==================== block 1
### Routing congestion, block 1

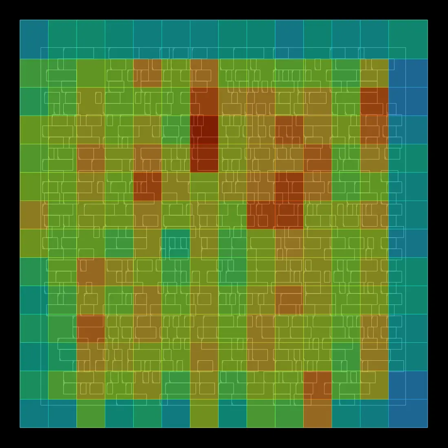

**src/rtl/zx_bus_responder.sv**
```systemverilog
// Z80 bus responder: serves memory, ULA port 0xFE and INTA cycles, and generates the frame interrupt.
// Optional build macro ROM_WRITE_PROTECT_EN blocks memory writes to 0x0000-0x3FFF.
module zx_bus_responder #(
    parameter int unsigned FRAME_LEN  = 69888,
    parameter int unsigned INT_LEN    = 32,
    parameter logic [7:0]  IM2_VECTOR = 8'hFF
) (
    input  logic        clk,
    input  logic        reset,
    input  logic [15:0] addr,
    input  logic [7:0]  d_in,
    output logic [7:0]  d_out,
    output logic        d_oe,
    input  logic        mreq_n,
    input  logic        iorq_n,
    input  logic        rd_n,
    input  logic        wr_n,
    input  logic        m1_n,
    output logic        int_n,
    output logic [15:0] mem_addr,
    output logic        mem_we,
    output logic [7:0]  mem_wdata,
    input  logic [7:0]  mem_rdata,
    output logic [7:0]  kbd_row,
    input  logic [4:0]  kbd_col,
    input  logic        ear_in,
    output logic [2:0]  border,
    output logic        ear_out,
    output logic        mic_out
);

`ifdef ROM_WRITE_PROTECT_EN
    localparam bit ROM_WP = 1'b1;
`else
    localparam bit ROM_WP = 1'b0;
`endif

    localparam int unsigned CNT_W = (FRAME_LEN > 1) ? $clog2(FRAME_LEN) : 1;

    typedef enum logic [2:0] {
        IDLE,
        MEM_RD,
        MEM_WR,
        IO_RD,
        IO_WR,
        INTA
    } state_t;

    state_t           state;
    state_t           state_next;
    logic             released;
    logic [1:0]       phase;
    logic [CNT_W-1:0] frame_cnt;

    logic mreq, iorq, rd, wr, m1;
    logic mreq_q, iorq_q, rd_q, wr_q, m1_q;

    assign mreq = ~mreq_n;
    assign iorq = ~iorq_n;
    assign rd   = ~rd_n;
    assign wr   = ~wr_n;
    assign m1   = ~m1_n;

    // Previous strobe sample keeps running through reset, so strobes held across
    // reset release look like an already-served cycle.
    always_ff @(posedge clk) begin
        {mreq_q, iorq_q, rd_q, wr_q, m1_q} <= {mreq, iorq, rd, wr, m1};
    end

    always_ff @(posedge clk) begin
        if (reset) begin
            state <= IDLE;
        end else begin
            state <= state_next;
        end
    end

    always_comb begin
        state_next = state;
        released   = 1'b0;
        unique case (state)
            IDLE: begin
                if (mreq) begin
                    if (rd) begin
                        if (!(mreq_q && rd_q)) state_next = MEM_RD;
                    end else if (wr && !(mreq_q && wr_q)) begin
                        state_next = MEM_WR;
                    end
                end else if (iorq) begin
                    if (m1) begin
                        if (!(iorq_q && m1_q)) state_next = INTA;
                    end else if (rd) begin
                        if (!(iorq_q && rd_q)) state_next = IO_RD;
                    end else if (wr && !(iorq_q && wr_q)) begin
                        state_next = IO_WR;
                    end
                end
            end
            MEM_RD:  released = !mreq && !rd;
            MEM_WR:  released = !mreq && !wr;
            IO_RD:   released = !iorq && !rd;
            IO_WR:   released = !iorq && !wr;
            INTA:    released = !iorq && !m1;
            default: released = 1'b1;
        endcase
        if (released) state_next = IDLE;
    end

    // phase sequences the one-shot actions: MEM_RD waits one clk for the memory
    // before latching, writes fire only in phase 0.
    always_ff @(posedge clk) begin
        if (reset) begin
            phase     <= '0;
            d_out     <= '0;
            d_oe      <= 1'b0;
            mem_addr  <= '0;
            mem_we    <= 1'b0;
            mem_wdata <= '0;
            border    <= '0;
            ear_out   <= 1'b0;
            mic_out   <= 1'b0;
        end else begin
            mem_we <= 1'b0;
            if (state == IDLE) begin
                phase <= '0;
                if (state_next == MEM_RD || state_next == MEM_WR) mem_addr <= addr;
            end else if (released) begin
                phase <= '0;
                d_oe  <= 1'b0;
            end else begin
                case (state)
                    MEM_RD: begin
                        if (phase == 2'd1) begin
                            d_out <= mem_rdata;
                            d_oe  <= 1'b1;
                        end
                        if (phase != 2'd2) phase <= phase + 2'd1;
                    end
                    MEM_WR: begin
                        if (phase == 2'd0) begin
                            mem_we    <= !(ROM_WP && mem_addr[15:14] == 2'b00);
                            mem_wdata <= d_in;
                            phase     <= 2'd1;
                        end
                    end
                    IO_RD: begin
                        d_out <= addr[0] ? 8'hFF : {1'b1, ear_in, 1'b1, kbd_col};
                        d_oe  <= 1'b1;
                    end
                    IO_WR: begin
                        if (phase == 2'd0) begin
                            if (!addr[0]) begin
                                border  <= d_in[2:0];
                                mic_out <= d_in[3];
                                ear_out <= d_in[4];
                            end
                            phase <= 2'd1;
                        end
                    end
                    INTA: begin
                        d_out <= IM2_VECTOR;
                        d_oe  <= 1'b1;
                    end
                    default: ;
                endcase
            end
        end
    end

    assign kbd_row = (state == IO_RD && !addr[0]) ? addr[15:8] : 8'hFF;

    always_ff @(posedge clk) begin
        if (reset || frame_cnt == CNT_W'(FRAME_LEN - 1)) begin
            frame_cnt <= '0;
        end else begin
            frame_cnt <= frame_cnt + CNT_W'(1);
        end
    end

    assign int_n = (32'(frame_cnt) >= INT_LEN);

    int_len_legal: assert property (@(posedge clk) INT_LEN < FRAME_LEN)
        else $error("zx_bus_responder: INT_LEN must be smaller than FRAME_LEN");

endmodule
```
**config.mk**
```make
export PLATFORM = sky130hd
export DESIGN_NAME = zx_bus_responder
export DESIGN_NICKNAME = d
export VERILOG_FILES = /design/src/rtl/zx_bus_responder.sv
export SDC_FILE = /design/constraint.sdc
export NUM_CORES = 1
export LEC_CHECK = 0
export ABC_CLOCK_PERIOD_IN_PS = 2800
export CELL_PAD_IN_SITES_DETAIL_PLACEMENT = 1
export CELL_PAD_IN_SITES_GLOBAL_PLACEMENT = 1
export CORE_MARGIN = 5
export CORE_UTILIZATION = 38
export CTS_BUF_LIST = sky130_fd_sc_hd__clkbuf_8
export DETAILED_ROUTE_END_ITERATION = 8
export GPL_TIMING_DRIVEN = 0
export PLACE_DENSITY_LB_ADDON = 0.1
export RECOVER_POWER = 50
export SETUP_SLACK_MARGIN = 0.4
export SYNTH_ARGS = -nofsm -noshare
export SYNTH_HDL_FRONTEND = slang
export SYNTH_SLANG_ARGS = --single-unit
```
**constraint.sdc**
```tcl
create_clock -name clk -period 2.8 [get_ports clk]
set_input_delay 0.56 -clock clk [delete_from_list [all_inputs] [get_ports clk]]
set_output_delay 0.56 -clock clk [all_outputs]
set_load 0.02 [all_outputs]
```
==================== block 2
==> config.mk <==
export PLATFORM = sky130hd
export DESIGN_NAME = rom_arbiter
export DESIGN_NICKNAME = d
export VERILOG_FILES = /design/src/rtl/rom_arbiter.sv
export SDC_FILE = /design/constraint.sdc
export NUM_CORES = 1
export LEC_CHECK = 0
export ABC_AREA = 0
export CAP_MARGIN = 40
export CORE_MARGIN = 2
export CORE_UTILIZATION = 37
export DETAILED_ROUTE_END_ITERATION = 10
export PLACE_DENSITY = 0.73
export SKIP_CTS_REPAIR_TIMING = 1
export SLEW_MARGIN = 10
export SYNTH_ARGS = -nofsm -noshare
export SYNTH_HDL_FRONTEND = slang
export SYNTH_SLANG_ARGS = --single-unit
==> constraint.sdc <==
create_clock -name clk -period 1.3 [get_ports clk]
set_input_delay 0.195 -clock clk [delete_from_list [all_inputs] [get_ports clk]]
set_output_delay 0.195 -clock clk [all_outputs]
set_load 0.05 [all_outputs]
==> src/rtl/rom_arbiter.sv <==
// -----------------------------------------------------------------------------
// rom_arbiter
//
// Lets two requesters share the single byte-wide boot ROM port:
//   port A - WASM boot loader, always allowed to reach the ROM
//   port B - instruction/data fetch, allowed only once rom_mapped is high
// Once the ROM is mapped, A and B are served round-robin. Only one ROM read is
// in flight at a time. Each transaction runs IDLE -> WAIT -> RESP. RESP is a
// turnaround cycle, so a requester may drop read_en or change its address in
// the cycle after its ready pulse.
//
// Parameters
//   ADDR_W          address width on all ports
//   DATA_W          ROM data width
//   TIMEOUT_CYCLES  WAIT cycles before abort (1..65535, timeout build only)
//
// Ports
//   clk, rst_n                 clock, asynchronous active-low reset
//   rom_mapped                 boot complete: enables port B and round-robin
//   a_addr/a_read_en           port A request (level)
//   a_data/a_ready             port A data (held) and one-cycle valid pulse
//   b_addr/b_read_en           port B request (level)
//   b_data/b_ready             port B data (held) and one-cycle valid pulse
//   rom_addr/rom_read_en       shared ROM request
//   rom_data_out/rom_ready     shared ROM response (rom_ready sampled in WAIT)
//   busy                       transaction in progress (state != IDLE)
//   grant_b                    owner of current/last transaction (0 = A)
//   rom_err                    sticky timeout flag
//
// Build option
//   ROM_ARB_TIMEOUT_EN  when defined, a WAIT that lasts TIMEOUT_CYCLES cycles
//                       without rom_ready is aborted. The owner gets all-ones
//                       data and a ready pulse, and rom_err is set (sticky).
//                       When undefined, WAIT lasts until rom_ready and
//                       rom_err is tied to 0.
// -----------------------------------------------------------------------------

// Per-port response register: holds the last returned data and produces the
// one-cycle ready pulse on the cycle after the load.
module rom_arb_port #(
  parameter int DATA_W = 8
) (
  input  logic              clk,
  input  logic              rst_n,
  input  logic              load,
  input  logic [DATA_W-1:0] load_data,
  output logic [DATA_W-1:0] data,
  output logic              ready
);

  always_ff @(posedge clk or negedge rst_n) begin
    if (!rst_n) begin
      data  <= '0;
      ready <= 1'b0;
    end else begin
      ready <= load;
      if (load) data <= load_data;
    end
  end

endmodule

module rom_arbiter #(
  parameter int ADDR_W         = 32,
  parameter int DATA_W         = 8,
  parameter int TIMEOUT_CYCLES = 255
) (
  input  logic              clk,
  input  logic              rst_n,
  input  logic              rom_mapped,
  input  logic [ADDR_W-1:0] a_addr,
  input  logic              a_read_en,
  output logic [DATA_W-1:0] a_data,
  output logic              a_ready,
  input  logic [ADDR_W-1:0] b_addr,
  input  logic              b_read_en,
  output logic [DATA_W-1:0] b_data,
  output logic              b_ready,
  output logic [ADDR_W-1:0] rom_addr,
  output logic              rom_read_en,
  input  logic [DATA_W-1:0] rom_data_out,
  input  logic              rom_ready,
  output logic              busy,
  output logic              grant_b,
  output logic              rom_err
);

  localparam int NUM_PORTS = 2;

  typedef enum logic [1:0] {
    IDLE = 2'd0,
    WAIT = 2'd1,
    RESP = 2'd2
  } state_t;

  state_t state;

  // Round-robin pointer. It is kept apart from grant_b because it resets to B
  // (so the first contested grant goes to A) while grant_b resets to 0.
  logic last_b;

  // ---------------------------------------------------------------------------
  // Arbitration
  // ---------------------------------------------------------------------------
  logic elig_a, elig_b, pick_b;

  assign elig_a = a_read_en;
  assign elig_b = b_read_en & rom_mapped;
  // With both eligible, take the port not granted last. Otherwise take
  // whichever port is eligible.
  assign pick_b = elig_b & (~elig_a | ~last_b);

  // ---------------------------------------------------------------------------
  // Completion: normal ROM response, or timeout abort. A rom_ready that
  // coincides with expiry wins, because expire is qualified by ~rom_ready.
  // ---------------------------------------------------------------------------
  logic              expire;
  logic              done;
  logic [DATA_W-1:0] fill;

  assign done = (state == WAIT) & (rom_ready | expire);
  assign fill = rom_ready ? rom_data_out : {DATA_W{1'b1}};

`ifdef ROM_ARB_TIMEOUT_EN
  localparam logic [15:0] TO_LAST = 16'(TIMEOUT_CYCLES - 1);

  logic [15:0] wait_cnt;
  logic        err_q;

  // wait_cnt counts completed WAIT cycles. It is zero on entry to WAIT.
  assign expire  = (state == WAIT) & ~rom_ready & (wait_cnt == TO_LAST);
  assign rom_err = err_q;

  always_ff @(posedge clk or negedge rst_n) begin
    if (!rst_n) begin
      wait_cnt <= '0;
      err_q    <= 1'b0;
    end else begin
      if (state != WAIT)  wait_cnt <= '0;
      else if (!done)     wait_cnt <= wait_cnt + 16'd1;
      if (expire)         err_q    <= 1'b1;
    end
  end
`else
  // Keep the timeout parameter visibly consumed in the plain build.
  logic unused_timeout_cfg;
  assign unused_timeout_cfg = ^TIMEOUT_CYCLES;
  assign expire  = 1'b0;
  assign rom_err = 1'b0;
`endif

  // ---------------------------------------------------------------------------
  // Main FSM. Registered ROM request, owner and round-robin pointer.
  // ---------------------------------------------------------------------------
  always_ff @(posedge clk or negedge rst_n) begin
    if (!rst_n) begin
      state       <= IDLE;
      rom_addr    <= '0;
      rom_read_en <= 1'b0;
      grant_b     <= 1'b0;
      last_b      <= 1'b1;
    end else begin
      case (state)
        IDLE: begin
          if (elig_a | elig_b) begin
            grant_b     <= pick_b;
            last_b      <= pick_b;
            rom_addr    <= pick_b ? b_addr : a_addr;
            rom_read_en <= 1'b1;
            state       <= WAIT;
          end
        end
        WAIT: begin
          // rom_addr holds. Owner address/read_en changes are not tracked.
          if (done) begin
            rom_read_en <= 1'b0;
            state       <= RESP;
          end
        end
        RESP: state <= IDLE;
        default: state <= IDLE;
      endcase
    end
  end

  assign busy = (state != IDLE);

  // ---------------------------------------------------------------------------
  // Per-port response registers. Only the owner loads; the other port keeps
  // its data and its ready stays low.
  // ---------------------------------------------------------------------------
  logic [NUM_PORTS-1:0]             load;
  logic [NUM_PORTS-1:0][DATA_W-1:0] port_data;
  logic [NUM_PORTS-1:0]             port_ready;

  assign load = done ? (grant_b ? 2'b10 : 2'b01) : 2'b00;

  for (genvar p = 0; p < NUM_PORTS; p++) begin : g_port
    rom_arb_port #(.DATA_W(DATA_W)) u_port (
      .clk       (clk),
      .rst_n     (rst_n),
      .load      (load[p]),
      .load_data (fill),
      .data      (port_data[p]),
      .ready     (port_ready[p])
    );
  end

  assign a_data  = port_data[0];
  assign a_ready = port_ready[0];
  assign b_data  = port_data[1];
  assign b_ready = port_ready[1];

endmodule
==================== block 3
$ cat config.mk
export PLATFORM = sky130hd
export DESIGN_NAME = keypad_emulator_flat
export DESIGN_NICKNAME = d
export VERILOG_FILES = /design/src/rtl/keypad_pkg.sv /design/src/rtl/keypad_emulator_if.sv /design/src/rtl/keypad_emu_fifo.sv /design/src/rtl/keypad_emulator.sv /design/src/flat_wrapper.sv
export SDC_FILE = /design/constraint.sdc
export NUM_CORES = 1
export LEC_CHECK = 0
export CAP_MARGIN = 10
export CORE_MARGIN = 2
export CORE_UTILIZATION = 30
export CTS_BUF_LIST = sky130_fd_sc_hd__clkbuf_8
export CTS_CLUSTER_SIZE = 12
export DETAILED_ROUTE_END_ITERATION = 12
export PLACE_DENSITY = 0.51
export SYNTH_ARGS = -nofsm -noshare
export SYNTH_HDL_FRONTEND = slang
export SYNTH_SLANG_ARGS = --single-unit
$ cat constraint.sdc
create_clock -name clk -period 4.74 [get_ports clk]
set_input_delay 0.948 -clock clk [delete_from_list [all_inputs] [get_ports clk]]
set_output_delay 0.948 -clock clk [all_outputs]
set_load 0.01 [all_outputs]
$ cat src/rtl/keypad_pkg.sv
// keypad_pkg: shared FSM encoding, key codes and the key-to-matrix position table
package keypad_pkg;
  typedef enum logic [1:0] {IDLE, PRESS, GAP} state_t;
  typedef struct packed {
    logic [1:0] r;
    logic [1:0] c;
  } key_pos_t;
  localparam logic [3:0] KEY_0 = 4'h0, KEY_1 = 4'h1, KEY_2 = 4'h2, KEY_3 = 4'h3;
  localparam logic [3:0] KEY_4 = 4'h4, KEY_5 = 4'h5, KEY_6 = 4'h6, KEY_7 = 4'h7;
  localparam logic [3:0] KEY_8 = 4'h8, KEY_9 = 4'h9, KEY_A = 4'hA, KEY_B = 4'hB;
  localparam logic [3:0] KEY_C = 4'hC, KEY_D = 4'hD, KEY_E = 4'hE, KEY_F = 4'hF;
  function automatic key_pos_t key_pos(input logic [3:0] key);
    case (key)
      KEY_1: key_pos = '{2'd0, 2'd0};
      KEY_2: key_pos = '{2'd0, 2'd1};
      KEY_3: key_pos = '{2'd0, 2'd2};
      KEY_A: key_pos = '{2'd0, 2'd3};
      KEY_4: key_pos = '{2'd1, 2'd0};
      KEY_5: key_pos = '{2'd1, 2'd1};
      KEY_6: key_pos = '{2'd1, 2'd2};
      KEY_B: key_pos = '{2'd1, 2'd3};
      KEY_7: key_pos = '{2'd2, 2'd0};
      KEY_8: key_pos = '{2'd2, 2'd1};
      KEY_9: key_pos = '{2'd2, 2'd2};
      KEY_C: key_pos = '{2'd2, 2'd3};
      KEY_E: key_pos = '{2'd3, 2'd0};
      KEY_0: key_pos = '{2'd3, 2'd1};
      KEY_F: key_pos = '{2'd3, 2'd2};
      default: key_pos = '{2'd3, 2'd3};
    endcase
  endfunction
endpackage

$ cat src/rtl/keypad_emulator_if.sv
// keypad_emulator_if: key-code enqueue handshake
interface keypad_emulator_if;
  logic [3:0] key_in;
  logic key_valid;
  logic key_ready;
  modport master(output key_in, key_valid, input key_ready);
  modport slave(input key_in, key_valid, output key_ready);
endinterface

$ cat src/rtl/keypad_emu_fifo.sv
// keypad_emu_fifo: DEPTH x 4 synchronous key-code FIFO
module keypad_emu_fifo #(
  parameter int DEPTH = 4
) (
  input  logic       clk,
  input  logic       rst,
  input  logic       push,
  input  logic       pop,
  input  logic [3:0] din,
  output logic [3:0] dout,
  output logic       full,
  output logic       empty
);
  localparam int AW = $clog2(DEPTH);
  logic [3:0] mem [DEPTH];
  logic [AW-1:0] wp, rp;
  logic [AW:0] cnt;
  always_ff @(posedge clk)
    if (push) mem[wp] <= din;
  always_ff @(posedge clk) begin
    if (rst) begin
      wp <= '0;
      rp <= '0;
      cnt <= '0;
    end else begin
      if (push) wp <= wp + 1'b1;
      if (pop) rp <= rp + 1'b1;
      cnt <= cnt + (AW+1)'(push) - (AW+1)'(pop);
    end
  end
  assign dout = mem[rp];
  assign full = cnt == (AW+1)'(DEPTH);
  assign empty = cnt == '0;
endmodule

$ cat src/rtl/keypad_emulator.sv
// keypad_emulator: 4x4 keypad responder pressing queued keys; define KEYPAD_EMU_BOUNCE_EN for contact bounce
module keypad_emulator
  import keypad_pkg::*;
#(
  parameter int DEPTH = 4,
  parameter int HOLD_CYCLES = 8,
  parameter int GAP_CYCLES = 8,
  parameter int BOUNCE_CYCLES = 3
) (
  input  logic                clk,
  input  logic                rst,
  keypad_emulator_if.slave    kif,
  input  logic [3:0]          row,
  output logic [3:0]          col,
  output logic                contact,
  output logic [3:0]          cur_key,
  output logic                busy
);
  localparam int MAXC = HOLD_CYCLES > GAP_CYCLES ? HOLD_CYCLES : GAP_CYCLES;
  localparam int CW = MAXC > 2 ? $clog2(MAXC) : 1;
  localparam logic [CW-1:0] HOLD_END = CW'(HOLD_CYCLES - 1);
  localparam logic [CW-1:0] GAP_END = CW'(GAP_CYCLES - 1);
  if (HOLD_CYCLES < BOUNCE_CYCLES + 1 || GAP_CYCLES < BOUNCE_CYCLES + 1) begin : g_bad_cfg
    $error("keypad_emulator: HOLD_CYCLES/GAP_CYCLES must exceed BOUNCE_CYCLES");
  end
  state_t state, state_n;
  logic [CW-1:0] cnt, cnt_n;
  logic [3:0] key_n, dout;
  logic push, pop, full, empty;
  key_pos_t pos;
  keypad_emu_fifo #(.DEPTH(DEPTH)) u_fifo (
    .clk(clk), .rst(rst), .push(push), .pop(pop),
    .din(kif.key_in), .dout(dout), .full(full), .empty(empty)
  );
  assign kif.key_ready = !full;
  assign push = kif.key_valid && !full;
  assign busy = !empty || state != IDLE;
  always_ff @(posedge clk) begin
    if (rst) begin
      state <= IDLE;
      cnt <= '0;
      cur_key <= '0;
    end else begin
      state <= state_n;
      cnt <= cnt_n;
      cur_key <= key_n;
    end
  end
  always_comb begin
    state_n = state;
    cnt_n = cnt;
    key_n = cur_key;
    pop = 1'b0;
    case (state)
      IDLE: if (!empty) begin
        pop = 1'b1;
        key_n = dout;
        cnt_n = '0;
        state_n = PRESS;
      end
      PRESS: begin
        cnt_n = cnt == HOLD_END ? '0 : cnt + 1'b1;
        state_n = cnt == HOLD_END ? GAP : PRESS;
      end
      GAP: begin
        cnt_n = cnt == GAP_END ? '0 : cnt + 1'b1;
        state_n = cnt == GAP_END ? IDLE : GAP;
      end
      default: state_n = IDLE;
    endcase
  end
`ifdef KEYPAD_EMU_BOUNCE_EN
  logic in_bounce;
  assign in_bounce = cnt < CW'(BOUNCE_CYCLES);
  assign contact = state == PRESS ? (!in_bounce || !cnt[0]) : (state == GAP && in_bounce && cnt[0]);
`else
  assign contact = state == PRESS;
`endif
  // combinational return so the scanner sees its own row drive in the same cycle
  assign pos = key_pos(cur_key);
  assign col = (contact && row[pos.r]) ? 4'b0001 << pos.c : 4'b0000;
endmodule

$ cat src/flat_wrapper.sv
// flat-port wrapper written by rule: the top's interface ports become plain ports
module keypad_emulator_flat import keypad_pkg::*;
#(
  parameter int DEPTH = 4,
  parameter int HOLD_CYCLES = 8,
  parameter int GAP_CYCLES = 8,
  parameter int BOUNCE_CYCLES = 3
)
  (clk, rst, row, col, contact, cur_key, busy, kif_key_in, kif_key_valid, kif_key_ready);
  keypad_emulator_if kif_i ();
  input  logic clk;
  input  logic rst;
  input  logic [3:0] row;
  output logic [3:0] col;
  output logic contact;
  output logic [3:0] cur_key;
  output logic busy;
  input wire logic [$bits(kif_i.key_in)-1:0] kif_key_in;
  input wire logic [$bits(kif_i.key_valid)-1:0] kif_key_valid;
  output wire logic [$bits(kif_i.key_ready)-1:0] kif_key_ready;
  assign kif_i.key_in = kif_key_in;
  assign kif_i.key_valid = kif_key_valid;
  assign kif_key_ready = kif_i.key_ready;
  keypad_emulator #(.DEPTH(DEPTH), .HOLD_CYCLES(HOLD_CYCLES), .GAP_CYCLES(GAP_CYCLES), .BOUNCE_CYCLES(BOUNCE_CYCLES)) u_core (.clk(clk), .rst(rst), .kif(kif_i), .row(row), .col(col), .contact(contact), .cur_key(cur_key), .busy(busy));
endmodule
### Clock network drawn from the DEF, block 2

The bar under the picture is 20 um long.
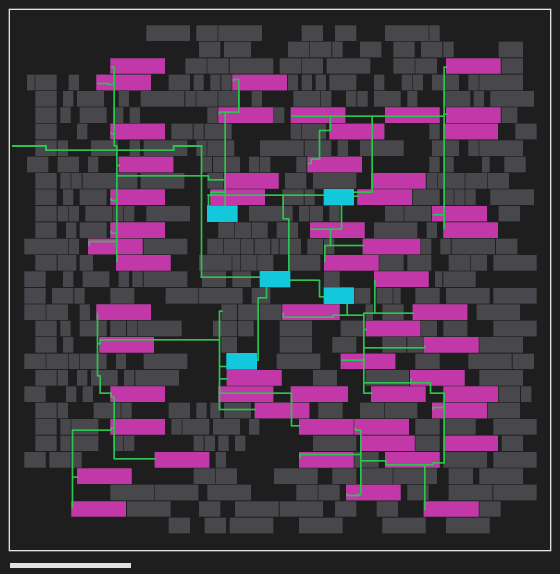
clock-net drivers -> cyan  # count 5
flip-flops -> magenta  # count 55
clock wires -> green  # length 602 um
flops lie = widely spread
routed clock nets = 6
Clock power frac: 6.8%
Clock Latency Late Sink: 310 ps
Worst Skew: 10.4 ps

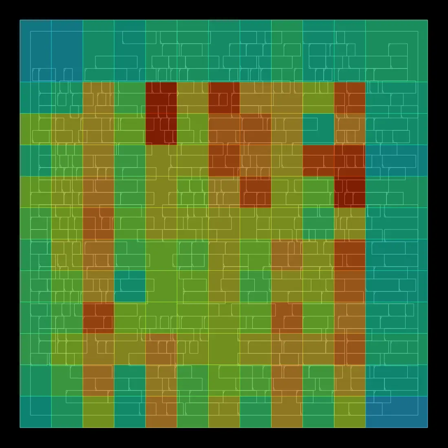
*Routing congestion, block 2*
GRT met1 Usage: 21.7%
post-layout util: 69.0%
Routed WL per cell: 16.5 um
GR Util met2: 33.8%
GR peak layer: met2

==> out/qor.yml, block 2 <==
outcome:
  status: "finished with violations"
  failed_checks: "setup timing"
global_route:
  grt_overflow: 0
sta:
  fin_ws_ps: -159
  setup_viol: 18
  setup_tns_ps: -2170
power:
  seqPwrFrac_pct: 25.8
  sequentialPower_mw: 3.53
final_layout:
  final_common_cell: "clkdlybuf4s50_1"
  drive_gt1_share_pct: 36.6
  stdcell_count: 484
route:
  num_vias: 2453
  firstDrtPassIters: 5
job:
  warning_count: 27
worst_setup_path:
  worstPathRequired_ps: 1500
  reg2reg_to: "g_port[0].u_port.data[3]"
  ff2ff_setup_slack_ps: -160
  critPathBufInv: 1
synthesis:
  synthTopCellsByArea: "dfrtp_1 (50%), a31oi_2 (14%), mux2_1 (6.7%)"
  synth-seq-cells: 55
  top_area_share_pct: 49.9
place:
  dp_hpwl_um: 5840
  port_buffers: 130
hold_path:
  hold_path.class: "input pin to async pin"
die:
  rows: 31
-- block 2: cell families after synthesis --
kind of cell / count (synthesis) / share of synthesized area [%]
other: 1 / 0.139
AND-OR/OR-AND: 99 / 27.0
buffers and inverters: 27 / 5.32
multiplexers: 18 / 7.77
AND/OR/NAND/NOR: 43 / 8.88
flip-flops: 55 / 50.9
-- block 2: sequential cells by signal, indices dropped and copies added, names as in the netlist --
register	cells
grant_b	1
g_port.u_port.data	16
rom_addr	32
g_port.u_port.ready	2
state	2
rom_read_en	1
last_b	1
-- block 2: synthesized netlist by cell type --
cell and number:
mux2_4 2, a31oi_1 2, inv_2 2, and2_1 2, dfstp_2 1, conb_1 1, and2_4 1, mux2_1 16
nor2_2 1, nor2_1 2, nand2_1 2, buf_4 1, inv_1 1, clkbuf_1 12, nand3_1 32, a21o_1 3
nand3b_4 1, nand2_2 1, a31oi_2 30, buf_2 7, o21ai_0 32, a21oi_1 32, buf_6 4, nor2_4 1
dfrtp_1 54
-- block 2: cell type report --
class                      instances  area, um2
fill                             527       2230
sequential                        55       1380
multi-input combinational        162       1240
clock buffer                       5       68.8
clock inverter                     3       20.0
tap                               99        124
timing repair buffer             157       2100
inverter                           3       11.3
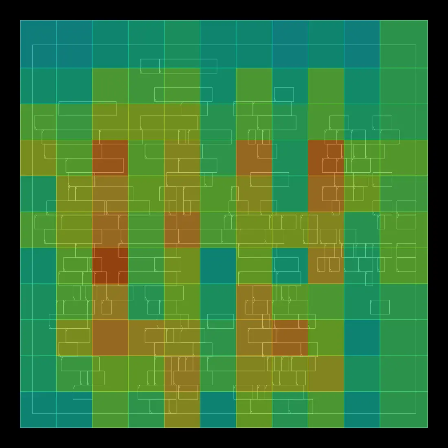
*Routing congestion, block 3*
Routed WL per cell: 12.5 um
post-layout util: 38.8%
GR Util met2: 18.2%

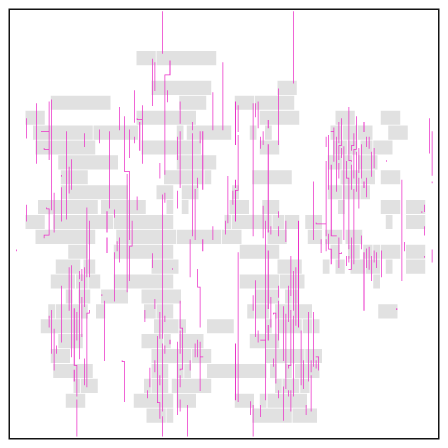
*The metal 2 layer, block 3*
Cells faint in the background.
main direction = vertical
wire length on this layer = 1440 um

==> out/qor.yml, block 3 <==
outcome:
  status: "finished, final reports clean"
worst_setup_path:
  cp-endpoint: "col[3]"
  cp_cell_sequence: "clkdlybuf4s50_1 -> or4b_1 -> a31oi_1 -> a211oi_1 -> nor2_1 -> clkdlybuf4s50_1"
  worstReg2RegStart: "u_core.u_fifo.cnt[1]"
  ff2ff_setup_slack_ps: 2370
  crit_top_cell: "clkdlybuf4s50_1"
synthesis:
  edf_count: 16
  top_area_share_pct: 29.1
  synth-seq-cells: 32
  adder_share_pct: 9.56
  synthAoiAreaFrac_pct: 10.0
  logic_family: "simple AND/OR/NAND/NOR gates"
  xor_area_share_pct: 4.25
place:
  port_buffers: 21
  dp_hpwl_um: 2170
route:
  met1_length_um: 1350
  routed.top_layer: "met4"
  wl_um: 2950
  dr_wl_met2_um: 1440
  drtIter0Drc: 43
global_route:
  grt_use_met3_pct: 4.02
  grtUsageTotal_pct: 10.8
  grt_pass1_wl_um: 5140
  grt_pass1_vias: 1143
final_layout:
  final_cell_mix: "nor2_1 (23), clkdlybuf4s50_1 (21), dfxtp_1 (16), edfxtp_1 (16), ha_1 (11)"
  final_common_cell: "nor2_1"
cts:
  cts_buffers: 5
  root_buffer: "clkbuf_8"
  cts_tree: "built"
  clock-sinks: 32
  post_cts.repair.setup_buffers: 0
sta:
  relSlewSlack_pct: 43.8
  finalHoldWorstSlack_ps: 496
  period_used_pct: 79.5
  min_period_ps: 3770
  fmax_mhz: 265
power:
  p_total_mw: 1.16
die:
  die_height_um: 78.1
  io_pins: 22
==> block 3: cell usage after synthesis, drive strengths merged, types with 3 or more instances <==
| cell type | number |
|---|---|
| a211oi | 4 |
| a32oi | 3 |
| and2 | 4 |
| buf | 4 |
| clkbuf | 4 |
| dfxtp | 16 |
| edfxtp | 16 |
| ha | 11 |
| inv | 8 |
| mux2i | 6 |
| mux4 | 4 |
| nand3 | 3 |
| nor2 | 23 |
| o31ai | 3 |
| xnor2 | 6 |
==> block 3: power breakdown <==
group          internal [mW]  switching, mW  total, mW
sequential             0.353          0.101      0.454
clock                  0.154         0.0959      0.250
combinational          0.237          0.217      0.454
==> block 3: sequential cells by signal, summed over array words and instances, names as in the netlist <==
signal	count
u_core.u_fifo.mem	16
u_core.u_fifo.cnt	3
u_core.cur_key	4
u_core.u_fifo.wp	2
u_core.u_fifo.rp	2
u_core.state	2
u_core.cnt	3
==> block 3: cell type report <==
class | instances | area, um2
tap | 70 | 87.6
multi-input combinational | 96 | 782
fill | 537 | 3190
timing repair buffer | 21 | 210
clock buffer | 5 | 68.8
inverter | 8 | 30.0
clock inverter | 3 | 38.8
sequential | 32 | 801
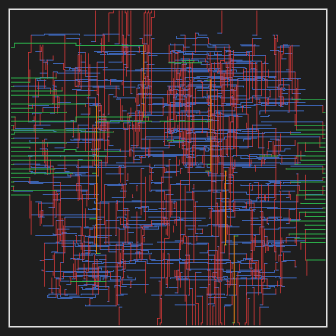
*Routed metal, one color a layer, block 1*
M1 -> blue  # wire length 4000 um
M2 -> red  # wire length 4190 um
M4 -> orange  # wire length 148 um
M3 -> green  # wire length 718 um
detailed-route via count: 2827
Routed WL per cell: 16.3 um
total track usage: 19.0%

About 'Routing congestion' of block 1:
met3 usage: 6.87%
GR peak layer: met2
GR Util met2: 31.5%
post-layout util: 56.9%
GRT met1 Usage: 22.8%

==> out/qor.yml, block 1 <==
synthesis:
  avgSynthCellArea_um2: 8.97
  ys_types: 50
  synthTopCellsByArea: "dfxtp_1 (44%), mux2i_1 (9.6%), nand2_1 (6.3%)"
  common_cells: "dfxtp_1 (66), nand2_1 (51), nor2_1 (44)"
  synth_async_sr_flop_share_pct: 0
  logic_family: "simple AND/OR/NAND/NOR gates"
job:
  warning_count: 32
final_layout:
  synthToLayoutAreaGrowth_pct: 45.6
route:
  drtIter0Drc: 71
  wl_um: 9050
  routed.top_layer: "met4"
  routed_via_density: 5.10
sta:
  hold_viol_final: 0
  relSlewSlack_pct: 46.3
place:
  gp_congestion: 0.750
die:
  initial_core_util_pct: 39.1
  chipArea_um2: 9840
  fp.coreArea_um2: 7730
  rows: 32
  io_pins: 93
cts:
  clk_latency_ps: 340
  clkTransAtPathRegs_ps: 70
  cts.path.max_buffers: 2
  root_buffer: "clkbuf_8"
hold_path:
  hold_path.class: "flop to flop"
  hp-start: "mem_addr[6]"
  whs_path_depth: 2
  min_to: "mem_addr[6]"
power:
  pwr-share-clk_pct: 32.4
  maxPowerGroup: "registers"
global_route:
  grt_overflow: 0
  grt_pass1_wl_um: 15000
worst_setup_path:
  endpoint_kind: "output port"
  cp-endpoint: "kbd_row[0]"
outcome:
  status: "finished, final reports clean"
[block 1: critical path, cell delays in order]
cell and delay (ps):
clkdlybuf4s15_2 220, or3_4 440, buf_6 140, or3_1 330
buf_2 180
[block 1: cells in the final DEF (no fill, tap or decap), drive strengths merged, types with 7 or more instances in the layout]
cell type,n
inv,15
clkbuf,16
xor2,10
nor2,44
dlygate4sd3,46
nor3,7
clkdlybuf4s50,37
buf,23
mux2i,29
nand4,7
a21oi,14
or3,9
nand2,51
dfxtp,66
[block 1: stage by stage]
| step | power [mW] | TNS (ps) | worst slack (ps) |
|---|---|---|---|
| after floorplan | 1.29 | 0 | 668 |
| after global placement | 1.48 | -4190 | -463 |
| after detailed placement | 1.49 | -4590 | -482 |
| after CTS | 2.23 | 0 | 381 |
| after global routing | 2.31 | 0 | 229 |
| final | 2.20 | 0 | 372 |
[block 1: cell type report]
cell class | count | area, um2
fillers | 913 | 3330
repair buffers | 99 | 988
plain buffers | 16 | 126
clock inverters | 6 | 33.8
clock buffers | 10 | 138
flip-flops and latches | 66 | 1320
inverters | 15 | 63.8
multi-input cells | 240 | 1600
well taps | 102 | 128

==================== block 4
--- src/rtl/clk_div_pkg.sv ---
`default_nettype none
`timescale 1ps/1ps
// =============================================================================
// clk_div_pkg : shared types and constants for the clock-divider controller
// Rev 1.0
// =============================================================================
package clk_div_pkg;

    localparam int RATIO_W = 6;

    localparam logic [RATIO_W-1:0] DEFAULT_RATIO = 6'd2;
    localparam int                 MIN_RATIO     = 2;

    typedef enum logic [2:0] {
        OFF    = 3'd0,
        SETTLE = 3'd1,
        RUN    = 3'd2,
        DRAIN  = 3'd3,
        GAP    = 3'd4
    } state_t;

    function automatic logic ratio_valid(input logic [RATIO_W-1:0] ratio,
                                         input logic [RATIO_W-1:0] min_ratio);
        return ratio >= min_ratio;
    endfunction

endpackage
`default_nettype wire

--- src/rtl/clk_edge_sync.sv ---
`default_nettype none
`timescale 1ps/1ps
// =============================================================================
// clk_edge_sync : brings the divider output into reference_clk and flags edges
// Rev 1.0
// =============================================================================
module clk_edge_sync (
    input  logic reference_clk,
    input  logic reset,
    input  logic din,
    output logic rise,
    output logic fall
);

    logic meta;
    logic sync;
    logic prev;

    always_ff @(posedge reference_clk or negedge reset) begin
        if (!reset) begin
            meta <= 1'b0;
            sync <= 1'b0;
            prev <= 1'b0;
        end else begin
            meta <= din;
            sync <= meta;
            prev <= sync;
        end
    end

    // Pulses appear two cycles after the raw edge of din.
    assign rise = sync & ~prev;
    assign fall = ~sync & prev;

endmodule
`default_nettype wire

--- src/rtl/clk_div_ctrl.sv ---
`default_nettype none
`timescale 1ps/1ps
// =============================================================================
// clk_div_ctrl : sequences glitch-safe ratio changes and enable of the divider
// Rev 1.0
// =============================================================================
module clk_div_ctrl #(
    parameter logic [clk_div_pkg::RATIO_W-1:0] DEFAULT_RATIO = clk_div_pkg::DEFAULT_RATIO,
    parameter int MIN_RATIO     = clk_div_pkg::MIN_RATIO,
    parameter int GAP_CYCLES    = 4,
    parameter int LOCK_EDGES    = 2,
    parameter int DRAIN_TIMEOUT = 128
) (
    input  logic                              reference_clk,
    input  logic                              reset,
    input  logic                              run_en,
    input  logic                              cfg_req,
    input  logic [clk_div_pkg::RATIO_W-1:0]   cfg_ratio,
    output logic                              cfg_ack,
    output logic                              cfg_err,
    input  logic                              div_output_clk,
    output logic                              clk_divider_enable,
    output logic [clk_div_pkg::RATIO_W-1:0]   division_ratio,
    output logic                              busy,
    output logic                              locked
);

    import clk_div_pkg::*;

    // GAP_CYCLES must be at least 2 so the load lands inside the gap;
    // DRAIN_TIMEOUT must fit the 8-bit cycle counter.
    localparam logic [RATIO_W-1:0] MIN_R      = RATIO_W'(MIN_RATIO);
    localparam logic [7:0]         DRAIN_LAST = 8'(DRAIN_TIMEOUT - 1);
    localparam logic [7:0]         GAP_LOAD   = 8'(GAP_CYCLES - 2);
    localparam logic [7:0]         GAP_LAST   = 8'(GAP_CYCLES - 1);
    localparam logic [2:0]         LOCK_LAST  = 3'(LOCK_EDGES - 1);

    state_t             state;
    state_t             state_nx;
    logic [7:0]         cyc_cnt;
    logic [2:0]         edge_cnt;
    logic [RATIO_W-1:0] pending;
    logic               load_pend;
    logic               fb_rise;
    logic               fb_fall;
    logic               sample;
    logic               req_ok;
    logic               enter;

    clk_edge_sync u_edge_sync (
        .reference_clk (reference_clk),
        .reset         (reset),
        .din           (div_output_clk),
        .rise          (fb_rise),
        .fall          (fb_fall)
    );

    // A request still high during its own ack/err cycle must not be taken twice.
    assign sample = ((state == OFF) || (state == RUN)) && cfg_req && !cfg_ack && !cfg_err;
    assign req_ok = ratio_valid(cfg_ratio, MIN_R);
    assign enter  = (state_nx != state);

    always_comb begin
        state_nx = state;
        case (state)
            OFF: begin
                if (!sample && run_en) begin
                    state_nx = SETTLE;
                end
            end
            SETTLE: begin
                if (!run_en) begin
                    state_nx = OFF;
                end else if (fb_rise && (edge_cnt >= LOCK_LAST)) begin
                    state_nx = RUN;
                end
            end
            RUN: begin
                if (sample) begin
                    if (req_ok) begin
                        state_nx = DRAIN;
                    end
                end else if (!run_en) begin
                    state_nx = DRAIN;
                end
            end
            DRAIN: begin
                if (fb_fall || (cyc_cnt >= DRAIN_LAST)) begin
                    state_nx = GAP;
                end
            end
            GAP: begin
                if (cyc_cnt >= GAP_LAST) begin
                    state_nx = run_en ? SETTLE : OFF;
                end
            end
            default: begin
                state_nx = OFF;
            end
        endcase
    end

    always_ff @(posedge reference_clk or negedge reset) begin
        if (!reset) begin
            state              <= OFF;
            clk_divider_enable <= 1'b0;
            busy               <= 1'b0;
            locked             <= 1'b0;
        end else begin
            state              <= state_nx;
            clk_divider_enable <= (state_nx == SETTLE) || (state_nx == RUN) ||
                                  (state_nx == DRAIN);
            busy               <= (state_nx == SETTLE) || (state_nx == DRAIN) ||
                                  (state_nx == GAP);
            locked             <= (state_nx == RUN);
        end
    end

    always_ff @(posedge reference_clk or negedge reset) begin
        if (!reset) begin
            cfg_ack <= 1'b0;
            cfg_err <= 1'b0;
        end else begin
            cfg_ack <= sample && req_ok;
            cfg_err <= sample && !req_ok;
        end
    end

    always_ff @(posedge reference_clk or negedge reset) begin
        if (!reset) begin
            cyc_cnt  <= 8'd0;
            edge_cnt <= 3'd0;
        end else begin
            if (enter) begin
                cyc_cnt <= 8'd0;
            end else if (cyc_cnt != 8'hFF) begin
                cyc_cnt <= cyc_cnt + 8'd1;
            end

            if (enter) begin
                edge_cnt <= 3'd0;
            end else if (fb_rise && (edge_cnt != 3'd7)) begin
                edge_cnt <= edge_cnt + 3'd1;
            end
        end
    end

    // Ratio moves only with the divider disabled: directly in OFF, or one
    // cycle before the end of the gap so it is stable before re-enable.
    always_ff @(posedge reference_clk or negedge reset) begin
        if (!reset) begin
            pending        <= DEFAULT_RATIO;
            load_pend      <= 1'b0;
            division_ratio <= DEFAULT_RATIO;
        end else begin
            if ((state == RUN) && sample && req_ok) begin
                pending   <= cfg_ratio;
                load_pend <= 1'b1;
            end else if ((state == GAP) && enter) begin
                load_pend <= 1'b0;
            end

            if ((state == OFF) && sample && req_ok) begin
                division_ratio <= cfg_ratio;
            end else if ((state == GAP) && load_pend && (cyc_cnt == GAP_LOAD)) begin
                division_ratio <= pending;
            end
        end
    end

endmodule
`default_nettype wire

--- config.mk ---
export PLATFORM = sky130hd
export DESIGN_NAME = clk_div_ctrl
export DESIGN_NICKNAME = d
export VERILOG_FILES = /design/src/rtl/clk_div_pkg.sv /design/src/rtl/clk_edge_sync.sv /design/src/rtl/clk_div_ctrl.sv
export SDC_FILE = /design/constraint.sdc
export NUM_CORES = 1
export LEC_CHECK = 0
export ABC_AREA = 1
export CAP_MARGIN = 20
export CELL_PAD_IN_SITES_DETAIL_PLACEMENT = 1
export CELL_PAD_IN_SITES_GLOBAL_PLACEMENT = 2
export CORE_ASPECT_RATIO = 0.9
export CORE_MARGIN = 5
export CORE_UTILIZATION = 25
export DETAILED_ROUTE_END_ITERATION = 6
export PLACE_DENSITY = 0.66
export SKIP_CTS_REPAIR_TIMING = 1
export SLEW_MARGIN = 20
export SYNTH_ARGS = -nofsm -noshare
export SYNTH_HDL_FRONTEND = slang
export SYNTH_HIERARCHICAL = 1
export SYNTH_SLANG_ARGS = --single-unit
--- constraint.sdc ---
create_clock -name reference_clk -period 2.4 [get_ports reference_clk]
set_input_delay 0.36 -clock reference_clk [delete_from_list [all_inputs] [get_ports reference_clk]]
set_output_delay 0.36 -clock reference_clk [all_outputs]
set_load 0.005 [all_outputs]
==================== block 5
$ cat config.mk
export PLATFORM = sky130hd
export DESIGN_NAME = btn_debounce_flat
export DESIGN_NICKNAME = d
export VERILOG_FILES = /design/src/rtl/btn_pkg.sv /design/src/rtl/btn_debounce_if.sv /design/src/rtl/btn_debounce_ch.sv /design/src/rtl/btn_debounce.sv /design/src/flat_wrapper.sv
export SDC_FILE = /design/constraint.sdc
export NUM_CORES = 1
export LEC_CHECK = 0
export CAP_MARGIN = 20
export CORE_UTILIZATION = 55
export DETAILED_ROUTE_END_ITERATION = 8
export PLACE_DENSITY_LB_ADDON = 0.3
export SKIP_LAST_GASP = 1
export SYNTH_ARGS = -nofsm -noshare
export SYNTH_HDL_FRONTEND = slang
export SYNTH_SLANG_ARGS = --single-unit
$ cat constraint.sdc
create_clock -name pclk -period 2.4 [get_ports pclk]
set_input_delay 0.48 -clock pclk [delete_from_list [all_inputs] [get_ports pclk]]
set_output_delay 0.48 -clock pclk [all_outputs]
set_load 0.01 [all_outputs]
$ cat src/rtl/btn_pkg.sv
// Shared types and constants for the push-button debounce front-end.
// Channel FSM states plus default and simulation qualification lengths.
package btn_pkg;

    typedef enum logic [1:0] {
        ST_LOW,
        WAIT_HIGH,
        ST_HIGH,
        WAIT_LOW
    } btn_state_t;

    // 20 ms at 50 MHz
    localparam int DEFAULT_DEBOUNCE_CYCLES = 1_000_000;
    localparam int SIM_DEBOUNCE_CYCLES     = 4;

endpackage

$ cat src/rtl/btn_debounce_if.sv
// Pad-side bundle: raw button levels in, clean levels and edge pulses out.
// The debouncer is the slave; pad/stimulus side is the master.
interface btn_debounce_if #(
    parameter int N_BTN = 4
);

    logic [N_BTN-1:0] btn_raw;
    logic [N_BTN-1:0] btn_out;
    logic [N_BTN-1:0] press_pulse;
    logic [N_BTN-1:0] release_pulse;

    modport master (
        output btn_raw,
        input  btn_out,
        input  press_pulse,
        input  release_pulse
    );

    modport slave (
        input  btn_raw,
        output btn_out,
        output press_pulse,
        output release_pulse
    );

endinterface

$ cat src/rtl/btn_debounce_ch.sv
// One button channel: 2-flop synchroniser, qualify FSM, counter, pulses.
// A new level is accepted after DEBOUNCE_CYCLES identical samples.
module btn_debounce_ch
    import btn_pkg::*;
#(
    parameter int DEBOUNCE_CYCLES = DEFAULT_DEBOUNCE_CYCLES,
    parameter int CNT_W           = $clog2(DEBOUNCE_CYCLES)
) (
    input  logic pclk,
    input  logic preset_n,
    input  logic raw,
    output logic level,
    output logic press_pulse,
    output logic release_pulse
);

    localparam logic [CNT_W-1:0] CNT_MAX = CNT_W'(DEBOUNCE_CYCLES - 1);

    generate
        if (DEBOUNCE_CYCLES < 2) begin : g_bad_len
            $error("btn_debounce_ch: DEBOUNCE_CYCLES must be >= 2");
        end
    endgenerate

    logic             s1;
    logic             s2;
    logic [CNT_W-1:0] cnt;
    btn_state_t       state;

    always_ff @(posedge pclk or negedge preset_n) begin
        if (!preset_n) begin
            s1            <= 1'b0;
            s2            <= 1'b0;
            cnt           <= '0;
            state         <= ST_LOW;
            level         <= 1'b0;
            press_pulse   <= 1'b0;
            release_pulse <= 1'b0;
        end else begin
            s1            <= raw;
            s2            <= s1;
            press_pulse   <= 1'b0;
            release_pulse <= 1'b0;
            unique case (state)
                ST_LOW: begin
                    if (s2) begin
                        state <= WAIT_HIGH;
                        cnt   <= CNT_W'(1);
                    end
                end
                WAIT_HIGH: begin
                    if (!s2) begin
                        state <= ST_LOW;
                        cnt   <= '0;
                    end else if (cnt == CNT_MAX) begin
                        state       <= ST_HIGH;
                        cnt         <= '0;
                        level       <= 1'b1;
                        press_pulse <= 1'b1;
                    end else begin
                        cnt <= cnt + CNT_W'(1);
                    end
                end
                ST_HIGH: begin
                    if (!s2) begin
                        state <= WAIT_LOW;
                        cnt   <= CNT_W'(1);
                    end
                end
                WAIT_LOW: begin
                    if (s2) begin
                        state <= ST_HIGH;
                        cnt   <= '0;
                    end else if (cnt == CNT_MAX) begin
                        state         <= ST_LOW;
                        cnt           <= '0;
                        level         <= 1'b0;
                        release_pulse <= 1'b1;
                    end else begin
                        cnt <= cnt + CNT_W'(1);
                    end
                end
                default: begin
                    state <= ST_LOW;
                    cnt   <= '0;
                    level <= 1'b0;
                end
            endcase
        end
    end

endmodule

$ cat src/rtl/btn_debounce.sv
// Debounce front-end for N_BTN board buttons feeding the APB sampler.
// Channels are identical and fully independent.
module btn_debounce
    import btn_pkg::*;
#(
    parameter int N_BTN           = 4,
    parameter int DEBOUNCE_CYCLES = DEFAULT_DEBOUNCE_CYCLES,
    parameter int CNT_W           = $clog2(DEBOUNCE_CYCLES)
) (
    input  logic          pclk,
    input  logic          preset_n,
    btn_debounce_if.slave bus
);

    logic [N_BTN-1:0] level;
    logic [N_BTN-1:0] press;
    logic [N_BTN-1:0] rel;

    for (genvar i = 0; i < N_BTN; i++) begin : g_ch
        btn_debounce_ch #(
            .DEBOUNCE_CYCLES (DEBOUNCE_CYCLES),
            .CNT_W           (CNT_W)
        ) u_ch (
            .pclk          (pclk),
            .preset_n      (preset_n),
            .raw           (bus.btn_raw[i]),
            .level         (level[i]),
            .press_pulse   (press[i]),
            .release_pulse (rel[i])
        );
    end

    assign bus.btn_out       = level;
    assign bus.press_pulse   = press;
    assign bus.release_pulse = rel;

endmodule

$ cat src/flat_wrapper.sv
// flat-port wrapper written by rule: the top's interface ports become plain ports
module btn_debounce_flat import btn_pkg::*;
#(
    parameter int N_BTN           = 4,
    parameter int DEBOUNCE_CYCLES = DEFAULT_DEBOUNCE_CYCLES,
    parameter int CNT_W           = $clog2(DEBOUNCE_CYCLES)
)
  (pclk, preset_n, bus_btn_raw, bus_btn_out, bus_press_pulse, bus_release_pulse);
  btn_debounce_if #(.N_BTN(N_BTN)) bus_i ();
  input  logic pclk;
  input  logic preset_n;
  input wire logic [$bits(bus_i.btn_raw)-1:0] bus_btn_raw;
  output wire logic [$bits(bus_i.btn_out)-1:0] bus_btn_out;
  output wire logic [$bits(bus_i.press_pulse)-1:0] bus_press_pulse;
  output wire logic [$bits(bus_i.release_pulse)-1:0] bus_release_pulse;
  assign bus_i.btn_raw = bus_btn_raw;
  assign bus_btn_out = bus_i.btn_out;
  assign bus_press_pulse = bus_i.press_pulse;
  assign bus_release_pulse = bus_i.release_pulse;
  btn_debounce #(.N_BTN(N_BTN), .DEBOUNCE_CYCLES(DEBOUNCE_CYCLES), .CNT_W(CNT_W)) u_core (.pclk(pclk), .preset_n(preset_n), .bus(bus_i));
endmodule
==================== block 6
`src/rtl/seg7_count_display.sv`:
```
// Display stage for an 8-bit count: sequential double-dabble to 3 BCD digits, then time-multiplexed 7-segment scan.
// Optional feature: define LEADING_ZERO_BLANK_EN to blank leading zero hundreds/tens digits.
module seg7_count_display #(
   parameter int unsigned SCAN_DIV       = 50000,
   parameter bit          SEG_ACTIVE_LOW = 1'b1,
   parameter bit          AN_ACTIVE_LOW  = 1'b1
) (
   input  logic       clk50m,
   input  logic       reset,
   input  logic [7:0] value,
   output logic [6:0] seg,
   output logic [2:0] an,
   output logic       busy
);

   localparam int unsigned PW      = $clog2(SCAN_DIV);
   localparam logic [PW-1:0] PRESC_LAST = PW'(SCAN_DIV - 1);
   localparam logic [2:0] AN_OFF   = AN_ACTIVE_LOW  ? 3'b111 : 3'b000;
   localparam logic [6:0] SEG_OFF  = SEG_ACTIVE_LOW ? 7'h7F  : 7'h00;

   typedef enum logic [1:0] {IDLE, CONV, DONE} state_t;

   state_t        state, state_nxt;
   logic [7:0]    cap, cap_nxt;
   logic [19:0]   sr, sr_nxt;
   logic [2:0]    bitcnt, bitcnt_nxt;
   logic [3:0]    h, t, o, h_nxt, t_nxt, o_nxt;

   logic [PW-1:0] presc, presc_nxt;
   logic [1:0]    idx, idx_nxt;
   logic [2:0]    an_nxt;
   logic [6:0]    seg_nxt;
   logic [3:0]    dig;
   logic          blank, blank_h, blank_t;

   // One double-dabble step: add 3 to every BCD nibble >= 5, then shift left.
   function automatic logic [19:0] dabble(input logic [19:0] s);
      logic [19:0] a;
      a = s;
      if (a[11:8]  >= 4'd5) a[11:8]  = a[11:8]  + 4'd3;
      if (a[15:12] >= 4'd5) a[15:12] = a[15:12] + 4'd3;
      if (a[19:16] >= 4'd5) a[19:16] = a[19:16] + 4'd3;
      return {a[18:0], 1'b0};
   endfunction

   function automatic logic [6:0] decode(input logic [3:0] d);
      logic [6:0] c;
      case (d)
         4'd0:    c = 7'h3F;
         4'd1:    c = 7'h06;
         4'd2:    c = 7'h5B;
         4'd3:    c = 7'h4F;
         4'd4:    c = 7'h66;
         4'd5:    c = 7'h6D;
         4'd6:    c = 7'h7D;
         4'd7:    c = 7'h07;
         4'd8:    c = 7'h7F;
         4'd9:    c = 7'h6F;
         default: c = 7'h00;
      endcase
      return c;
   endfunction

   assign busy = (state != IDLE);

   always_comb begin
      // NOTE: every output of this block gets a default first, so no path can infer a latch.
      state_nxt  = state;
      cap_nxt    = cap;
      sr_nxt     = sr;
      bitcnt_nxt = bitcnt;
      h_nxt      = h;
      t_nxt      = t;
      o_nxt      = o;
      case (state)
         IDLE: begin
            if (value != cap) begin
               cap_nxt    = value;
               sr_nxt     = {12'd0, value};
               bitcnt_nxt = 3'd0;
               state_nxt  = CONV;
            end
         end
         CONV: begin
            sr_nxt     = dabble(sr);
            bitcnt_nxt = bitcnt + 3'd1;
            if (bitcnt == 3'd7) state_nxt = DONE;
         end
         DONE: begin
            h_nxt     = sr[19:16];
            t_nxt     = sr[15:12];
            o_nxt     = sr[11:8];
            state_nxt = IDLE;
         end
         default: state_nxt = IDLE;
      endcase
   end

   always_ff @(posedge clk50m) begin
      // NOTE: reset is synchronous; it is only an ordinary term of the clocked update.
      if (!reset) begin
         state  <= IDLE;
         cap    <= '0;
         sr     <= '0;
         bitcnt <= '0;
         h      <= '0;
         t      <= '0;
         o      <= '0;
      end else begin
         state  <= state_nxt;
         cap    <= cap_nxt;
         sr     <= sr_nxt;
         bitcnt <= bitcnt_nxt;
         h      <= h_nxt;
         t      <= t_nxt;
         o      <= o_nxt;
      end
   end

   always_comb begin
`ifdef LEADING_ZERO_BLANK_EN
      blank_h = (h == 4'd0);
      blank_t = (h == 4'd0) && (t == 4'd0);
`else
      blank_h = 1'b0;
      blank_t = 1'b0;
`endif
      presc_nxt = presc + PW'(1);
      idx_nxt   = idx;
      if (presc == PRESC_LAST) begin
         presc_nxt = '0;
         idx_nxt   = (idx == 2'd2) ? 2'd0 : idx + 2'd1;
      end
      dig   = o;
      blank = 1'b0;
      case (idx)
         2'd0:    begin dig = o; blank = 1'b0;    end
         2'd1:    begin dig = t; blank = blank_t; end
         2'd2:    begin dig = h; blank = blank_h; end
         default: begin dig = o; blank = 1'b1;    end
      endcase
      // A blanked slot keeps its enable inactive but still occupies its scan time.
      if (blank) begin
         an_nxt  = AN_OFF;
         seg_nxt = SEG_OFF;
      end else begin
         an_nxt  = AN_ACTIVE_LOW  ? ~(3'b001 << idx) : (3'b001 << idx);
         seg_nxt = SEG_ACTIVE_LOW ? ~decode(dig)    : decode(dig);
      end
   end

   always_ff @(posedge clk50m) begin
      if (!reset) begin
         presc <= '0;
         idx   <= '0;
         an    <= AN_OFF;
         seg   <= SEG_OFF;
      end else begin
         presc <= presc_nxt;
         idx   <= idx_nxt;
         an    <= an_nxt;
         seg   <= seg_nxt;
      end
   end

endmodule

```
`config.mk`:
```
export PLATFORM = sky130hd
export DESIGN_NAME = seg7_count_display
export DESIGN_NICKNAME = d
export VERILOG_FILES = /design/src/rtl/seg7_count_display.sv
export SDC_FILE = /design/constraint.sdc
export NUM_CORES = 1
export LEC_CHECK = 0
export ABC_AREA = 1
export CAP_MARGIN = 20
export CORE_ASPECT_RATIO = 1.1
export CORE_MARGIN = 3
export CORE_UTILIZATION = 60
export CTS_BUF_LIST = sky130_fd_sc_hd__clkbuf_4
export CTS_CLUSTER_SIZE = 28
export DETAILED_ROUTE_END_ITERATION = 12
export GPL_TIMING_DRIVEN = 1
export PLACE_DENSITY = 0.8
export SLEW_MARGIN = 20
export SYNTH_ARGS = -nofsm -noshare
export SYNTH_HDL_FRONTEND = slang
export SYNTH_SLANG_ARGS = --single-unit
```
`constraint.sdc`:
```
create_clock -name clk50m -period 2.44 [get_ports clk50m]
set_clock_uncertainty 0.2 [all_clocks]
set_input_delay 0.244 -clock clk50m [delete_from_list [all_inputs] [get_ports clk50m]]
set_output_delay 0.244 -clock clk50m [all_outputs]
set_load 0.03 [all_outputs]
```
==================== block 7
$ cat config.mk
export PLATFORM = sky130hd
export DESIGN_NAME = pzcorebus_request_switch_scheduler
export DESIGN_NICKNAME = d
export VERILOG_FILES = /design/src/rtl/pzcorebus_pkg.sv /design/src/rtl/pzcorebus_outstanding_counter.sv /design/src/rtl/pzcorebus_request_switch_scheduler.sv
export SDC_FILE = /design/constraint.sdc
export NUM_CORES = 1
export LEC_CHECK = 0
export CAP_MARGIN = 30
export CORE_MARGIN = 5
export CORE_UTILIZATION = 45
export CTS_CLUSTER_DIAMETER = 100
export DETAILED_ROUTE_END_ITERATION = 8
export PLACE_DENSITY = 0.75
export SETUP_SLACK_MARGIN = 0.4
export SLEW_MARGIN = 15
export SYNTH_ARGS = -nofsm -noshare
export SYNTH_HDL_FRONTEND = slang
export SYNTH_HIERARCHICAL = 1
export SYNTH_SLANG_ARGS = --single-unit
$ cat constraint.sdc
create_clock -name i_clk -period 4.6 [get_ports i_clk]
set_clock_uncertainty 0.05 [all_clocks]
set_input_delay 0.92 -clock i_clk [delete_from_list [all_inputs] [get_ports i_clk]]
set_output_delay 0.92 -clock i_clk [all_outputs]
set_load 0.05 [all_outputs]
$ cat src/rtl/pzcorebus_pkg.sv
// Shared types and helpers for the pzcorebus request switch.
//
// Contents:
//   pzcorebus_switch_state_e : data-ordering state of the request switch scheduler
//   pzcorebus_rr_search      : cyclic first-one search starting at a pointer
package pzcorebus_pkg;

   localparam int PZCOREBUS_MAX_SLAVES = 16;

   typedef enum logic [1:0] {
      IDLE,
      CMD_DONE,
      DATA_DONE
   } pzcorebus_switch_state_e;

   // Returns {found, index} of the first set bit of request at or after
   // pointer, wrapping at slaves. Only the low slaves bits are considered.
   function automatic logic [4:0] pzcorebus_rr_search(
      input logic [PZCOREBUS_MAX_SLAVES-1:0] request,
      input int                              pointer,
      input int                              slaves
   );
      logic [4:0] result;
      logic [3:0] index;
      result = '0;
      index  = '0;
      for (int i = 0; i < PZCOREBUS_MAX_SLAVES; i++) begin
         if (i < slaves) begin
            index = 4'((pointer + i) % slaves);
            if (request[index] && !result[4]) begin
               result = {1'b1, index};
            end
         end
      end
      return result;
   endfunction

endpackage

$ cat src/rtl/pzcorebus_outstanding_counter.sv
// Outstanding non-posted command counter for a single requester.
//
// Ports:
//   i_clk, i_rst_n : clock, asynchronous active-low reset
//   up             : one non-posted command accepted
//   down           : final response for one command delivered
//   count          : commands awaiting a response
//   full           : registered, count has reached MAX_OUTSTANDING
module pzcorebus_outstanding_counter #(
   parameter int MAX_OUTSTANDING = 4,
   parameter int COUNT_WIDTH     = $clog2(MAX_OUTSTANDING + 1)
) (
   input  logic                   i_clk,
   input  logic                   i_rst_n,
   input  logic                   up,
   input  logic                   down,
   output logic [COUNT_WIDTH-1:0] count,
   output logic                   full
);

   localparam logic [COUNT_WIDTH-1:0] COUNT_MAX = COUNT_WIDTH'(MAX_OUTSTANDING);

   logic [COUNT_WIDTH-1:0] count_next;

   // A same-cycle up and down cancel; saturate at both ends.
   always_comb begin
      count_next = count;
      if (up && !down && (count != COUNT_MAX)) begin
         count_next = count + COUNT_WIDTH'(1);
      end else if (down && !up && (count != '0)) begin
         count_next = count - COUNT_WIDTH'(1);
      end
   end

   always_ff @(posedge i_clk or negedge i_rst_n) begin
      if (!i_rst_n) begin
         count <= '0;
         full  <= 1'b0;
      end else begin
         count <= count_next;
         full  <= (count_next == COUNT_MAX);
      end
   end

`ifndef SYNTHESIS
   a_no_underflow : assert property (@(posedge i_clk) disable iff (!i_rst_n)
      !(down && !up && (count == '0)));
   a_no_overflow : assert property (@(posedge i_clk) disable iff (!i_rst_n)
      !(up && !down && (count == COUNT_MAX)));
`endif

endmodule

$ cat src/rtl/pzcorebus_request_switch_scheduler.sv
// Command/data arbitration and sequencing for an m-to-1 corebus request switch.
//
// Ports:
//   i_clk, i_rst_n     : clock, asynchronous active-low reset
//   i_request          : command valid per requester
//   i_non_posted       : command of requester i expects a response
//   i_with_data        : command of requester i carries write data
//   o_command_grant    : one-hot command select
//   i_command_ack      : command accepted on the master side
//   i_data_last_ack    : last write-data beat accepted on the master side
//   o_data_grant       : one-hot write-data select
//   i_response_ack     : final response beat of one outstanding command
//   i_response_select  : one-hot owner of that response
//   o_outstanding_full : requester i has MAX_OUTSTANDING commands in flight
//   o_busy             : grant held, data pending or any command outstanding
//
// state     | meaning
// ----------+-----------------------------------------------------------------
// IDLE      | command and its write data travel together, data follows grant
// CMD_DONE  | with-data command accepted, its data still flowing; only
//           | no-data commands may be granted meanwhile
// DATA_DONE | write data finished before its command; command grant pinned
//           | to the data owner until that command is accepted
module pzcorebus_request_switch_scheduler
   import pzcorebus_pkg::*;
#(
   parameter int SLAVES          = 4,
   parameter int WEIGHT          = 1,
   parameter int MAX_OUTSTANDING = 4
) (
   input  logic              i_clk,
   input  logic              i_rst_n,
   input  logic [SLAVES-1:0] i_request,
   input  logic [SLAVES-1:0] i_non_posted,
   input  logic [SLAVES-1:0] i_with_data,
   output logic [SLAVES-1:0] o_command_grant,
   input  logic              i_command_ack,
   input  logic              i_data_last_ack,
   output logic [SLAVES-1:0] o_data_grant,
   input  logic              i_response_ack,
   input  logic [SLAVES-1:0] i_response_select,
   output logic [SLAVES-1:0] o_outstanding_full,
   output logic              o_busy
);

   localparam int COUNT_WIDTH = $clog2(MAX_OUTSTANDING + 1);
   localparam int PTR_W       = $clog2(SLAVES);

   pzcorebus_switch_state_e state;
   logic [SLAVES-1:0]       held_grant;
   logic                    locked;
   logic [SLAVES-1:0]       locked_grant;
   logic [PTR_W-1:0]        pointer;
   logic [2:0]              weight_count;

   logic [SLAVES-1:0] eligible;
   logic [4:0]        search;
   logic [SLAVES-1:0] arb_grant;
   logic [PTR_W-1:0]  grant_index;
   logic [PTR_W-1:0]  next_pointer;
   logic [2:0]        run_count;
   logic              weight_hit;
   logic [SLAVES-1:0] count_nonzero;

   always_comb begin
      eligible = i_request & ~(i_non_posted & o_outstanding_full);
      if (state == CMD_DONE) begin
         eligible = eligible & ~i_with_data;
      end
      search    = pzcorebus_rr_search(16'(eligible), int'(pointer), SLAVES);
      arb_grant = search[4] ? (SLAVES'(1) << search[3:0]) : '0;
   end

   always_comb begin
      case (state)
         DATA_DONE: o_command_grant = held_grant;
         default:   o_command_grant = locked ? locked_grant : arb_grant;
      endcase
      case (state)
         IDLE:     o_data_grant = o_command_grant;
         CMD_DONE: o_data_grant = held_grant;
         default:  o_data_grant = '0;
      endcase
   end

   // Weighted round-robin: a grant away from the pointer starts a fresh run.
   always_comb begin
      grant_index = '0;
      for (int i = 0; i < SLAVES; i++) begin
         if (o_command_grant[i]) grant_index = PTR_W'(i);
      end
      run_count    = (grant_index == pointer) ? weight_count : 3'd0;
      weight_hit   = (int'(run_count) == WEIGHT - 1);
      next_pointer = (int'(grant_index) == SLAVES - 1) ? '0 : grant_index + PTR_W'(1);
   end

   always_ff @(posedge i_clk or negedge i_rst_n) begin
      if (!i_rst_n) begin
         pointer      <= '0;
         weight_count <= '0;
         locked       <= 1'b0;
         locked_grant <= '0;
      end else if (i_command_ack) begin
         locked <= 1'b0;
         if (weight_hit) begin
            pointer      <= next_pointer;
            weight_count <= 3'd0;
         end else begin
            pointer      <= grant_index;
            weight_count <= run_count + 3'd1;
         end
      end else if (|o_command_grant) begin
         locked       <= 1'b1;
         locked_grant <= o_command_grant;
      end
   end

   always_ff @(posedge i_clk or negedge i_rst_n) begin
      if (!i_rst_n) begin
         state      <= IDLE;
         held_grant <= '0;
      end else begin
         case (state)
            IDLE: begin
               if (i_command_ack && |(o_command_grant & i_with_data) && !i_data_last_ack) begin
                  state      <= CMD_DONE;
                  held_grant <= o_command_grant;
               end else if (i_data_last_ack && !i_command_ack) begin
                  state      <= DATA_DONE;
                  held_grant <= o_command_grant;
               end
            end
            CMD_DONE:  if (i_data_last_ack) state <= IDLE;
            DATA_DONE: if (i_command_ack) state <= IDLE;
            default:   state <= IDLE;
         endcase
      end
   end

   for (genvar i = 0; i < SLAVES; i++) begin : g_counter
      logic [COUNT_WIDTH-1:0] count;
      pzcorebus_outstanding_counter #(
         .MAX_OUTSTANDING (MAX_OUTSTANDING),
         .COUNT_WIDTH     (COUNT_WIDTH)
      ) u_counter (
         .i_clk   (i_clk),
         .i_rst_n (i_rst_n),
         .up      (i_command_ack && o_command_grant[i] && i_non_posted[i]),
         .down    (i_response_ack && i_response_select[i]),
         .count   (count),
         .full    (o_outstanding_full[i])
      );
      assign count_nonzero[i] = |count;
   end

   assign o_busy = (|o_command_grant) || (state != IDLE) || (|count_nonzero);

`ifndef SYNTHESIS
   a_command_grant_onehot : assert property (@(posedge i_clk) disable iff (!i_rst_n)
      $onehot0(o_command_grant));
   a_data_grant_onehot : assert property (@(posedge i_clk) disable iff (!i_rst_n)
      $onehot0(o_data_grant));
   a_command_ack_granted : assert property (@(posedge i_clk) disable iff (!i_rst_n)
      i_command_ack |-> (|o_command_grant));
   a_data_last_ack_granted : assert property (@(posedge i_clk) disable iff (!i_rst_n)
      i_data_last_ack |-> ((|o_data_grant) || ((state == IDLE) && |(o_command_grant & i_with_data))));
   a_response_select_onehot : assert property (@(posedge i_clk) disable iff (!i_rst_n)
      i_response_ack |-> $onehot(i_response_select));
`endif

endmodule


==> layout pictures side by side <==
Routed metal, one color a layer.
shot_01.png
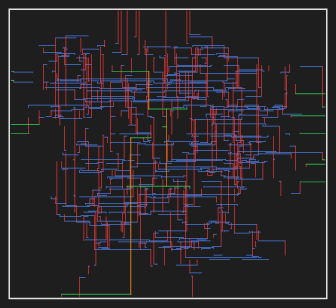
shot_02.png
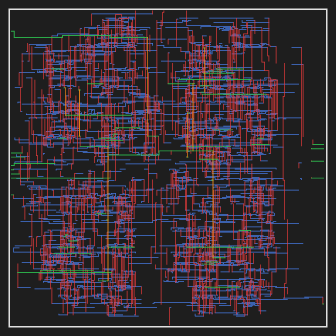
shot_03.png
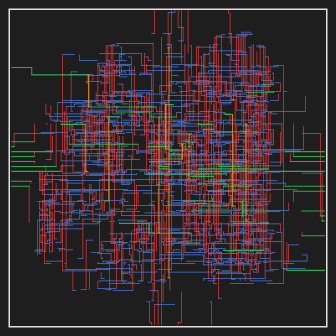
shot_04.png
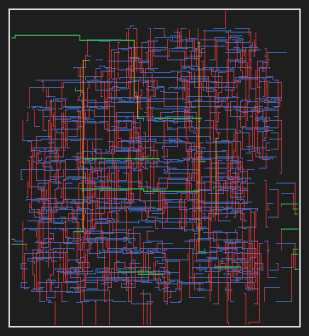
Block 5 is shot_02.png.
Block 7 is shot_03.png.
Block 4 is shot_01.png.
Block 6 is shot_04.png.
The one with the least wire is shot_01.png.
The one with the most wire is shot_02.png.

### Routing congestion, block 4

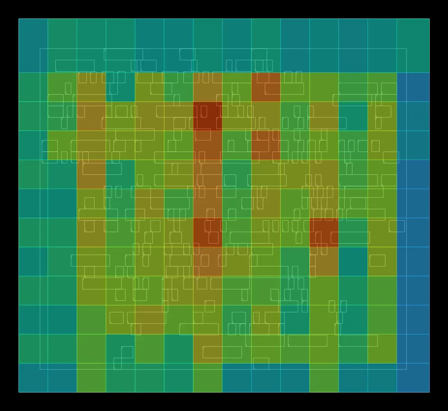
GR peak layer: met2
met3 usage: 2.76%
Routed WL per cell: 12.3 um
total track usage: 10.5%
GR Util met2: 16.2%

==> out/qor.yml, block 4 <==
final_layout:
  diodes: 0
  largest_reg_flops: 8
  regMostFlops: "cyc_cnt"
  clock_buffers: 6
worst_setup_path:
  endpoint_kind: "flop"
  worstPathRequired_ps: 2570
  cp.arrival_ps: 2070
  cp_top_family: "simple AND/OR/NAND/NOR gates"
  critPathKind: "flop to flop"
  crit_fanout: 11
  critical_path.slowest_cell: "dfrtp_1"
cts:
  root_buffer: "clkbuf_8"
  cts.path.max_buffers: 2
  clk_latency_ps: 290
  clkTransAtPathRegs_ps: 80
die:
  initial_core_util_pct: 26.0
  die_height_um: 88.7
  rows: 28
  io_pins: 22
global_route:
  grt_overflow: 0
  antenna_found_initial: 0
  grt_max_degree: 36
outcome:
  status: "finished, final reports clean"
place:
  port_buffers: 21
sta:
  fmax_mhz: 527
  period_used_pct: 79.1
  fin_ws_ps: 503
  setup_tns_ps: 0
power:
  p_clk_uw: 424
  p_int_mw: 1.34
  vdd_drop_max_mv: 0.254
route:
  routed.top_layer: "met4"
  wl_met3_um: 127
  routed_via_density: 4.20
synthesis:
  synth_area_um2: 1720
  synth-seq-cells: 35
job:
  drv_cap: 0
-- block 4: Yosys cell counts, drive strengths merged --
| cell | n | area (um2) |
|---|---|---|
| nor2 | 34 | 155 |
| dfrtp | 33 | 826 |
| nand3 | 20 | 105 |
| dfstp | 2 | 52.6 |
| inv | 33 | 124 |
| ha | 5 | 62.6 |
| buf | 1 | 11.3 |
| nor3b | 2 | 15.0 |
| o21ai | 14 | 70.1 |
| nor3 | 1 | 5.00 |
| clkbuf | 1 | 3.75 |
| xnor2 | 1 | 8.76 |
| o211ai | 6 | 45.0 |
| xor2 | 3 | 26.3 |
| or2 | 1 | 6.26 |
| a21oi | 1 | 5.00 |
| nor4 | 2 | 18.8 |
| nand2 | 44 | 168 |
| nand4 | 2 | 12.5 |
-- block 4: cells by family (layout without fill, tap and decap cells) --
group | count (synthesis) | count (layout) | share of synthesized area (%)
AOI/OAI and AO/OA | 21 | 21 | 6.98
xor gates and xnor gates | 4 | 4 | 2.04
adders and majority gates | 5 | 5 | 3.64
buffers and inverters | 35 | 66 | 8.07
DFF | 35 | 35 | 51.1
and+or+nand+nor | 106 | 106 | 28.2
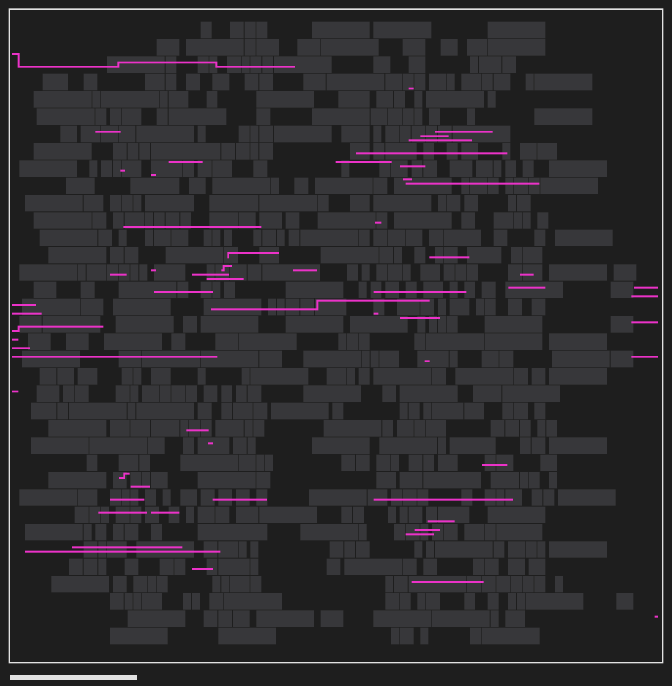
*The metal 3 layer, block 5*
The bar under the picture is 20 um long. Cells faint in the background.
nets with wire on the layer = 46
share of all routed wire = 4.2%
longest straight run = 32.0 um
wire length on this layer = 470 um
main direction = horizontal
DRT Wirelength: 11200 um
detailed-route via count: 4560
met3 usage: 3.97%

==> out/qor.yml, block 5 <==
die:
  rows: 36
outcome:
  status: "finished with violations"
  failed_checks: "hold timing"
final_layout:
  final_cell_mix: "dfrtp_1 (108), nand2_1 (57), a21oi_1 (49)"
synthesis:
  xor_area_share_pct: 0.631
  synthTopCellsByArea: "dfrtp_1 (49%), a31oi_1 (5.3%), a21oi_1 (4.4%)"
  synthCells: 590
  adder_share_pct: 0.902
  ys_cells: 590
sta:
  hold_viol_final: 19
  fmax_mhz: 458
  finalHoldWorstSlack_ps: -4.51
power:
  power_density_nw_per_um2: 588
cts:
  cts.htree.levels: 3
worst_setup_path:
  cp-endpoint: "u_core.g_ch[0].u_ch.cnt[19]"
[block 5: sequential cells by signal (all words and copies together), names as in the netlist, named ones only]
name                            flops
u_core.g_ch.u_ch.s2                 4
u_core.g_ch.u_ch.press_pulse        4
u_core.g_ch.u_ch.level              4
u_core.g_ch.u_ch.state              4
u_core.g_ch.u_ch.cnt               80
u_core.g_ch.u_ch.release_pulse      4
u_core.g_ch.u_ch.s1                 4
[block 5: stage by stage]
stage	area, um2	std cells
floorplan	5550	590
global placement	5800	717
detailed placement	5800	717
CTS	6020	733
global route	6020	733
finish	6020	733
[block 5: power by group through the flow]
stage | Clock (mW) | Sequential [mW] | Combinational [mW]
6_report | 1.25 | 2.01 | 0.283
5_1_grt | 1.34 | 2.03 | 0.325
4_1_cts | 1.27 | 2.01 | 0.287
3_5_place_dp | 0 | 2.05 | 0.286
3_3_place_gp | 0 | 2.04 | 0.273
2_1_floorplan | 0 | 2.02 | 0.195
[block 5: cell type report]
cell class | count | area share, %
multi-input cells | 430 | 42.8
clock buffers | 11 | 2.35
flip-flops and latches | 108 | 44.9
inverters | 16 | 0.997
repair buffers | 30 | 4.82
clock inverters | 5 | 1.41
well taps | 133 | 2.76
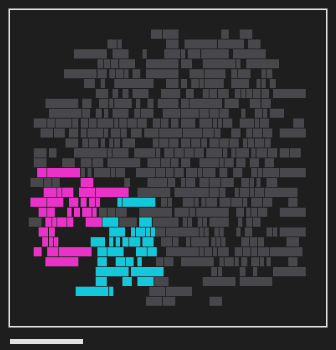
*Placement by RTL instance, block 7*
The bar under the picture is 20 um long.
g_counter[0].u_counter -> cyan  # cells 30
g_counter[3].u_counter -> magenta  # cells 34
not colored = 326

==> out/qor.yml, block 7 <==
route:
  met1_length_um: 3230
  dr_wl_met2_um: 4150
  routed_via_density: 6.12
cts:
  cts.htree.levels: 2
  cts_tree: "built"
  ctsResizeCount: 24
  root_buffer: "clkbuf_8"
outcome:
  status: "finished, final reports clean"
place:
  port_buffers: 33
synthesis:
  synth.mux.area_fraction_pct: 0.847
  ys_types: 61
  top_area_share_pct: 30.1
  flop_cell: "dfrtp_1"
  simple_gate_area_share_pct: 28.3
  yosysSeqAreaShare_pct: 30.1
final_layout:
  inverters: 34
  final_common_cell: "buf_4"
  nNetsFinal: 424
  num-multi-input-gates: 250
  fill_cells: 492
  area_share_nonclk_buffers_pct: 18.1
  clock_buffers: 6
sta:
  fmax_mhz: 239
  period_used_pct: 90.9
  rsz0062_at_grt: "false"
  hold_viol_final: 0
global_route:
  grt-busiest-layer: "met2"
  use_met1_pct: 25.2
  antenna_found_initial: 0
power:
  p_int_mw: 1.22
  pwr-share-clk_pct: 11.8
job:
  drv_cap: 0
==> block 7: cells by family after synthesis <==
family	count (synthesis)
xor+xnor	4
compound gates	100
simple gates	130
flops	32
mux	2
fa+ha+maj	14
buf+inv	43
==> block 7: power groups by stage <==
stage          registers [mW]  logic (mW)  clock network, mW
3_3_place_gp            0.559        1.24                  0
4_1_cts                 0.562        1.40              0.279
2_1_floorplan           0.548       0.826                  0
3_5_place_dp            0.563        1.28                  0
6_report                0.569        1.47              0.273
5_1_grt                 0.588        1.58              0.288
==> block 7: critical path, delay by kind of cell <==
family,cells,cell delay [ps]
AND/OR/NAND/NOR,4,910
buffers and inverters,3,620
AND-OR/OR-AND,3,770
==> block 7: path summary, 6_finish.rpt <==
path                                  from                               to  slack (ps)  depth (start not counted)
max reg2reg                       state[0]                  weight_count[0]         590                         17
min reg2reg                locked_grant[2]                  locked_grant[2]         430                          2
max in group asynchronous          i_rst_n  g_counter[2].u_counter/count[2]        3190                          2
max                         i_with_data[2]                           o_busy         420                         10
min in group asynchronous          i_rst_n                    held_grant[1]        1000                          2
min                        locked_grant[2]                  locked_grant[2]         430                          2
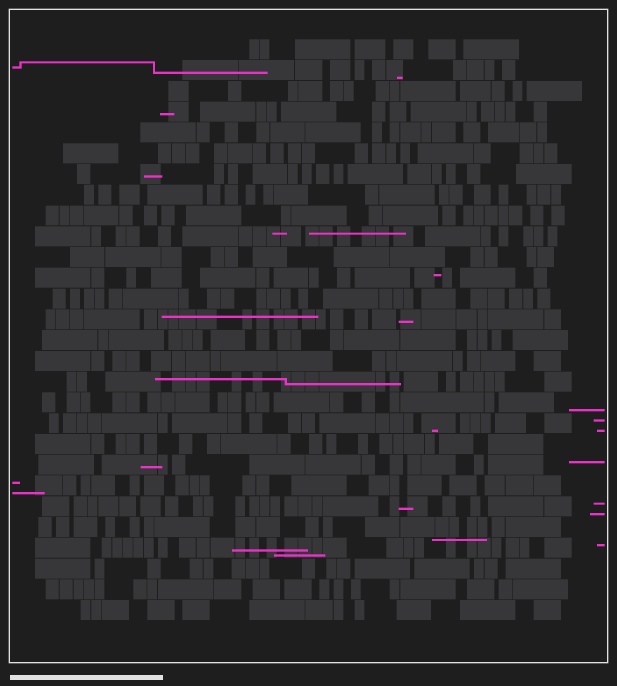
*The metal 3 layer, block 6*
The bar under the picture is 20 um long. Cells faint in the background.
share of all routed wire = 2.3%
wire length on this layer = 153 um
main direction = horizontal
nets with wire on the layer = 16
longest straight run = 20.2 um
detailed-route via count: 2930
DRT Wirelength: 6800 um
met3 usage: 3.50%

==> out/qor.yml, block 6 <==
outcome:
  status: "finished, final reports clean"
final_layout:
  design_area_um2: 3850
  final_cell_mix: "nand2_1 (90), dfxtp_1 (73), a21oi_1 (64)"
  fill_cells: 473
  flop_area_um2: 1460
  nNetsFinal: 511
synthesis:
  top_area_share_pct: 42.5
  ys_types: 32
  synth_area_um2: 3440
  flop_cell: "dfxtp_1"
  adder_share_pct: 7.28
  synth_async_sr_flop_share_pct: 0
  synthCells: 457
worst_setup_path:
  worstPathRequired_ps: 2560
global_route:
  grt_max_degree: 33
  grt_pass1_wl_um: 11800
  grt-busiest-layer: "met2"
  grt_overflow: 0
sta:
  finalHoldWorstSlack_ps: 256
  rsz0062_at_grt: "false"
job:
  drv_cap: 0
power:
  p_leak_nw: 1.52
cts:
  post_cts.repair.setup_buffers: 0
  clk_latency_ps: 420
  cts_tree: "built"
  ctsResizeCount: 0
place:
  dp_hpwl_um: 4870
hold_path:
  hold_path.class: "input pin to flop"
die:
  chipArea_um2: 6680
[block 6: cell type report]
cell class / count / area share [%]
clock buffer: 10 / 1.95
timing repair buffer: 28 / 6.76
clock inverter: 6 / 1.53
inverter: 49 / 4.78
sequential: 73 / 38.0
tap: 75 / 2.44
multi-input combinational: 320 / 44.6
[block 6: worst max path at each step]
| stage | endpoint | slack, ps | cells after the start |
|---|---|---|---|
| 6_report | seg[3] | 200 | 9 |
| 5_1_grt | seg[3] | 90 | 9 |
| 4_1_cts | seg[3] | 210 | 9 |
| 3_5_place_dp | seg[3] | 250 | 9 |
| 3_3_place_gp | sr[3] | 260 | 9 |
| 2_1_floorplan | seg[3] | 190 | 9 |
[block 6: power breakdown]
| group | internal [mW] | switching, mW |
|---|---|---|
| clock | 0.317 | 0.411 |
| sequential | 1.23 | 0.0194 |
| combinational | 0.0803 | 0.125 |
| total | 1.62 | 0.556 |
[block 6: registers in the layout (all words and copies together) (netlist names)]
register  count
h             4
an            3
presc        16
bitcnt        3
o             4
seg           7
sr           20
idx           2
cap           8
state         2
t             4


## Gallery

The metal 3 layer.
The bar under the picture is 20 um long. Cells faint in the background.
(a)
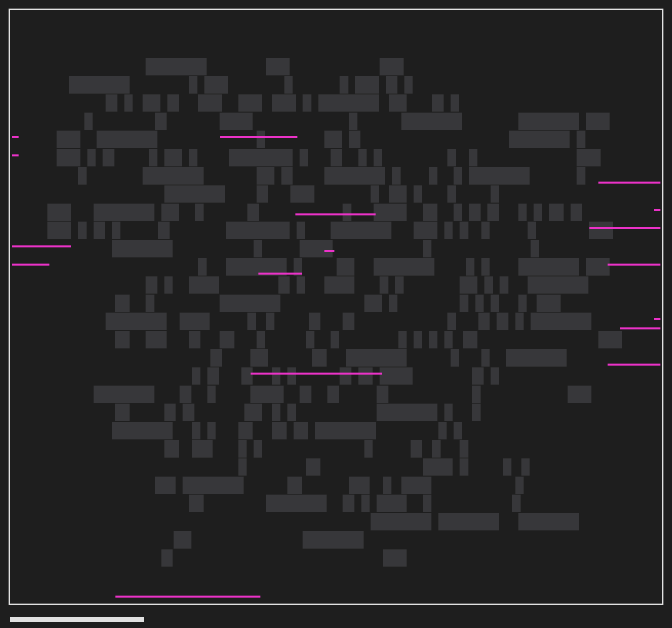
(b)
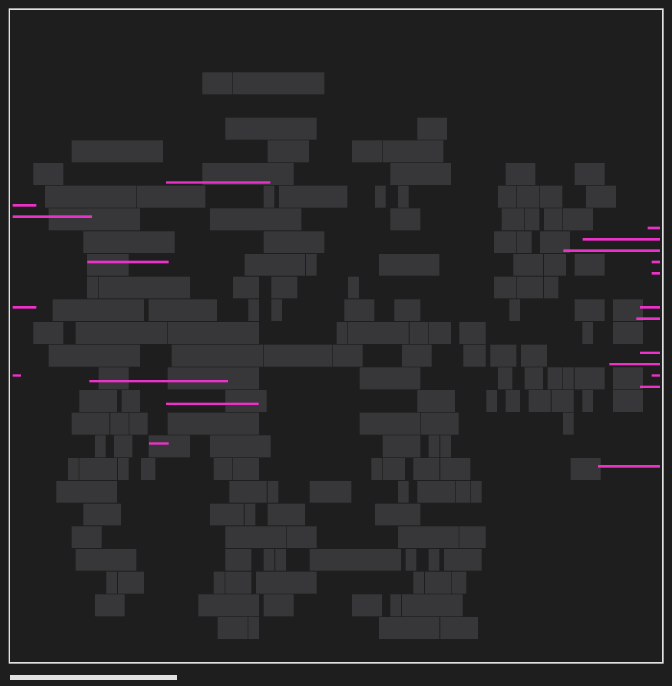
(c)
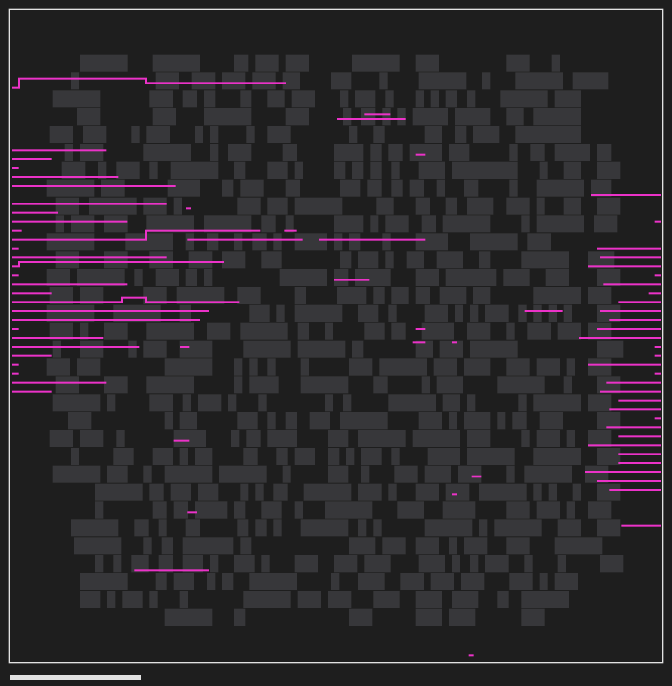
(d)
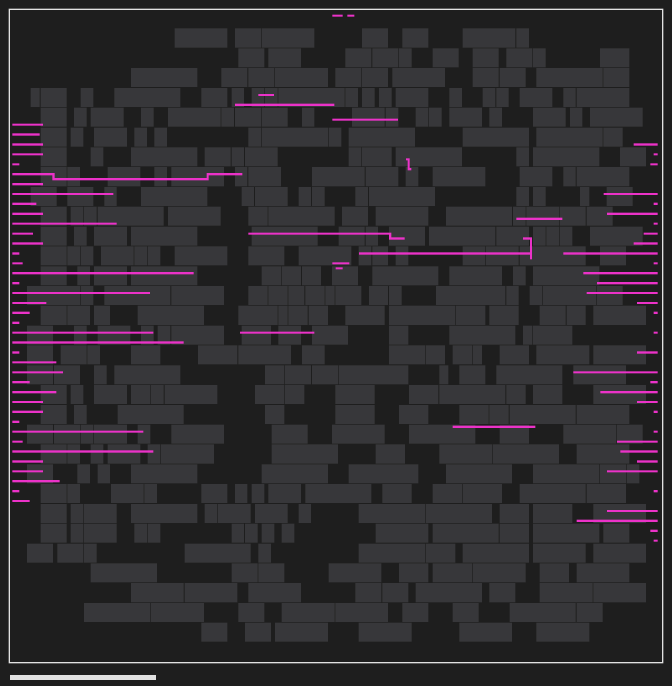
Of these, smallest die: (b)
(d): block 2
(c): block 1
(b): block 3
(a): block 4

Key to (c):
nets with wire on the layer = 66
share of all routed wire = 7.9%
wire length on this layer = 718 um
main direction = horizontal
longest straight run = 31.0 um


==> screenshots <==
Clock network drawn from the DEF.
The bar under the picture is 20 um long.
image #1
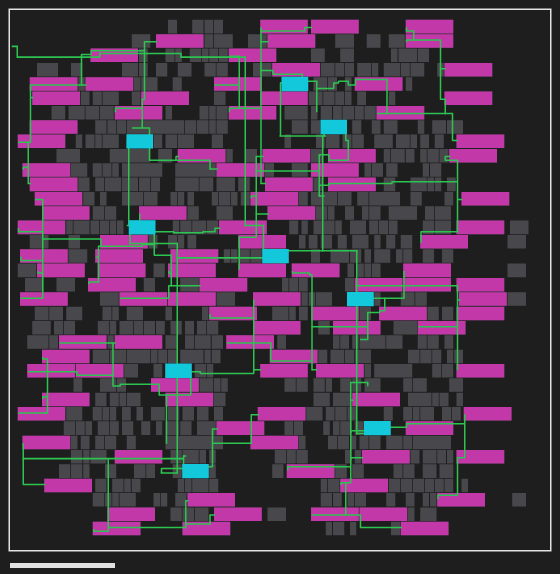
image #2
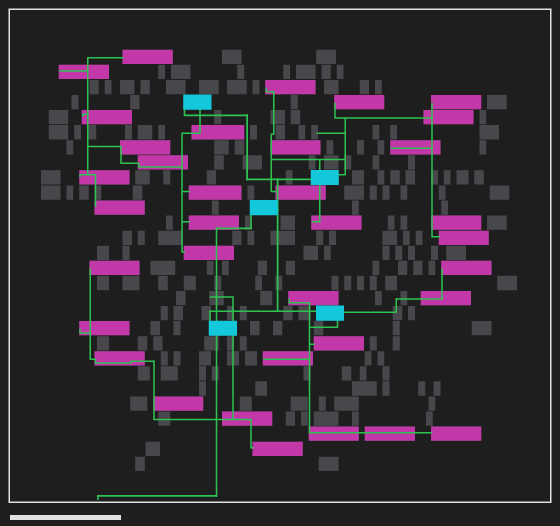
image #3
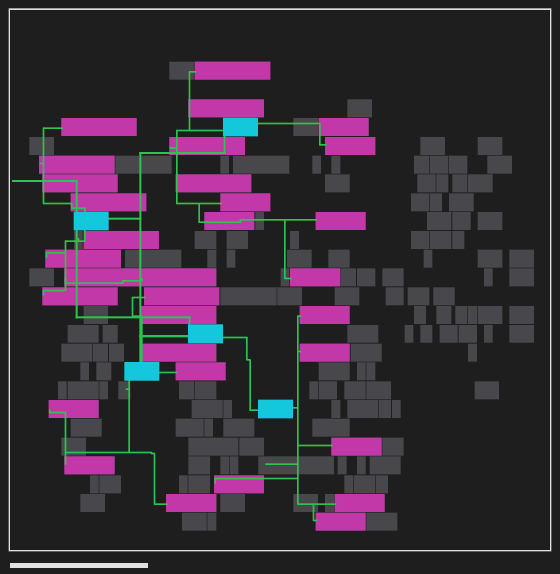
image #4
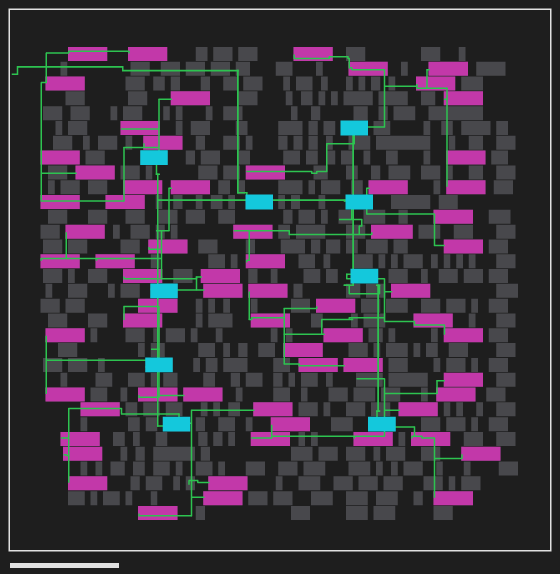
image #5
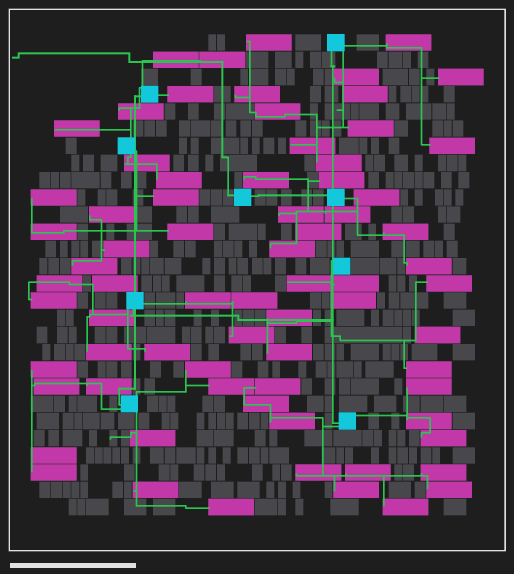
image #6
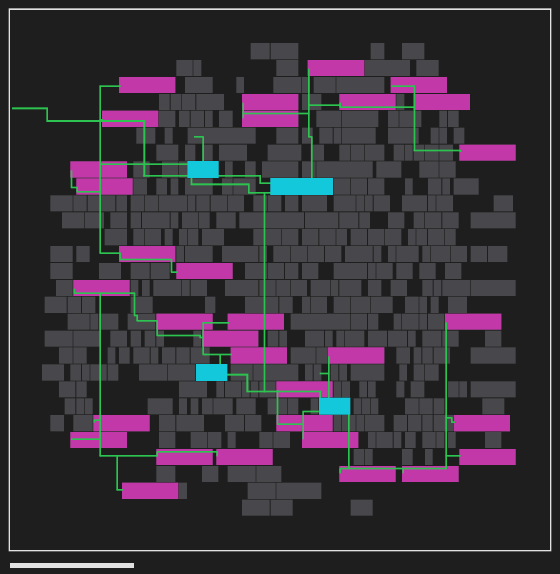
- most sequential cells: image #1
image #3: block 3
image #1: block 5
image #4: block 1
image #5: block 6
image #2: block 4
image #6: block 7

Power is estimated from default activity; no workload was simulated.
